# toy_fetch_filter

==> src/rtl/toy_fetch_filter_pkg.sv <==
// toy_pack: shared fetch-path types and sizing for the fetch filter and fetch queue.
//    FILTER_CHANNEL  slots per I-cache line / fetch-queue write width
//    ADDR_WIDTH      PC width
//    INST_WIDTH      instruction width
//    EPOCH_WIDTH     cancel epoch tag width
//    fetch_queue_pkg per-slot payload {inst_pc, inst, pred_taken}
package toy_pack;
   localparam int FILTER_CHANNEL = 16;
   localparam int ADDR_WIDTH     = 32;
   localparam int INST_WIDTH     = 32;
   localparam int EPOCH_WIDTH    = 2;
   typedef struct packed {
      logic [ADDR_WIDTH-1:0] inst_pc;
      logic [INST_WIDTH-1:0] inst;
      logic                  pred_taken;
   } fetch_queue_pkg;
endpackage

==> src/rtl/toy_fetch_filter_buf.sv <==
// toy_fetch_filter_buf: 2-entry output FIFO of {payload array, slot mask}.
//    clk, rst_n      clock, asynchronous active-low reset
//    push_i          write push_pld_i/push_en_i (caller guarantees not full)
//    pop_i           retire the head entry (caller guarantees not empty)
//    flush_i         empty the FIFO; wins over push/pop
//    count_o         occupancy 0..2
//    vld_o           head entry present
//    pld_o, en_o     head entry, forced to 0 when empty
module toy_fetch_filter_buf
   import toy_pack::*;
#(
   parameter int CH = FILTER_CHANNEL
) (
   input  logic           clk,
   input  logic           rst_n,
   input  logic           push_i,
   input  logic           pop_i,
   input  logic           flush_i,
   input  fetch_queue_pkg push_pld_i [CH],
   input  logic [CH-1:0]  push_en_i,
   output logic [1:0]     count_o,
   output logic           vld_o,
   output fetch_queue_pkg pld_o [CH],
   output logic [CH-1:0]  en_o
);
   logic [1:0]     count_q, count_d;
   logic           wr_q, wr_d, rd_q, rd_d;
   fetch_queue_pkg pld_q [2][CH];
   logic [CH-1:0]  en_q [2];

   always_comb begin
      count_d = flush_i ? 2'd0 : count_q + {1'b0, push_i} - {1'b0, pop_i};
      wr_d    = flush_i ? 1'b0 : wr_q ^ push_i;
      rd_d    = flush_i ? 1'b0 : rd_q ^ pop_i;
   end

   always_ff @(posedge clk or negedge rst_n) begin
      if (!rst_n) begin
         count_q <= 2'd0;
         wr_q    <= 1'b0;
         rd_q    <= 1'b0;
      end else begin
         count_q <= count_d;
         wr_q    <= wr_d;
         rd_q    <= rd_d;
      end
   end

   // Storage needs no reset: every read of it is gated by the registered count.
   always_ff @(posedge clk) begin
      if (push_i) begin
         pld_q[wr_q] <= push_pld_i;
         en_q[wr_q]  <= push_en_i;
      end
   end

   assign count_o = count_q;
   assign vld_o   = count_q != 2'd0;
   assign en_o    = vld_o ? en_q[rd_q] : '0;

   always_comb begin
      for (int k = 0; k < CH; k++) pld_o[k] = vld_o ? pld_q[rd_q][k] : '0;
   end
endmodule

==> src/rtl/toy_fetch_filter.sv <==
// toy_fetch_filter: marks the in-stream slots of an I-cache line, tags each with its PC,
// and hands the line to the fetch queue through a 2-entry buffer; stale lines are dropped.
//    clk, rst_n             clock, asynchronous active-low reset
//    cancel_en              pipeline flush: empties buffer, bumps epoch
//    line_vld/line_rdy      line response handshake
//    line_pc                line base PC (low OW+2 bits ignored)
//    line_data              FILTER_CHANNEL instructions, slot k at [k*INST_WIDTH +: INST_WIDTH]
//    line_start_off/end_off first / last (inclusive) slot of the fetch stream
//    line_taken             slot at line_end_off is predicted taken
//    line_epoch, cur_epoch  request epoch tag / current epoch
//    filter_vld/filter_rdy  fetch-queue write handshake
//    filter_pld, filter_en  per-slot payload and valid mask
//    drop_cnt               saturating count of discarded lines
module toy_fetch_filter #(
   parameter  int FILTER_CHANNEL = toy_pack::FILTER_CHANNEL,
   parameter  int ADDR_WIDTH     = toy_pack::ADDR_WIDTH,
   parameter  int INST_WIDTH     = toy_pack::INST_WIDTH,
   parameter  int EPOCH_WIDTH    = toy_pack::EPOCH_WIDTH,
   localparam int OW             = $clog2(FILTER_CHANNEL)
) (
   input  logic                           clk,
   input  logic                           rst_n,
   input  logic                           cancel_en,
   input  logic                           line_vld,
   output logic                           line_rdy,
   input  logic [ADDR_WIDTH-1:0]          line_pc,
   input  logic [FILTER_CHANNEL*INST_WIDTH-1:0] line_data,
   input  logic [OW-1:0]                  line_start_off,
   input  logic [OW-1:0]                  line_end_off,
   input  logic                           line_taken,
   input  logic [EPOCH_WIDTH-1:0]         line_epoch,
   output logic [EPOCH_WIDTH-1:0]         cur_epoch,
   output logic                           filter_vld,
   input  logic                           filter_rdy,
   output toy_pack::fetch_queue_pkg       filter_pld [FILTER_CHANNEL],
   output logic [FILTER_CHANNEL-1:0]      filter_en,
   output logic [15:0]                    drop_cnt
);
   import toy_pack::*;

   logic [EPOCH_WIDTH-1:0]    epoch_q, epoch_d;
   logic [15:0]               drop_cnt_q, drop_cnt_d;
   logic [1:0]                count;
   logic                      acc, drop, push, pop;
   logic [FILTER_CHANNEL-1:0] en;
   fetch_queue_pkg            pld [FILTER_CHANNEL];
   logic                      pc_low_unused;

   assign pc_low_unused = ^line_pc[OW+1:0];

   assign line_rdy   = count < 2'd2;
   assign acc        = line_vld & line_rdy & ~cancel_en;
   assign drop       = acc & ((line_epoch != epoch_q) | (line_start_off > line_end_off));
   assign push       = acc & ~drop;
   assign pop        = filter_vld & filter_rdy;
   assign epoch_d    = cancel_en ? epoch_q + EPOCH_WIDTH'(1) : epoch_q;
   assign drop_cnt_d = (drop && drop_cnt_q != 16'hFFFF) ? drop_cnt_q + 16'd1 : drop_cnt_q;

   always_ff @(posedge clk or negedge rst_n) begin
      if (!rst_n) begin
         epoch_q    <= '0;
         drop_cnt_q <= '0;
      end else begin
         epoch_q    <= epoch_d;
         drop_cnt_q <= drop_cnt_d;
      end
   end

   always_comb begin
      for (int k = 0; k < FILTER_CHANNEL; k++) begin
         en[k]              = (OW'(k) >= line_start_off) && (OW'(k) <= line_end_off);
         pld[k].inst_pc     = {line_pc[ADDR_WIDTH-1:OW+2], OW'(k), 2'b00};
         pld[k].inst        = line_data[k*INST_WIDTH +: INST_WIDTH];
         pld[k].pred_taken  = line_taken && (OW'(k) == line_end_off);
      end
   end

   // Cancel flushes the buffer; push is already suppressed through acc.
   toy_fetch_filter_buf #(.CH(FILTER_CHANNEL)) u_buf (
      .clk        (clk),
      .rst_n      (rst_n),
      .push_i     (push),
      .pop_i      (pop),
      .flush_i    (cancel_en),
      .push_pld_i (pld),
      .push_en_i  (en),
      .count_o    (count),
      .vld_o      (filter_vld),
      .pld_o      (filter_pld),
      .en_o       (filter_en)
   );

   assign cur_epoch = epoch_q;
   assign drop_cnt  = drop_cnt_q;
endmodule

==> config.mk <==
export PLATFORM = sky130hd
export DESIGN_NAME = toy_fetch_filter
export DESIGN_NICKNAME = d
export VERILOG_FILES = /design/src/rtl/toy_fetch_filter_pkg.sv /design/src/rtl/toy_fetch_filter_buf.sv /design/src/rtl/toy_fetch_filter.sv
export SDC_FILE = /design/constraint.sdc
export NUM_CORES = 1
export LEC_CHECK = 0
export CAP_MARGIN = 20
export CORE_AREA = 10 10 636 638
export DETAILED_ROUTE_END_ITERATION = 10
export DIE_AREA = 0 0 646 648
export HOLD_SLACK_MARGIN = 0.1
export PLACE_DENSITY = 0.39
export SYNTH_ARGS = -nofsm -noshare
export SYNTH_HDL_FRONTEND = slang
export SYNTH_HIERARCHICAL = 1
export SYNTH_SLANG_ARGS = --single-unit
export TNS_END_PERCENT = 100
==> constraint.sdc <==
create_clock -name clk -period 71.5 [get_ports clk]
set_clock_uncertainty 0.1 [all_clocks]
set_input_delay 14.3 -clock clk [delete_from_list [all_inputs] [get_ports clk]]
set_output_delay 14.3 -clock clk [all_outputs]
set_load 0.005 [all_outputs]
# reg_file

<file path="src/rtl/cpu_pkg.sv">
`default_nettype none
// ============================================================================
//  Module      : cpu_pkg
//  Description : Shared datapath constants and types for the accumulator CPU.
//                DATA_W   - register/word width
//                IDX_W    - register index width
//                NUM_REGS - register count (always 2**IDX_W)
//  Revision    : 1.0 - initial release
// ============================================================================
package cpu_pkg;

    localparam int DATA_W   = 8;
    localparam int IDX_W    = 3;
    localparam int NUM_REGS = 1 << IDX_W;

    typedef logic [IDX_W-1:0]  reg_idx_t;
    typedef logic [DATA_W-1:0] word_t;

endpackage : cpu_pkg
`default_nettype wire

</file>
<file path="src/rtl/reg_ptr.sv">
`default_nettype none
// ============================================================================
//  Module      : reg_ptr
//  Description : Load-enable pointer register with synchronous active-high
//                reset. Holds a register index for the register file.
//  Ports       : clk_i  - clock (rising edge)
//                rst_i  - synchronous reset, clears the pointer to 0
//                load_i - load d_i on the next rising edge
//                d_i    - index to load
//                q_o    - current pointer value
//  Revision    : 1.0 - initial release
// ============================================================================
module reg_ptr
    import cpu_pkg::*;
#(
    parameter int W = IDX_W
) (
    input  logic         clk_i,
    input  logic         rst_i,
    input  logic         load_i,
    input  logic [W-1:0] d_i,
    output logic [W-1:0] q_o
);

    logic [W-1:0] ptr_q;
    logic [W-1:0] ptr_d;

    always_comb begin
        ptr_d = ptr_q;
        if (load_i) begin
            ptr_d = d_i;
        end
    end

    always_ff @(posedge clk_i) begin
        if (rst_i) begin
            ptr_q <= '0;
        end else begin
            ptr_q <= ptr_d;
        end
    end

    assign q_o = ptr_q;

endmodule : reg_ptr
`default_nettype wire

</file>
<file path="src/rtl/reg_file.sv">
`default_nettype none
// ============================================================================
//  Module      : reg_file
//  Description : General-purpose register file with one shared index port.
//                rt_index drives the combinational rt read and is the load
//                value for the source and destination pointers. Writes go to
//                the destination pointer as it stood before the write edge.
//  Ports       : CLK         - clock (rising edge)
//                RESET       - synchronous active-high reset
//                REGWRITE    - write write_value into regs[dest_ptr]
//                SETSRC      - load src_ptr from rt_index
//                SETDEST     - load dest_ptr from rt_index
//                rt_index    - index for rt read and pointer loads
//                write_value - data to write
//                rs          - regs[src_ptr]  (combinational)
//                rt          - regs[rt_index] (combinational)
//  Revision    : 1.0 - initial release
// ============================================================================
module reg_file
    import cpu_pkg::*;
#(
    parameter int DATA_W   = cpu_pkg::DATA_W,
    parameter int NUM_REGS = cpu_pkg::NUM_REGS,
    parameter int IDX_W    = cpu_pkg::IDX_W
) (
    input  logic              CLK,
    input  logic              RESET,
    input  logic              REGWRITE,
    input  logic              SETSRC,
    input  logic              SETDEST,
    input  logic [IDX_W-1:0]  rt_index,
    input  logic [DATA_W-1:0] write_value,
    output logic [DATA_W-1:0] rs,
    output logic [DATA_W-1:0] rt
);

    logic [IDX_W-1:0]  src_ptr;
    logic [IDX_W-1:0]  dest_ptr;
    logic [DATA_W-1:0] regs_q [NUM_REGS];
    logic [DATA_W-1:0] regs_d [NUM_REGS];

    // ------------------------------------------------------------------
    // Pointer registers
    // ------------------------------------------------------------------
    reg_ptr #(
        .W (IDX_W)
    ) u_src_ptr (
        .clk_i  (CLK),
        .rst_i  (RESET),
        .load_i (SETSRC),
        .d_i    (rt_index),
        .q_o    (src_ptr)
    );

    reg_ptr #(
        .W (IDX_W)
    ) u_dest_ptr (
        .clk_i  (CLK),
        .rst_i  (RESET),
        .load_i (SETDEST),
        .d_i    (rt_index),
        .q_o    (dest_ptr)
    );

    // ------------------------------------------------------------------
    // Storage. dest_ptr here is the registered value, so a SETDEST in the
    // same cycle as REGWRITE only redirects later writes.
    // ------------------------------------------------------------------
    always_comb begin
        for (int i = 0; i < NUM_REGS; i++) begin
            regs_d[i] = regs_q[i];
        end
        if (REGWRITE) begin
            regs_d[dest_ptr] = write_value;
        end
    end

    always_ff @(posedge CLK) begin
        if (RESET) begin
            for (int i = 0; i < NUM_REGS; i++) begin
                regs_q[i] <= '0;
            end
        end else begin
            for (int i = 0; i < NUM_REGS; i++) begin
                regs_q[i] <= regs_d[i];
            end
        end
    end

    // Read paths read stored state only; no write-through bypass.
    assign rs = regs_q[src_ptr];
    assign rt = regs_q[rt_index];

    // ------------------------------------------------------------------
    // Assertions (state before the first reset is undefined, so checks
    // are held off until a reset has been seen).
    // ------------------------------------------------------------------
    logic rst_seen_q;

    always_ff @(posedge CLK) begin
        if (RESET) begin
            rst_seen_q <= 1'b1;
        end
    end

    a_no_x_reads : assert property (@(posedge CLK) disable iff (RESET || (rst_seen_q !== 1'b1))
        !$isunknown(rs) && !$isunknown(rt));

    a_dest_stable_on_write : assert property (@(posedge CLK) disable iff (RESET || (rst_seen_q !== 1'b1))
        (REGWRITE && !SETDEST) |=> $stable(dest_ptr));

endmodule : reg_file
`default_nettype wire

</file>
<file path="config.mk">
export PLATFORM = sky130hd
export DESIGN_NAME = reg_file
export DESIGN_NICKNAME = d
export VERILOG_FILES = /design/src/rtl/cpu_pkg.sv /design/src/rtl/reg_ptr.sv /design/src/rtl/reg_file.sv
export SDC_FILE = /design/constraint.sdc
export NUM_CORES = 1
export LEC_CHECK = 0
export ABC_AREA = 1
export CORE_UTILIZATION = 40
export DETAILED_ROUTE_END_ITERATION = 7
export GPL_TIMING_DRIVEN = 0
export PLACE_DENSITY = 0.65
export SLEW_MARGIN = 30
export SYNTH_ARGS = -nofsm -noshare
export SYNTH_HDL_FRONTEND = slang
export SYNTH_HIERARCHICAL = 1
export SYNTH_SLANG_ARGS = --single-unit
export TNS_END_PERCENT = 10
</file>
<file path="constraint.sdc">
create_clock -name CLK -period 1.2 [get_ports CLK]
set_input_delay 0.3 -clock CLK [delete_from_list [all_inputs] [get_ports CLK]]
set_output_delay 0.3 -clock CLK [all_outputs]
set_load 0.05 [all_outputs]
</file>

==> gallery <==
M4 wires.
picture 1
(6 px per um) Supply wires on this layer in grey. Cells faint in the background.
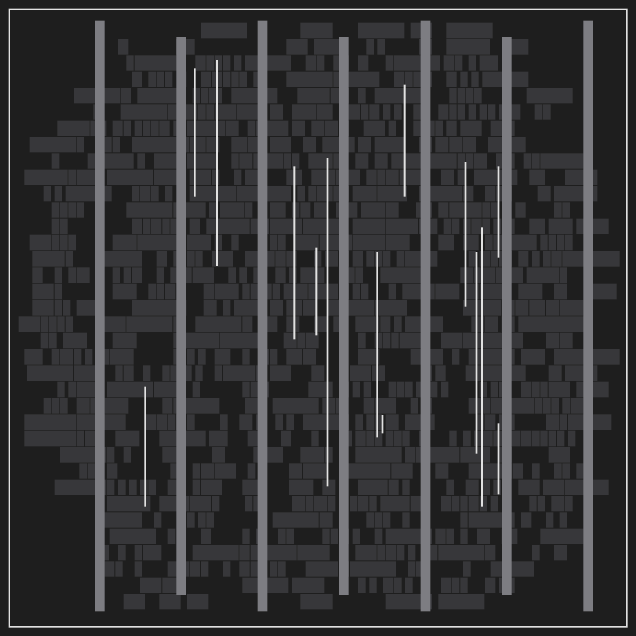
picture 2
(1 px per um) Supply wires on this layer in grey. Cells faint in the background.
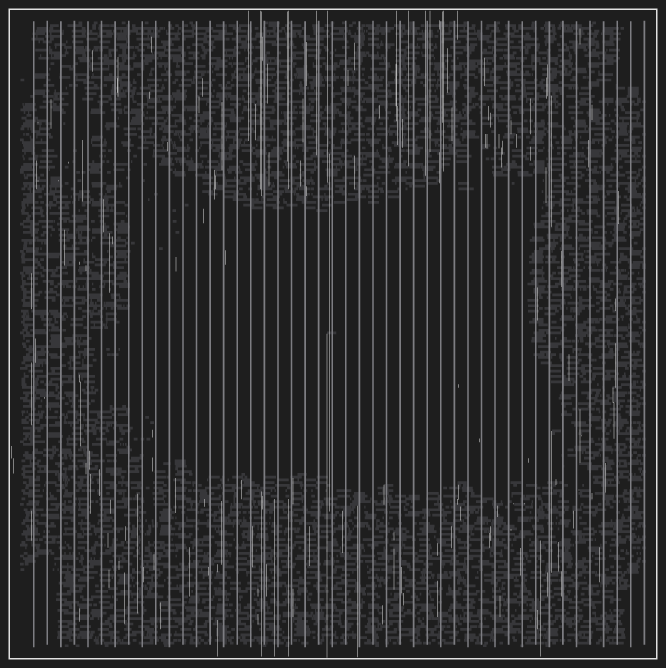
picture 2 -> toy_fetch_filter
picture 1 -> reg_file

### Placement density heat map, reg_file

(4 px per um) The die is cut into 10 by 10 equal tiles; white is low, dark blue is high, 0 to 100% covered.
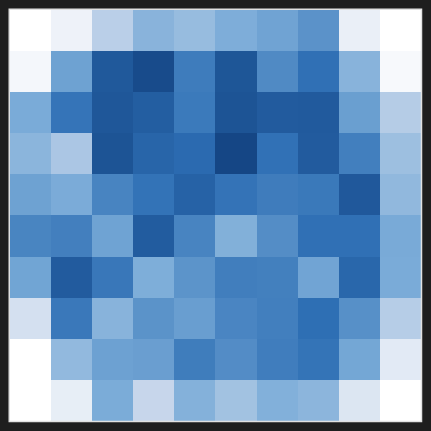
- fullest tile: 91%
- emptiest ninth of the die: bottom left
- nearly empty tiles: 5.0%
- tiles over 75% full: 18%
Core Util, Final: 0.6045
Starting Density: 0.4130
core area: 9819 sq um

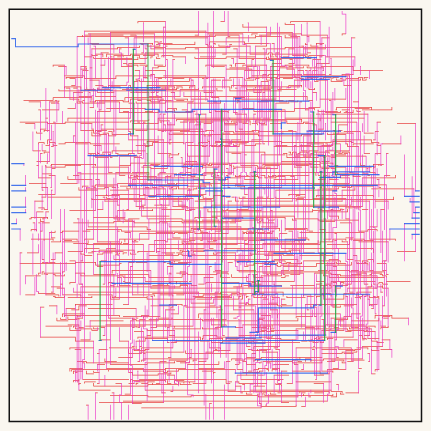
*Metal layers overlaid, reg_file*
(4 px per um)
- green: M4 (wire length 354 um)
- red: M1 (wire length 6580 um)
- blue: M3 (wire length 764 um)
- magenta: M2 (wire length 6890 um)
Total GRT Usage: 0.2921
final wirelength: 14580 um

==> impl_metrics.env, reg_file <==
# flow metrics
export IMPL_synth_area_sq_um=4055
export IMPL_grt_overflow=0
export IMPL_postCtsSetupRepairBufs=12
export IMPL_flops=70
export IMPL_total_power_uw=6585
export IMPL_cts_root_buffer="clkbuf_8"
export IMPL_fin_setup_tns_ps=-8129
export IMPL_critPathMaxStageDelay_ps=350
export IMPL_cts_max_level=3
export IMPL_fin_ws_ps=-658.0
export IMPL_ys_sh_adder=0
export IMPL_largest_class="combinational gates"
export IMPL_n_antenna_cell=0
export IMPL_outcome="finished, violations left"
export IMPL_violations="negative setup slack"
export IMPL_period_needed_ps=1858
export IMPL_synth_avg_cell_area_sq_um=5.860
export IMPL_ys_sh_simple=0.4462
export IMPL_finalSetupViolCount=16
export IMPL_r2r_start="u_dest_ptr/q_o[2]"
export IMPL_min_period_over_period=1.548
export IMPL_wl_met1_um=6575
export IMPL_critPathCapture="rs[2]"
export IMPL_yosysCellCount=692
export IMPL_max_freq_mhz=538.2
export IMPL_cp_top_family="buffers and inverters"
export IMPL_wl_per_cell_um=16.26
export IMPL_cellLeakagePower_uw=0.002789
export IMPL_power_group_top="registers"
export IMPL_area_delta_synth_final_pct=46.37
export IMPL_ys_warnings_count=6
export IMPL_firstDrtPassIters=5
export IMPL_sh_seq_area=0.2477
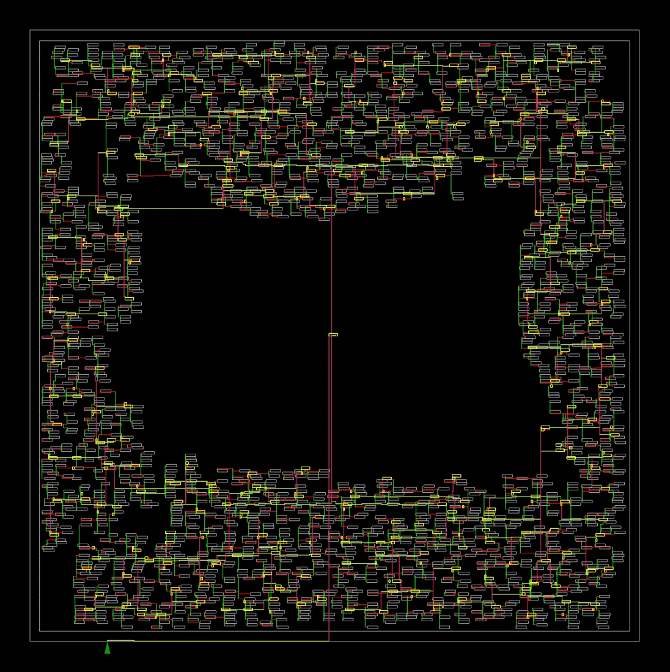
*Clock routing, toy_fetch_filter*
CLK BUF: 332
Power Clock: 1270 uW
Latency at later pin: 880 ps
Clock Sinks: 2134

==> impl_metrics.env, toy_fetch_filter <==
# flow metrics
export IMPL_largest_register_ffs=2080
export IMPL_fin_area_sq_um=112000
export IMPL_ys_ff=2134
export IMPL_synth_cell_types=45
export IMPL_routed_wl_met2_um=155800
export IMPL_outcome="complete, no violations"
export IMPL_fill_cells=39673
export IMPL_r2r_start="cur_epoch[0]"
export IMPL_p_per_area_nw_per_um2=36.15
export IMPL_grt_max_degree=161
export IMPL_clkTransAtPathRegs_ps=60
export IMPL_flops=2134
export IMPL_ant_nets=0
export IMPL_first_iter_violations=2915
export IMPL_tool_warnings=74
export IMPL_path_cells="buf_4 -> buf_4 -> buf_12 -> buf_4 -> buf_4 -> mux2i_1 -> nor2_1 -> clkdlybuf4s50_1"
export IMPL_top_cell="edfxtp_1"
export IMPL_slew_headroom=0.2723
export IMPL_met1_usage=0.1563
export IMPL_pre_cts_ws_ps=49170
export IMPL_top_cells_by_area="edfxtp_1, mux2i_1, nor2_1"
export IMPL_worst_pin_slew_ps=1061
export IMPL_cellLeakagePower_uw=0.03470
export IMPL_cp_top_family="buffers and inverters"
export IMPL_mux_share=0.1302

# riscv_mmio_initiator

### Clock routing, riscv_mmio_initiator

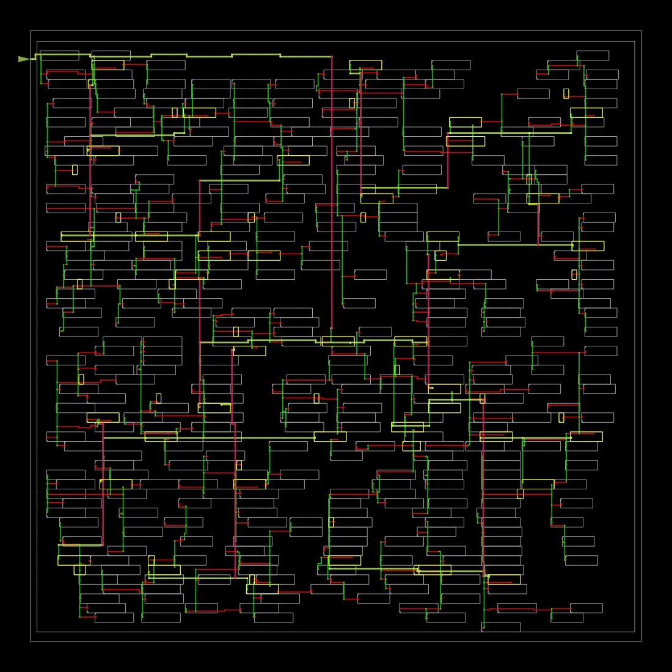

## src/rtl/riscv_mmio_initiator.sv

```systemverilog
// Queued single-transfer AHB-Lite initiator for MMIO requests: in-order responses,
// pipelined address/data phases, local rejection of oversized or misaligned requests.
module riscv_mmio_initiator #(
   parameter int HADDR_SIZE = 32,
   parameter int HDATA_SIZE = 32,
   parameter int FIFO_DEPTH = 4
) (
   input  logic                  HCLK,
   input  logic                  HRESETn,

   input  logic                  req_valid,
   output logic                  req_ready,
   input  logic                  req_write,
   input  logic [HADDR_SIZE-1:0] req_addr,
   input  logic [2:0]            req_size,
   input  logic [HDATA_SIZE-1:0] req_wdata,

   output logic                  rsp_valid,
   output logic [HDATA_SIZE-1:0] rsp_rdata,
   output logic                  rsp_err,
   output logic                  busy,

   output logic [1:0]            HTRANS,
   output logic [HADDR_SIZE-1:0] HADDR,
   output logic                  HWRITE,
   output logic [2:0]            HSIZE,
   output logic [2:0]            HBURST,
   output logic [3:0]            HPROT,
   output logic [HDATA_SIZE-1:0] HWDATA,
   input  logic [HDATA_SIZE-1:0] HRDATA,
   input  logic                  HREADY,
   input  logic                  HRESP
);

   localparam int PTR_W    = $clog2(FIFO_DEPTH);
   localparam int MAX_SIZE = $clog2(HDATA_SIZE / 8);
   localparam logic [1:0] HTRANS_IDLE   = 2'b00;
   localparam logic [1:0] HTRANS_NONSEQ = 2'b10;

   typedef struct packed {
      logic                  write;
      logic [HADDR_SIZE-1:0] addr;
      logic [2:0]            size;
      logic [HDATA_SIZE-1:0] wdata;
   } req_t;

   req_t                  fifo_mem [FIFO_DEPTH];
   logic [PTR_W-1:0]      head_reg;
   logic [PTR_W-1:0]      tail_reg;
   logic [PTR_W:0]        count_reg;

   logic                  dp_valid_reg;
   logic                  dp_write_reg;
   logic [HDATA_SIZE-1:0] dp_wdata_reg;

   logic                  rsp_valid_reg;
   logic                  rsp_err_reg;
   logic [HDATA_SIZE-1:0] rsp_rdata_reg;

   req_t                  head;
   logic                  queue_nonempty;
   logic [6:0]            align_mask;
   logic                  head_lerr;
   logic                  err_cancel;
   logic                  issue;
   logic                  lerr_pop;
   logic                  push;
   logic                  pop;

   assign head           = fifo_mem[head_reg];
   assign queue_nonempty = (count_reg != '0);
   assign req_ready      = (count_reg != (PTR_W+1)'(FIFO_DEPTH));

   assign align_mask = (7'd1 << head.size) - 7'd1;
   assign head_lerr  = (head.size > 3'(MAX_SIZE)) || ((head.addr[6:0] & align_mask) != 7'd0);

   // An ERROR response on the outstanding transfer cancels any pending address phase.
   assign err_cancel = dp_valid_reg && HRESP;
   assign issue      = queue_nonempty && !err_cancel && !head_lerr;
   assign lerr_pop   = queue_nonempty && head_lerr && !dp_valid_reg;

   assign push = req_valid && req_ready;
   assign pop  = (issue && HREADY) || lerr_pop;

   assign HTRANS = issue ? HTRANS_NONSEQ : HTRANS_IDLE;
   assign HADDR  = issue ? head.addr  : '0;
   assign HWRITE = issue ? head.write : 1'b0;
   assign HSIZE  = issue ? head.size  : 3'b000;
   assign HBURST = 3'b000;
   assign HPROT  = 4'b0011;
   assign HWDATA = (dp_valid_reg && dp_write_reg) ? dp_wdata_reg : '0;

   assign rsp_valid = rsp_valid_reg;
   assign rsp_err   = rsp_err_reg;
   assign rsp_rdata = rsp_rdata_reg;
   assign busy      = queue_nonempty || dp_valid_reg || rsp_valid_reg;

   // Queue storage carries no reset; occupancy is tracked solely by count_reg.
   always_ff @(posedge HCLK) begin
      if (push) begin
         fifo_mem[tail_reg] <= '{write: req_write, addr: req_addr, size: req_size, wdata: req_wdata};
      end
   end

   always_ff @(posedge HCLK or negedge HRESETn) begin
      if (!HRESETn) begin
         head_reg      <= '0;
         tail_reg      <= '0;
         count_reg     <= '0;
         dp_valid_reg  <= 1'b0;
         dp_write_reg  <= 1'b0;
         dp_wdata_reg  <= '0;
         rsp_valid_reg <= 1'b0;
         rsp_err_reg   <= 1'b0;
         rsp_rdata_reg <= '0;
      end else begin
         if (push) begin
            tail_reg <= tail_reg + PTR_W'(1);
         end
         if (pop) begin
            head_reg <= head_reg + PTR_W'(1);
         end
         unique case ({push, pop})
            2'b10:   count_reg <= count_reg + (PTR_W+1)'(1);
            2'b01:   count_reg <= count_reg - (PTR_W+1)'(1);
            default: count_reg <= count_reg;
         endcase

         if (HREADY) begin
            dp_valid_reg <= issue;
            if (issue) begin
               dp_write_reg <= head.write;
               dp_wdata_reg <= head.wdata;
            end
         end

         // A local error pop only happens with no data phase outstanding, so it never collides.
         if (dp_valid_reg && HREADY) begin
            rsp_valid_reg <= 1'b1;
            rsp_err_reg   <= HRESP;
            rsp_rdata_reg <= (!dp_write_reg && !HRESP) ? HRDATA : '0;
         end else if (lerr_pop) begin
            rsp_valid_reg <= 1'b1;
            rsp_err_reg   <= 1'b1;
            rsp_rdata_reg <= '0;
         end else begin
            rsp_valid_reg <= 1'b0;
            rsp_err_reg   <= 1'b0;
            rsp_rdata_reg <= '0;
         end
      end
   end

endmodule

```

## config.mk

```make
export PLATFORM = sky130hd
export DESIGN_NAME = riscv_mmio_initiator
export DESIGN_NICKNAME = d
export VERILOG_FILES = /design/src/rtl/riscv_mmio_initiator.sv
export SDC_FILE = /design/constraint.sdc
export NUM_CORES = 1
export LEC_CHECK = 0
export ABC_AREA = 1
export ABC_CLOCK_PERIOD_IN_PS = 8400
export CELL_PAD_IN_SITES_DETAIL_PLACEMENT = 0
export CELL_PAD_IN_SITES_GLOBAL_PLACEMENT = 1
export CORE_MARGIN = 1.5
export CORE_UTILIZATION = 46
export DETAILED_ROUTE_END_ITERATION = 6
export PLACE_DENSITY_LB_ADDON = 0.1
export SYNTH_ARGS = -nofsm -noshare
export SYNTH_HDL_FRONTEND = slang
export SYNTH_SLANG_ARGS = --single-unit
```

## constraint.sdc

```tcl
create_clock -name HCLK -period 8.4 [get_ports HCLK]
set_input_delay 1.68 -clock HCLK [delete_from_list [all_inputs] [get_ports HCLK]]
set_output_delay 1.68 -clock HCLK [all_outputs]
set_load 0.05 [all_outputs]
```

# id_stage_scoreboard

`src/rtl/id_stage_scoreboard.sv`:
```
// id_stage_scoreboard
// Decode/issue stage for the ARM-subset pipeline. It decodes the IF
// instruction, reads operands from an internal 16-entry register file and
// evaluates the condition field against the status flags. An internal
// scoreboard counts pending register and flag writes and stalls issue on
// hazards. Issued instructions sit in a registered ID/EXE slot with a
// valid/ready handshake and flush support.
//
// Ports:
//   clk, rst                    clock (rising edge), async active-low reset
//   if_instr/if_pc/if_valid     instruction, PC and valid from IF
//   if_ready                    ID accepts the IF instruction this cycle
//   ex_ready / ex_valid         EXE accepts / ID/EXE slot occupied
//   ex_*                        decoded controls, operands and fields
//   wb_en/wb_dest/wb_value      register write-back
//   sr, sr_update               current NZCV; an in-flight S op wrote sr
//   flush                       taken branch in EXE, squashes the slot
module id_stage_scoreboard #(
  parameter int unsigned DATA_W       = 32,
  parameter int unsigned MAX_INFLIGHT = 3,
  parameter bit          BYPASS_WB    = 1'b1
) (
  input  logic              clk,
  input  logic              rst,
  input  logic [31:0]       if_instr,
  input  logic [DATA_W-1:0] if_pc,
  input  logic              if_valid,
  output logic              if_ready,
  input  logic              ex_ready,
  output logic              ex_valid,
  output logic              ex_wb_en,
  output logic              ex_mem_r_en,
  output logic              ex_mem_w_en,
  output logic              ex_b,
  output logic              ex_s,
  output logic              ex_imm,
  output logic [3:0]        ex_exe_cmd,
  output logic [DATA_W-1:0] ex_val_rn,
  output logic [DATA_W-1:0] ex_val_rm,
  output logic [11:0]       ex_shift_operand,
  output logic [23:0]       ex_signed_imm_24,
  output logic [3:0]        ex_dest,
  output logic [DATA_W-1:0] ex_pc,
  input  logic              wb_en,
  input  logic [3:0]        wb_dest,
  input  logic [DATA_W-1:0] wb_value,
  input  logic [3:0]        sr,
  input  logic              sr_update,
  input  logic              flush
);

  localparam int unsigned   CW       = $clog2(MAX_INFLIGHT + 1);
  localparam logic [CW-1:0] PEND_MAX = CW'(MAX_INFLIGHT);

  localparam logic [3:0] OP_MOV = 4'b1101;
  localparam logic [3:0] OP_MVN = 4'b1111;
  localparam logic [3:0] OP_ADD = 4'b0100;
  localparam logic [3:0] OP_ADC = 4'b0101;
  localparam logic [3:0] OP_SUB = 4'b0010;
  localparam logic [3:0] OP_SBC = 4'b0110;
  localparam logic [3:0] OP_AND = 4'b0000;
  localparam logic [3:0] OP_ORR = 4'b1100;
  localparam logic [3:0] OP_EOR = 4'b0001;
  localparam logic [3:0] OP_CMP = 4'b1010;
  localparam logic [3:0] OP_TST = 4'b1000;

  // Instruction fields
  logic [3:0] cond, opcode, rn, rd, rm;
  logic [1:0] mode;
  logic       imm_bit, s_bit;

  assign cond    = if_instr[31:28];
  assign mode    = if_instr[27:26];
  assign imm_bit = if_instr[25];
  assign opcode  = if_instr[24:21];
  assign s_bit   = if_instr[20];
  assign rn      = if_instr[19:16];
  assign rd      = if_instr[15:12];
  // STR carries its store data register in the Rd position
  assign rm      = (mode == 2'b01) ? if_instr[15:12] : if_instr[3:0];

  // Control decode
  logic       dec_wb, dec_mr, dec_mw, dec_b, dec_s;
  logic [3:0] dec_cmd;

  always_comb begin
    dec_wb  = 1'b0;
    dec_mr  = 1'b0;
    dec_mw  = 1'b0;
    dec_b   = 1'b0;
    dec_s   = 1'b0;
    dec_cmd = '0;
    case (mode)
      2'b00: begin
        dec_s = s_bit;
        case (opcode)
          OP_MOV: begin dec_cmd = 4'b0001; dec_wb = 1'b1; end
          OP_MVN: begin dec_cmd = 4'b1001; dec_wb = 1'b1; end
          OP_ADD: begin dec_cmd = 4'b0010; dec_wb = 1'b1; end
          OP_ADC: begin dec_cmd = 4'b0011; dec_wb = 1'b1; end
          OP_SUB: begin dec_cmd = 4'b0100; dec_wb = 1'b1; end
          OP_SBC: begin dec_cmd = 4'b0101; dec_wb = 1'b1; end
          OP_AND: begin dec_cmd = 4'b0110; dec_wb = 1'b1; end
          OP_ORR: begin dec_cmd = 4'b0111; dec_wb = 1'b1; end
          OP_EOR: begin dec_cmd = 4'b1000; dec_wb = 1'b1; end
          OP_CMP: dec_cmd = 4'b0100;
          OP_TST: dec_cmd = 4'b0110;
          default: ;
        endcase
      end
      2'b01: begin
        // Address is always base + offset; S selects LDR (1) or STR (0)
        dec_cmd = 4'b0010;
        if (s_bit) begin
          dec_mr = 1'b1;
          dec_wb = 1'b1;
        end else begin
          dec_mw = 1'b1;
        end
      end
      2'b10:   dec_b = 1'b1;
      default: ;
    endcase
  end

  // Condition check against NZCV
  logic flag_n, flag_z, flag_c, flag_v, cond_ok;

  assign {flag_n, flag_z, flag_c, flag_v} = sr;

  always_comb begin
    cond_ok = 1'b0;
    case (cond)
      4'b0000: cond_ok = flag_z;
      4'b0001: cond_ok = !flag_z;
      4'b0010: cond_ok = flag_c;
      4'b0011: cond_ok = !flag_c;
      4'b0100: cond_ok = flag_n;
      4'b0101: cond_ok = !flag_n;
      4'b0110: cond_ok = flag_v;
      4'b0111: cond_ok = !flag_v;
      4'b1000: cond_ok = flag_c && !flag_z;
      4'b1001: cond_ok = !flag_c || flag_z;
      4'b1010: cond_ok = (flag_n == flag_v);
      4'b1011: cond_ok = (flag_n != flag_v);
      4'b1100: cond_ok = !flag_z && (flag_n == flag_v);
      4'b1101: cond_ok = flag_z || (flag_n != flag_v);
      4'b1110: cond_ok = 1'b1;
      default: cond_ok = 1'b0;
    endcase
  end

  // Register file with optional same-cycle write-back forwarding
  logic [DATA_W-1:0] rf [16];
  logic [DATA_W-1:0] val_rn, val_rm;

  always_ff @(posedge clk or negedge rst) begin
    if (!rst) begin
      for (int unsigned r = 0; r < 16; r++) rf[r] <= '0;
    end else if (wb_en) begin
      rf[wb_dest] <= wb_value;
    end
  end

  always_comb begin
    val_rn = rf[rn];
    val_rm = rf[rm];
    if (BYPASS_WB && wb_en && (wb_dest == rn)) val_rn = wb_value;
    if (BYPASS_WB && wb_en && (wb_dest == rm)) val_rm = wb_value;
  end

  // Scoreboard
  logic [CW-1:0] pend     [16];
  logic [CW-1:0] pend_nxt [16];
  logic [CW-1:0] fpend, fpend_nxt;
  logic          underflow;

  // A counter still blocks readers unless this cycle's write retires its
  // last outstanding write (only when write-back is forwarded).
  function automatic logic busy(input logic [CW-1:0] cnt, input logic hit);
    if (BYPASS_WB) return cnt > CW'(hit);
    else           return cnt != '0;
  endfunction

  function automatic logic [CW:0] cnt_up(input logic [CW-1:0] cnt, input logic inc);
    return {1'b0, cnt} + {{CW{1'b0}}, inc};
  endfunction

  function automatic logic [CW:0] cnt_down(input logic d1, input logic d2);
    return {{CW{1'b0}}, d1} + {{CW{1'b0}}, d2};
  endfunction

  // Issue, write-back and squash can all hit one counter on the same edge;
  // they are summed and the result saturates at zero.
  function automatic logic [CW-1:0] cnt_next(input logic [CW:0] up, input logic [CW:0] down);
    logic [CW:0] diff;
    diff = up - down;
    return (up < down) ? '0 : diff[CW-1:0];
  endfunction

  logic use_src1, use_src2, stall, accept, issue, squash;

  assign use_src1 = (opcode != OP_MOV) && (opcode != OP_MVN) && (mode != 2'b10);
  assign use_src2 = dec_mw || (!imm_bit && (mode == 2'b00));

  assign stall = (use_src1 && busy(pend[rn], wb_en && (wb_dest == rn)))
              || (use_src2 && busy(pend[rm], wb_en && (wb_dest == rm)))
              || (dec_wb && (pend[rd] == PEND_MAX))
              || ((cond != 4'b1110) && busy(fpend, sr_update))
              || (dec_s && (fpend == PEND_MAX));

  assign if_ready = rst && !flush && !stall && (!ex_valid || ex_ready);
  assign accept   = if_valid && if_ready;
  assign issue    = accept && cond_ok;
  // EXE owns the slot if it takes it on the flush edge
  assign squash   = flush && ex_valid && !ex_ready;

  always_comb begin
    logic [CW:0] up, down;
    underflow = 1'b0;
    pend_nxt  = '{default: '0};
    for (int unsigned r = 0; r < 16; r++) begin
      up   = cnt_up(pend[r], issue && dec_wb && (rd == r[3:0]));
      down = cnt_down(wb_en && (wb_dest == r[3:0]),
                      squash && ex_wb_en && (ex_dest == r[3:0]));
      pend_nxt[r] = cnt_next(up, down);
      underflow   = underflow || (up < down);
    end
    up        = cnt_up(fpend, issue && dec_s);
    down      = cnt_down(sr_update, squash && ex_s);
    fpend_nxt = cnt_next(up, down);
    underflow = underflow || (up < down);
  end

  always_ff @(posedge clk or negedge rst) begin
    if (!rst) begin
      for (int unsigned r = 0; r < 16; r++) pend[r] <= '0;
      fpend <= '0;
    end else begin
      assert (!underflow) else $error("scoreboard counter decremented below zero");
      pend  <= pend_nxt;
      fpend <= fpend_nxt;
    end
  end

  // ID/EXE slot
  always_ff @(posedge clk or negedge rst) begin
    if (!rst) begin
      ex_valid         <= 1'b0;
      ex_wb_en         <= 1'b0;
      ex_mem_r_en      <= 1'b0;
      ex_mem_w_en      <= 1'b0;
      ex_b             <= 1'b0;
      ex_s             <= 1'b0;
      ex_imm           <= 1'b0;
      ex_exe_cmd       <= '0;
      ex_val_rn        <= '0;
      ex_val_rm        <= '0;
      ex_shift_operand <= '0;
      ex_signed_imm_24 <= '0;
      ex_dest          <= '0;
      ex_pc            <= '0;
    end else if (flush) begin
      ex_valid <= 1'b0;
    end else if (issue) begin
      ex_valid         <= 1'b1;
      ex_wb_en         <= dec_wb;
      ex_mem_r_en      <= dec_mr;
      ex_mem_w_en      <= dec_mw;
      ex_b             <= dec_b;
      ex_s             <= dec_s;
      ex_imm           <= imm_bit;
      ex_exe_cmd       <= dec_cmd;
      ex_val_rn        <= val_rn;
      ex_val_rm        <= val_rm;
      ex_shift_operand <= if_instr[11:0];
      ex_signed_imm_24 <= if_instr[23:0];
      ex_dest          <= rd;
      ex_pc            <= if_pc;
    end else if (ex_ready) begin
      // Drain, or a condition-false accept that leaves the slot empty
      ex_valid <= 1'b0;
    end
  end

endmodule
```
`config.mk`:
```
export PLATFORM = sky130hd
export DESIGN_NAME = id_stage_scoreboard
export DESIGN_NICKNAME = d
export VERILOG_FILES = /design/src/rtl/id_stage_scoreboard.sv
export SDC_FILE = /design/constraint.sdc
export NUM_CORES = 2
export LEC_CHECK = 0
export ABC_AREA = 1
export CAP_MARGIN = 30
export CORE_MARGIN = 4
export CORE_UTILIZATION = 42
export DETAILED_ROUTE_END_ITERATION = 6
export SYNTH_ARGS = -nofsm -noshare
export SYNTH_HDL_FRONTEND = slang
export SYNTH_SLANG_ARGS = --single-unit
```
`constraint.sdc`:
```
create_clock -name clk -period 3 [get_ports clk]
set_input_delay 0.3 -clock clk [delete_from_list [all_inputs] [get_ports clk]]
set_output_delay 0.3 -clock clk [all_outputs]
set_load 0.03 [all_outputs]
```
# saturating_narrower

===== src/rtl/multsigned_pkg.sv =====
// multsigned_pkg: shared saturation limits and round/shift helper for the multsigned datapath
package multsigned_pkg;
  typedef logic signed [63:0] wide_t;
  function automatic int sat_max(input int w);
    return (1 << (w - 1)) - 1;
  endfunction
  function automatic int sat_min(input int w);
    return -(1 << (w - 1));
  endfunction
  // Round-half-up arithmetic right shift; s == 0 passes the value through.
  function automatic wide_t round_shift(input wide_t v, input int s);
    return (s == 0) ? v : (v + (wide_t'(1) <<< (s - 1))) >>> s;
  endfunction
endpackage


===== src/rtl/pipe_stage.sv =====
// pipe_stage: one-entry valid/ready register slice
//   clk_i, rst_i        clock, sync active-high reset
//   valid_i/ready_o     upstream handshake, data_i payload
//   valid_o/ready_i     downstream handshake, data_o registered payload
module pipe_stage #(
  parameter int WIDTH = 1
) (
  input  logic             clk_i,
  input  logic             rst_i,
  input  logic             valid_i,
  output logic             ready_o,
  input  logic [WIDTH-1:0] data_i,
  output logic             valid_o,
  input  logic             ready_i,
  output logic [WIDTH-1:0] data_o
);
  logic             valid_q, valid_d;
  logic [WIDTH-1:0] data_q, data_d;
  assign ready_o = !valid_q || ready_i;
  assign valid_o = valid_q;
  assign data_o  = data_q;
  always_comb begin
    valid_d = ready_o ? valid_i : valid_q;
    data_d  = (ready_o && valid_i) ? data_i : data_q;
  end
  always_ff @(posedge clk_i) begin
    if (rst_i) begin
      valid_q <= 1'b0;
      data_q  <= '0;
    end else begin
      valid_q <= valid_d;
      data_q  <= data_d;
    end
  end
endmodule


===== src/rtl/saturating_narrower.sv =====
// saturating_narrower: two-stage signed narrowing (round/shift, then saturate) with saturation counter
//   clk_i, rst_i              clock, sync active-high reset
//   in_valid_i/in_ready_o     input handshake; in_i value, shift_i right-shift amount
//   out_valid_o/out_ready_i   output handshake; out_o narrowed value, sat_o clamped flag
//   clr_cnt_i, sat_cnt_o      clear and value of the sticky saturation counter
module saturating_narrower
  import multsigned_pkg::*;
#(
  parameter int IN_SIZE  = 8,
  parameter int OUT_SIZE = 4,
  parameter int SHIFT_W  = $clog2(IN_SIZE),
  parameter int CNT_W    = 16
) (
  input  logic                       clk_i,
  input  logic                       rst_i,
  input  logic                       in_valid_i,
  output logic                       in_ready_o,
  input  logic signed [IN_SIZE-1:0]  in_i,
  input  logic        [SHIFT_W-1:0]  shift_i,
  output logic                       out_valid_o,
  input  logic                       out_ready_i,
  output logic signed [OUT_SIZE-1:0] out_o,
  output logic                       sat_o,
  input  logic                       clr_cnt_i,
  output logic        [CNT_W-1:0]    sat_cnt_o
);
  localparam logic signed [OUT_SIZE-1:0] MAX_V = OUT_SIZE'(sat_max(OUT_SIZE));
  localparam logic signed [OUT_SIZE-1:0] MIN_V = OUT_SIZE'(sat_min(OUT_SIZE));
  logic              s1_ready, s1_valid, s2_ready;
  logic [IN_SIZE:0]  r_d, s1_r;
  logic [OUT_SIZE:0] s2_d, s2_q;
  logic [CNT_W-1:0]  cnt_d, cnt_q;
  int                shamt;
  assign in_ready_o = s1_ready && !rst_i;
  assign out_o      = s2_q[OUT_SIZE:1];
  assign sat_o      = s2_q[0];
  assign sat_cnt_o  = cnt_q;
  always_comb begin
    shamt = (int'(shift_i) > IN_SIZE - 1) ? IN_SIZE - 1 : int'(shift_i);
    r_d   = (IN_SIZE + 1)'(round_shift(wide_t'(in_i), shamt));
    s2_d  = ($signed(s1_r) > sat_max(OUT_SIZE)) ? {MAX_V, 1'b1} :
            ($signed(s1_r) < sat_min(OUT_SIZE)) ? {MIN_V, 1'b1} :
            {s1_r[OUT_SIZE-1:0], 1'b0};
    cnt_d = clr_cnt_i ? '0 :
            (out_valid_o && out_ready_i && sat_o && !(&cnt_q)) ? cnt_q + 1'b1 : cnt_q;
  end
  always_ff @(posedge clk_i) begin
    if (rst_i) cnt_q <= '0;
    else cnt_q <= cnt_d;
  end
  pipe_stage #(.WIDTH(IN_SIZE + 1)) u_s1 (
    .clk_i   (clk_i),
    .rst_i   (rst_i),
    .valid_i (in_valid_i),
    .ready_o (s1_ready),
    .data_i  (r_d),
    .valid_o (s1_valid),
    .ready_i (s2_ready),
    .data_o  (s1_r)
  );
  pipe_stage #(.WIDTH(OUT_SIZE + 1)) u_s2 (
    .clk_i   (clk_i),
    .rst_i   (rst_i),
    .valid_i (s1_valid),
    .ready_o (s2_ready),
    .data_i  (s2_d),
    .valid_o (out_valid_o),
    .ready_i (out_ready_i),
    .data_o  (s2_q)
  );
endmodule

===== config.mk =====
export PLATFORM = sky130hd
export DESIGN_NAME = saturating_narrower
export DESIGN_NICKNAME = d
export VERILOG_FILES = /design/src/rtl/multsigned_pkg.sv /design/src/rtl/pipe_stage.sv /design/src/rtl/saturating_narrower.sv
export SDC_FILE = /design/constraint.sdc
export NUM_CORES = 1
export LEC_CHECK = 0
export ABC_AREA = 1
export CAP_MARGIN = 30
export CORE_AREA = 2 2 73 75
export DETAILED_ROUTE_END_ITERATION = 7
export DIE_AREA = 0 0 75 77
export PLACE_DENSITY = 0.84
export SLEW_MARGIN = 20
export SYNTH_ARGS = -nofsm -noshare
export SYNTH_HDL_FRONTEND = slang
export SYNTH_SLANG_ARGS = --single-unit

===== constraint.sdc =====
create_clock -name clk_i -period 5.9 [get_ports clk_i]
set_input_delay 1.475 -clock clk_i [delete_from_list [all_inputs] [get_ports clk_i]]
set_output_delay 1.475 -clock clk_i [all_outputs]
set_load 0.005 [all_outputs]

# uart_cmd_responder

==> config.mk <==
export PLATFORM = sky130hd
export DESIGN_NAME = uart_cmd_responder
export DESIGN_NICKNAME = d
export VERILOG_FILES = /design/src/rtl/uart_cmd_pkg.sv /design/src/rtl/uart_cmd_timeout.sv /design/src/rtl/uart_cmd_responder.sv
export SDC_FILE = /design/constraint.sdc
export NUM_CORES = 1
export LEC_CHECK = 0
export ABC_AREA = 0
export ABC_CLOCK_PERIOD_IN_PS = 3560
export CAP_MARGIN = 0
export CORE_ASPECT_RATIO = 1.5
export CORE_UTILIZATION = 40
export DETAILED_ROUTE_END_ITERATION = 10
export GPL_TIMING_DRIVEN = 0
export PLACE_DENSITY = 0.74
export SYNTH_ARGS = -nofsm -noshare
export SYNTH_HDL_FRONTEND = slang
export SYNTH_SLANG_ARGS = --single-unit
==> constraint.sdc <==
create_clock -name clk -period 3.56 [get_ports clk]
set_clock_uncertainty 0.2 [all_clocks]
set_input_delay 0.712 -clock clk [delete_from_list [all_inputs] [get_ports clk]]
set_output_delay 0.712 -clock clk [all_outputs]
set_load 0.01 [all_outputs]
==> src/rtl/uart_cmd_pkg.sv <==
// uart_cmd_pkg
//   Shared constants, state encoding and CMD field positions for the UART
//   command responder.
//   Optional feature macro: UART_CMD_CSUM_EN (adds a trailing checksum byte).
package uart_cmd_pkg;

  localparam logic [7:0] SYNC_BYTE = 8'hA5;
  localparam logic [7:0] ACK_BYTE  = 8'h06;
  localparam logic [7:0] NAK_BYTE  = 8'h15;

  // CMD byte layout: [7] write, [6:4] reserved (must be 0), [3:0] address
  localparam int CMD_W_BIT   = 7;
  localparam int CMD_RSV_HI  = 6;
  localparam int CMD_RSV_LO  = 4;
  localparam int CMD_ADDR_HI = 3;
  localparam int CMD_ADDR_LO = 0;

  typedef enum logic [3:0] {
    ST_IDLE    = 4'd0,
    ST_CMD     = 4'd1,
    ST_DATA    = 4'd2,
    ST_CSUM    = 4'd3,
    ST_EXEC    = 4'd4,
    ST_RD_WAIT = 4'd5,
    ST_TX_ACK  = 4'd6,
    ST_TX_DATA = 4'd7,
    ST_TX_NAK  = 4'd8
  } state_e;

  // Checksum over the packet; DATA is 0 for reads.
  function automatic logic [7:0] calc_csum(input logic [7:0] cmd, input logic [7:0] data);
    return SYNC_BYTE ^ cmd ^ data;
  endfunction

endpackage

==> src/rtl/uart_cmd_timeout.sv <==
// uart_cmd_timeout
//   Tick-driven inter-byte silence counter. Counts baud ticks while enabled,
//   clears on request, and flags expiry once TIMEOUT_TICKS ticks have elapsed.
//   Ports:
//     clk, reset_n (async, active-high despite the name), tick (baud tick),
//     clr (synchronous clear, highest priority), en (count enable),
//     expired (counter has reached TIMEOUT_TICKS).
module uart_cmd_timeout #(
  parameter int TIMEOUT_TICKS = 2560,
  parameter int TO_W          = 12
) (
  input  logic clk,
  input  logic reset_n,
  input  logic tick,
  input  logic clr,
  input  logic en,
  output logic expired
);

  logic [TO_W-1:0] r_cnt;

  assign expired = (r_cnt == TO_W'(TIMEOUT_TICKS));

  // Counter parks at the limit so expiry stays asserted until cleared.
  always_ff @(posedge clk or posedge reset_n) begin
    if (reset_n)                      r_cnt <= '0;
    else if (clr)                     r_cnt <= '0;
    else if (en && tick && !expired)  r_cnt <= r_cnt + 1'b1;
  end

endmodule

==> src/rtl/uart_cmd_responder.sv <==
// uart_cmd_responder
//   Responder for the host register link. Pops bytes from the UART RX buffer,
//   parses SYNC/CMD/[DATA]/[CSUM] packets, drives a 16-entry register port
//   and pushes ACK / read data / NAK bytes into the UART TX buffer.
//   Optional feature macro: UART_CMD_CSUM_EN (checksum byte required/checked).
//   Ports:
//     clk, reset_n          clock, async active-high reset
//     tick                  baud tick (16x oversample), drives the timeout
//     r_data/rx_empty       RX buffer head / empty flag; rd_uart pops
//     w_data/wr_uart        TX byte / push strobe; tx_full backpressure
//     reg_addr/reg_wdata    register port address / write data
//     reg_we/reg_re         one-cycle write / read strobes
//     reg_rdata             read data, valid the cycle after reg_re
//     busy                  any state other than IDLE
//     nak_cnt               saturating count of NAKs sent
module uart_cmd_responder
  import uart_cmd_pkg::*;
#(
  parameter int TIMEOUT_TICKS = 2560,
  parameter int TO_W          = 12
) (
  input  logic       clk,
  input  logic       reset_n,
  input  logic       tick,
  input  logic [7:0] r_data,
  input  logic       rx_empty,
  output logic       rd_uart,
  output logic [7:0] w_data,
  output logic       wr_uart,
  input  logic       tx_full,
  output logic [3:0] reg_addr,
  output logic [7:0] reg_wdata,
  output logic       reg_we,
  output logic       reg_re,
  input  logic [7:0] reg_rdata,
  output logic       busy,
  output logic [7:0] nak_cnt
);

  state_e     r_state;
  logic       r_is_wr;
  logic [7:0] r_hold;

  logic w_parse;
  logic w_tx;
  logic w_pop;
  logic w_push;
  logic w_expired;
  logic w_to_clr;

  assign w_parse = (r_state == ST_CMD) || (r_state == ST_DATA) || (r_state == ST_CSUM);
  assign w_tx    = (r_state == ST_TX_ACK) || (r_state == ST_TX_DATA) || (r_state == ST_TX_NAK);

  // Pop/push strobes are the registered state qualified by the live buffer
  // flags: that is what lets a full RX buffer drain one byte per cycle while
  // never popping an empty buffer or pushing into a full one. Pop and push
  // belong to disjoint states, so they can never coincide.
  assign w_pop   = !reset_n && !rx_empty &&
                   ((r_state == ST_IDLE) || (w_parse && !w_expired));
  assign w_push  = w_tx && !tx_full;
  assign rd_uart = w_pop;
  assign wr_uart = w_push;

  assign w_to_clr = w_pop || (r_state == ST_IDLE) || w_expired;

  uart_cmd_timeout #(
    .TIMEOUT_TICKS (TIMEOUT_TICKS),
    .TO_W          (TO_W)
  ) u_timeout (
    .clk     (clk),
    .reset_n (reset_n),
    .tick    (tick),
    .clr     (w_to_clr),
    .en      (w_parse),
    .expired (w_expired)
  );

  always_ff @(posedge clk or posedge reset_n) begin
    if (reset_n) begin
      r_state   <= ST_IDLE;
      r_is_wr   <= 1'b0;
      r_hold    <= 8'h00;
      w_data    <= 8'h00;
      reg_addr  <= 4'h0;
      reg_wdata <= 8'h00;
      reg_we    <= 1'b0;
      reg_re    <= 1'b0;
      busy      <= 1'b0;
      nak_cnt   <= 8'h00;
    end else begin
      reg_we <= 1'b0;
      reg_re <= 1'b0;
      case (r_state)
        ST_IDLE: begin
          // Anything but SYNC is dropped silently.
          if (w_pop && r_data == SYNC_BYTE) begin
            r_state <= ST_CMD;
            busy    <= 1'b1;
          end
        end

        ST_CMD: begin
          if (w_expired) begin
            r_state <= ST_IDLE;
            busy    <= 1'b0;
          end else if (w_pop) begin
            r_is_wr  <= r_data[CMD_W_BIT];
            reg_addr <= r_data[CMD_ADDR_HI:CMD_ADDR_LO];
            if (r_data[CMD_RSV_HI:CMD_RSV_LO] != 3'b000) begin
              r_state <= ST_TX_NAK;
              w_data  <= NAK_BYTE;
            end else if (r_data[CMD_W_BIT]) begin
              r_state <= ST_DATA;
            end else begin
`ifdef UART_CMD_CSUM_EN
              r_state <= ST_CSUM;
`else
              r_state <= ST_EXEC;
              reg_re  <= 1'b1;
`endif
            end
          end
        end

        ST_DATA: begin
          if (w_expired) begin
            r_state <= ST_IDLE;
            busy    <= 1'b0;
          end else if (w_pop) begin
            reg_wdata <= r_data;
`ifdef UART_CMD_CSUM_EN
            r_state   <= ST_CSUM;
`else
            r_state   <= ST_EXEC;
            reg_we    <= 1'b1;
`endif
          end
        end

`ifdef UART_CMD_CSUM_EN
        ST_CSUM: begin
          if (w_expired) begin
            r_state <= ST_IDLE;
            busy    <= 1'b0;
          end else if (w_pop) begin
            // Reserved bits are known to be zero here, so CMD is rebuilt
            // from the stored direction and address.
            if (r_data == calc_csum({r_is_wr, 3'b000, reg_addr},
                                    r_is_wr ? reg_wdata : 8'h00)) begin
              r_state <= ST_EXEC;
              reg_we  <= r_is_wr;
              reg_re  <= !r_is_wr;
            end else begin
              r_state <= ST_TX_NAK;
              w_data  <= NAK_BYTE;
            end
          end
        end
`endif

        // reg_we / reg_re were raised on entry, so they are high in this cycle.
        ST_EXEC: begin
          if (r_is_wr) begin
            r_state <= ST_TX_ACK;
            w_data  <= ACK_BYTE;
          end else begin
            r_state <= ST_RD_WAIT;
          end
        end

        ST_RD_WAIT: begin
          r_hold  <= reg_rdata;
          r_state <= ST_TX_ACK;
          w_data  <= ACK_BYTE;
        end

        ST_TX_ACK: begin
          if (w_push) begin
            if (r_is_wr) begin
              r_state <= ST_IDLE;
              busy    <= 1'b0;
            end else begin
              r_state <= ST_TX_DATA;
              w_data  <= r_hold;
            end
          end
        end

        ST_TX_DATA: begin
          if (w_push) begin
            r_state <= ST_IDLE;
            busy    <= 1'b0;
          end
        end

        ST_TX_NAK: begin
          if (w_push) begin
            r_state <= ST_IDLE;
            busy    <= 1'b0;
            if (nak_cnt != 8'hFF) nak_cnt <= nak_cnt + 8'd1;
          end
        end

        default: begin
          r_state <= ST_IDLE;
          busy    <= 1'b0;
        end
      endcase
    end
  end

endmodule

### Register map, names as in the netlist, saturating_narrower

(6 px per um) Other sequential cells in the stronger grey, the rest of the logic in the fainter grey.
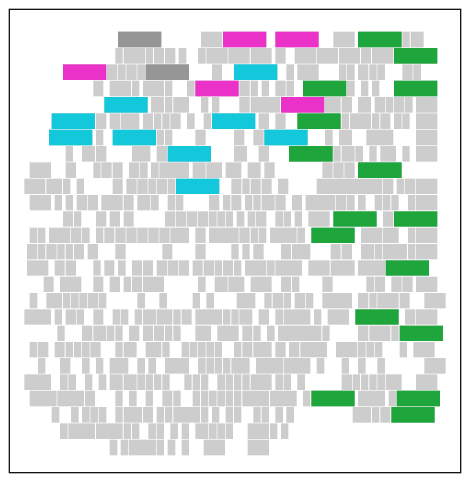
- cyan: u_s1.data_o (placed flops 9)
- green: sat_cnt_o (placed flops 16)
- magenta: u_s2.data_o (placed flops 5; where top middle)
- not coloured: 2
P_seq: 231 uW
Core Util, Final: 0.6966

==> impl_metrics.env, saturating_narrower <==
# flow metrics
export IMPL_outcome="complete, no violations"
export IMPL_ys_sh_simple=0.4246
export IMPL_synth_avg_cell_area_sq_um=6.142
export IMPL_power_switching_uw=209.4
export IMPL_floorplan_core_util=0.5837
export IMPL_synth_area_sq_um=2905
export IMPL_rsz0062_at_grt="no"
export IMPL_ys_chip_area_sq_um=2905
export IMPL_top_area_cell="dfxtp_1"
export IMPL_min_period_over_period=0.8385
export IMPL_dp_hpwl_um=6091
export IMPL_cts_max_level=2
export IMPL_clock_area_frac=0.03104
export IMPL_critPathMostFrequentCell="nand3_1"
export IMPL_antenna_found_initial=0
export IMPL_edf_count=0
export IMPL_use_met2=0.4947
export IMPL_ys_ff=32
export IMPL_arrival_ps=5120
export IMPL_top_layer_used="met4"
export IMPL_layout_nets=551
export IMPL_dieArea_sq_um=5775
export IMPL_rows=26
export IMPL_p_sw_frac=0.3298
export IMPL_finalNonFillerCells=587
export IMPL_drcViolationCount=0
export IMPL_grt_busiest_layer="met2"
export IMPL_mux_share=0.006891
export IMPL_top_cell_area_share=0.2205
export IMPL_slew_headroom=0.5671
export IMPL_maxSlewViolCount=0
export IMPL_largest_register_ffs=16
export IMPL_netlist_logic_family_top="simple AND/OR/NAND/NOR gates"
export IMPL_grt_pass1_wl_um=13040
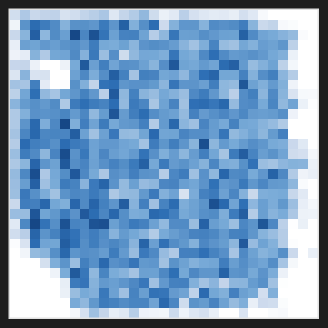
*Placement density heat map, id_stage_scoreboard*
(1 px per um) The die is cut into 31 by 31 equal tiles; white is low, dark blue is high, 0 to 100% covered.
- fullest tile: 91%
- mean over tiles: 47%
- emptiest ninth of the die: bottom right
- nearly empty tiles: 10%
- tiles over 75% full: 7.4%
core area: 88650 sq um
Starting Density: 0.4252

==> impl_metrics.env, id_stage_scoreboard <==
# flow metrics
export IMPL_rr_worst_depth=18
export IMPL_cp_end_kind="flip-flop"
export IMPL_finalSetupViolCount=34
export IMPL_r2r_start="pend[20]"
export IMPL_ys_ff=677
export IMPL_power_group_top="registers"
export IMPL_compound_area_frac=0.2379
export IMPL_p_per_area_nw_per_um2=711.3
export IMPL_violations="design-rule violations, negative setup slack"
export IMPL_layout_nonclk_buf_frac=0.1149
export IMPL_yosysCellCount=5068
export IMPL_critPathMaxStageDelay_ps=510
export IMPL_vias=36675
export IMPL_synth_avg_cell_area_sq_um=7.437
export IMPL_outcome="finished, violations left"
export IMPL_antenna_found_initial=3
export IMPL_drcViolationCount=1
export IMPL_die_h_um=307.6
export IMPL_r2r_end="pend[8]"
export IMPL_cts_hold_buf=1
export IMPL_top_layer_used="met4"
export IMPL_io_pins=259
export IMPL_rows=109
export IMPL_area_delta_synth_final_pct=21.19
export IMPL_use_met2=0.4475
export IMPL_grt_max_degree=265
export IMPL_powerSeq_uw=13000
export IMPL_top_cell_area_share=0.4495
export IMPL_dp_cells=6328
export IMPL_grt_pass1_vias=34998
export IMPL_arrival_ps=3890
export IMPL_fin_ws_ps=-330.8
export IMPL_wl_met3_um=13720
export IMPL_slew_headroom=0.2229
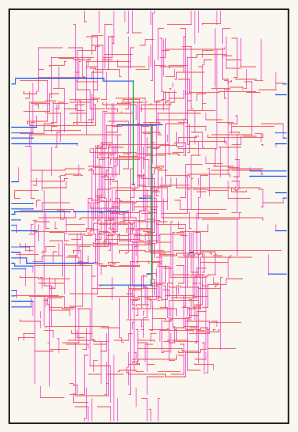
*Metal layers overlaid, uart_cmd_responder*
(4 px per um)
- red: M1 (wire length 2260 um)
- magenta: M2 (wire length 2770 um)
- green: M4 (wire length 66.0 um)
- blue: M3 (wire length 231 um)
Routed WL per cell: 13.95 um
final wirelength: 5329 um
routed vias: 2005
Total GRT Usage: 0.1631

==> impl_metrics.env, uart_cmd_responder <==
# flow metrics
export IMPL_worst_pin_slew_ps=720.5
export IMPL_top_register="u_timeout.r_cnt"
export IMPL_critPathMostFrequentCell="clkdlybuf4s50_1"
export IMPL_dieArea_sq_um=7157
export IMPL_fin_area_sq_um=3486
export IMPL_wl_met1_um=2257
export IMPL_numCtsBuffers=5
export IMPL_io_pins=54
export IMPL_top_layer_used="met4"
export IMPL_arrival_ps=2460
export IMPL_sh_seq_area=0.4020
export IMPL_power_group_top="combinational cells"
export IMPL_drcViolationCount=0
export IMPL_firstDrtPassIters=4
export IMPL_top_cell_area_share=0.5140
export IMPL_path_cells="clkdlybuf4s50_1 -> nor2_1 -> nand2_1 -> a21oi_2 -> clkdlybuf4s50_1"
export IMPL_synth_cell_types=50
export IMPL_ant_nets=0
export IMPL_gp_congestion=0.8227
export IMPL_powerSeq_uw=885
export IMPL_finalSetupViolCount=0
export IMPL_comb_area_share=0.3611
export IMPL_mux_share=0.1262
export IMPL_outcome="complete, no violations"
export IMPL_worst_path_max_delay_cell="clkdlybuf4s50_1"
export IMPL_cts_hold_buf=0
export IMPL_compound_area_frac=0.07572
export IMPL_clockPowerShare=0.177
export IMPL_lay_top_count="dfrtp_1"
export IMPL_cp_end_kind="output port"
export IMPL_syn_inst=244
export IMPL_grt_overflow=0
export IMPL_use_met2=0.3002
export IMPL_grt_use_met3=0.03519
export IMPL_hold_path_endpoint="w_data[2]"
export IMPL_clock_path_buffers=2
export IMPL_yosysCellCount=244
export IMPL_top_area_cell="dfrtp_1"
export IMPL_floorplan_core_util=0.4174
export IMPL_synth_seq_share=0.5140
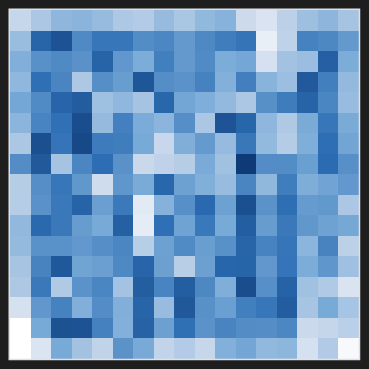
*Placement density heat map, riscv_mmio_initiator*
(2 px per um) The die is cut into 17 by 17 equal tiles; white is low, dark blue is high, 0 to 100% covered.
- tiles over 75% full: 14%
- fullest tile: 96%
- mean over tiles: 54%
- nearly empty tiles: 0.70%
core area: 28780 sq um
Core Util, Final: 0.5909
Starting Density: 0.4697

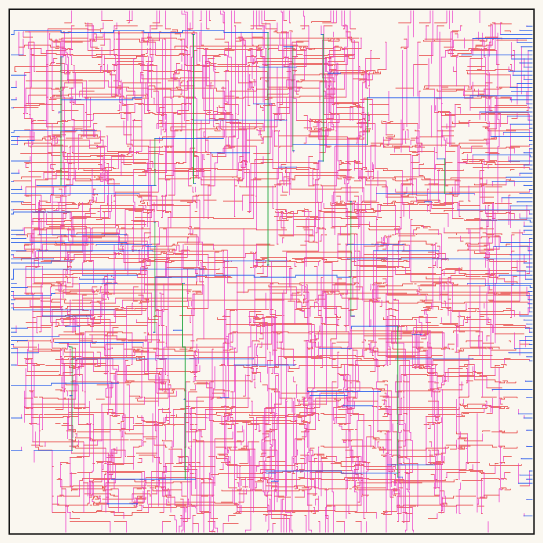
*Metal layers overlaid, riscv_mmio_initiator*
(3 px per um)
- blue: M3 (wire length 2020 um)
- red: M1 (wire length 12700 um)
- magenta: M2 (wire length 13400 um)
- green: M4 (wire length 517 um)
final wirelength: 28690 um
Total GRT Usage: 0.1934
Routed WL per cell: 16.87 um
routed vias: 8444

About 'Clock routing' of riscv_mmio_initiator:
Power Clock: 1510 uW
Latency at later pin: 520 ps
CTS buffer count: 37
flip-flops: 347
CLK BUF: 51

==> impl_metrics.env, riscv_mmio_initiator <==
# flow metrics
export IMPL_r2r_setup_slack_ps=4660
export IMPL_total_power_uw=6055
export IMPL_outcome="complete, no violations"
export IMPL_crit_path_max_fanout=68
export IMPL_power_switching_uw=2280
export IMPL_die_w_um=174.4
export IMPL_min_period_over_period=0.7049
export IMPL_largest_register_ffs=272
export IMPL_r2r_start="head_reg[1]"
export IMPL_fin_ws_ps=2479
export IMPL_grt_use_met3=0.04549
export IMPL_powerSeq_uw=2420
export IMPL_rsz0062_at_grt="no"
export IMPL_port_buffers=208
export IMPL_seq_area_sq_um=10050
export IMPL_cts_sinks=347
export IMPL_clock_area_frac=0.06688
export IMPL_dp_cells=1632
export IMPL_top_cells_by_area="edfxtp_1, dfrtp_1, nor2_1"
export IMPL_top_layer_used="met4"
export IMPL_clkTransAtPathRegs_ps=60
export IMPL_cellLeakagePower_uw=0.006219
export IMPL_critPathMaxStageDelay_ps=880
export IMPL_cp_end_kind="output port"
export IMPL_arrival_ps=4240


## Gallery

Metal layers overlaid.
image #1
(6 px per um)
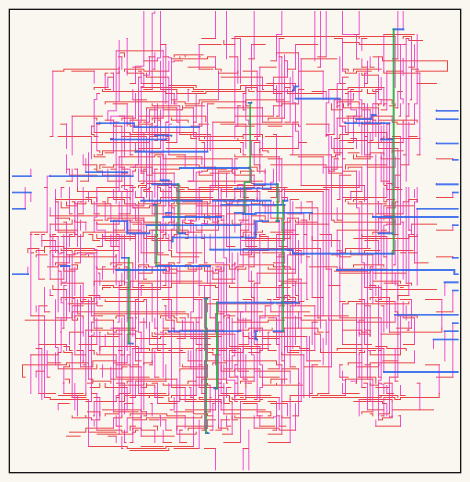
image #2
(1 px per um)
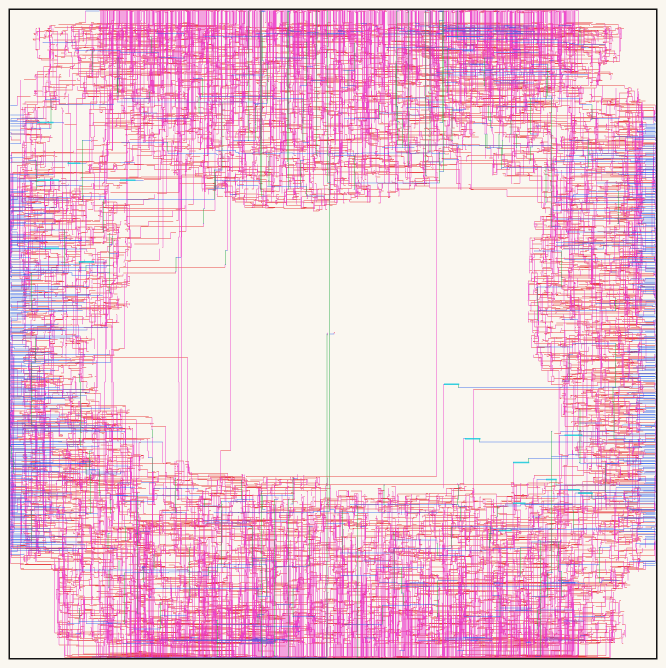
image #3
(1.5 px per um)
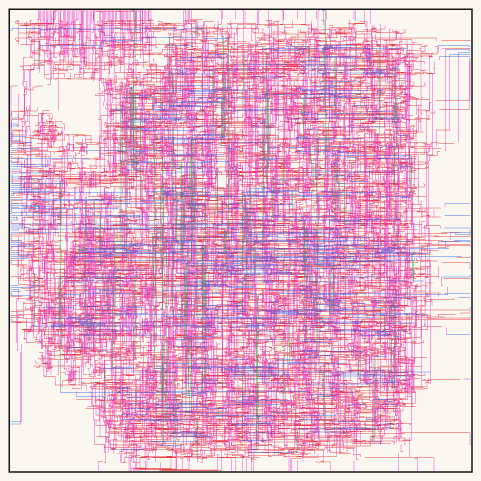
- most wire: image #2
- smallest die: image #1
saturating_narrower -> image #1
id_stage_scoreboard -> image #3
toy_fetch_filter -> image #2


==> notes/layouts.md <==
Pictures saved along the way, in no particular order.

M4 wires.
Plate I
(2 px per um) Supply wires on this layer in grey. Cells faint in the background.
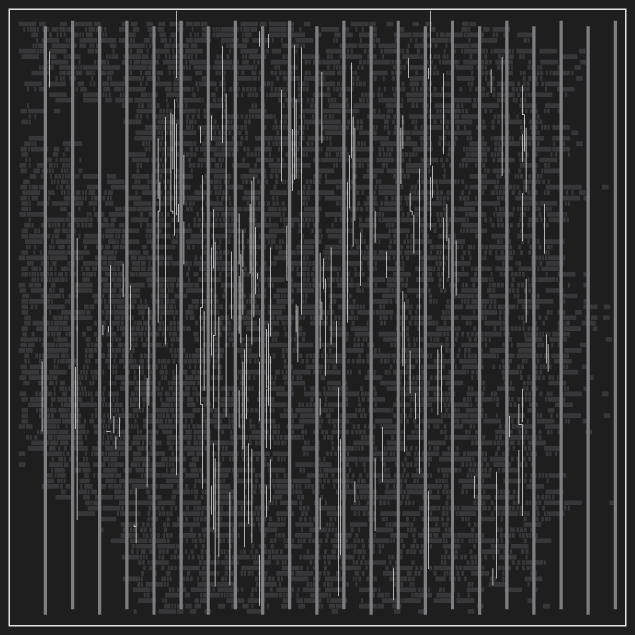
Plate II
(8 px per um) Supply wires on this layer in grey. Cells faint in the background.
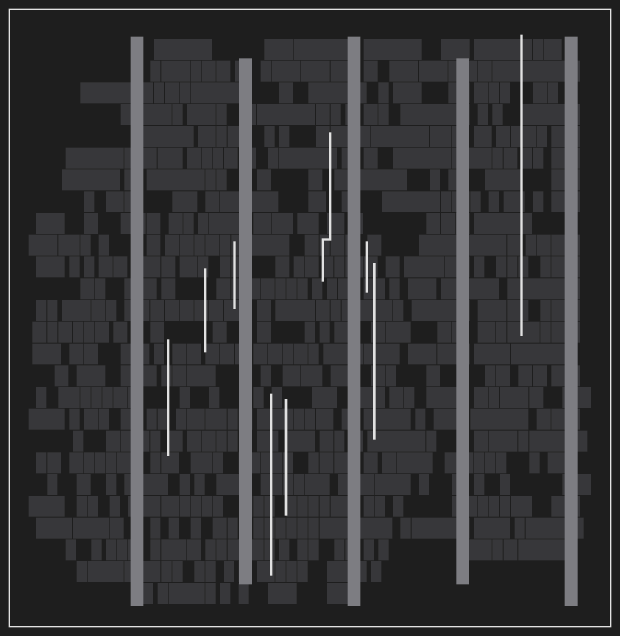
Plate III
(3 px per um) Supply wires on this layer in grey. Cells faint in the background.
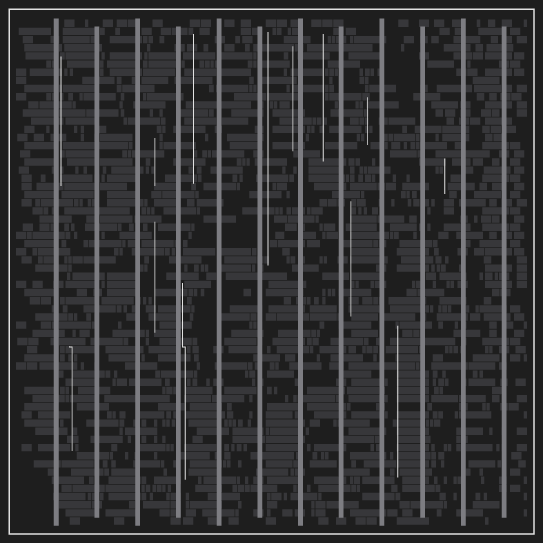
riscv_mmio_initiator is Plate III.
id_stage_scoreboard is Plate I.
saturating_narrower is Plate II.
Of these, largest die: Plate I
Of these, smallest die: Plate II

Key to Plate II:
- longest straight run: 37.4 um
- nets with wire on the layer: 9
- wire length on this layer: 154 um
- main direction: vertical

Power is estimated from default activity; no workload was simulated.
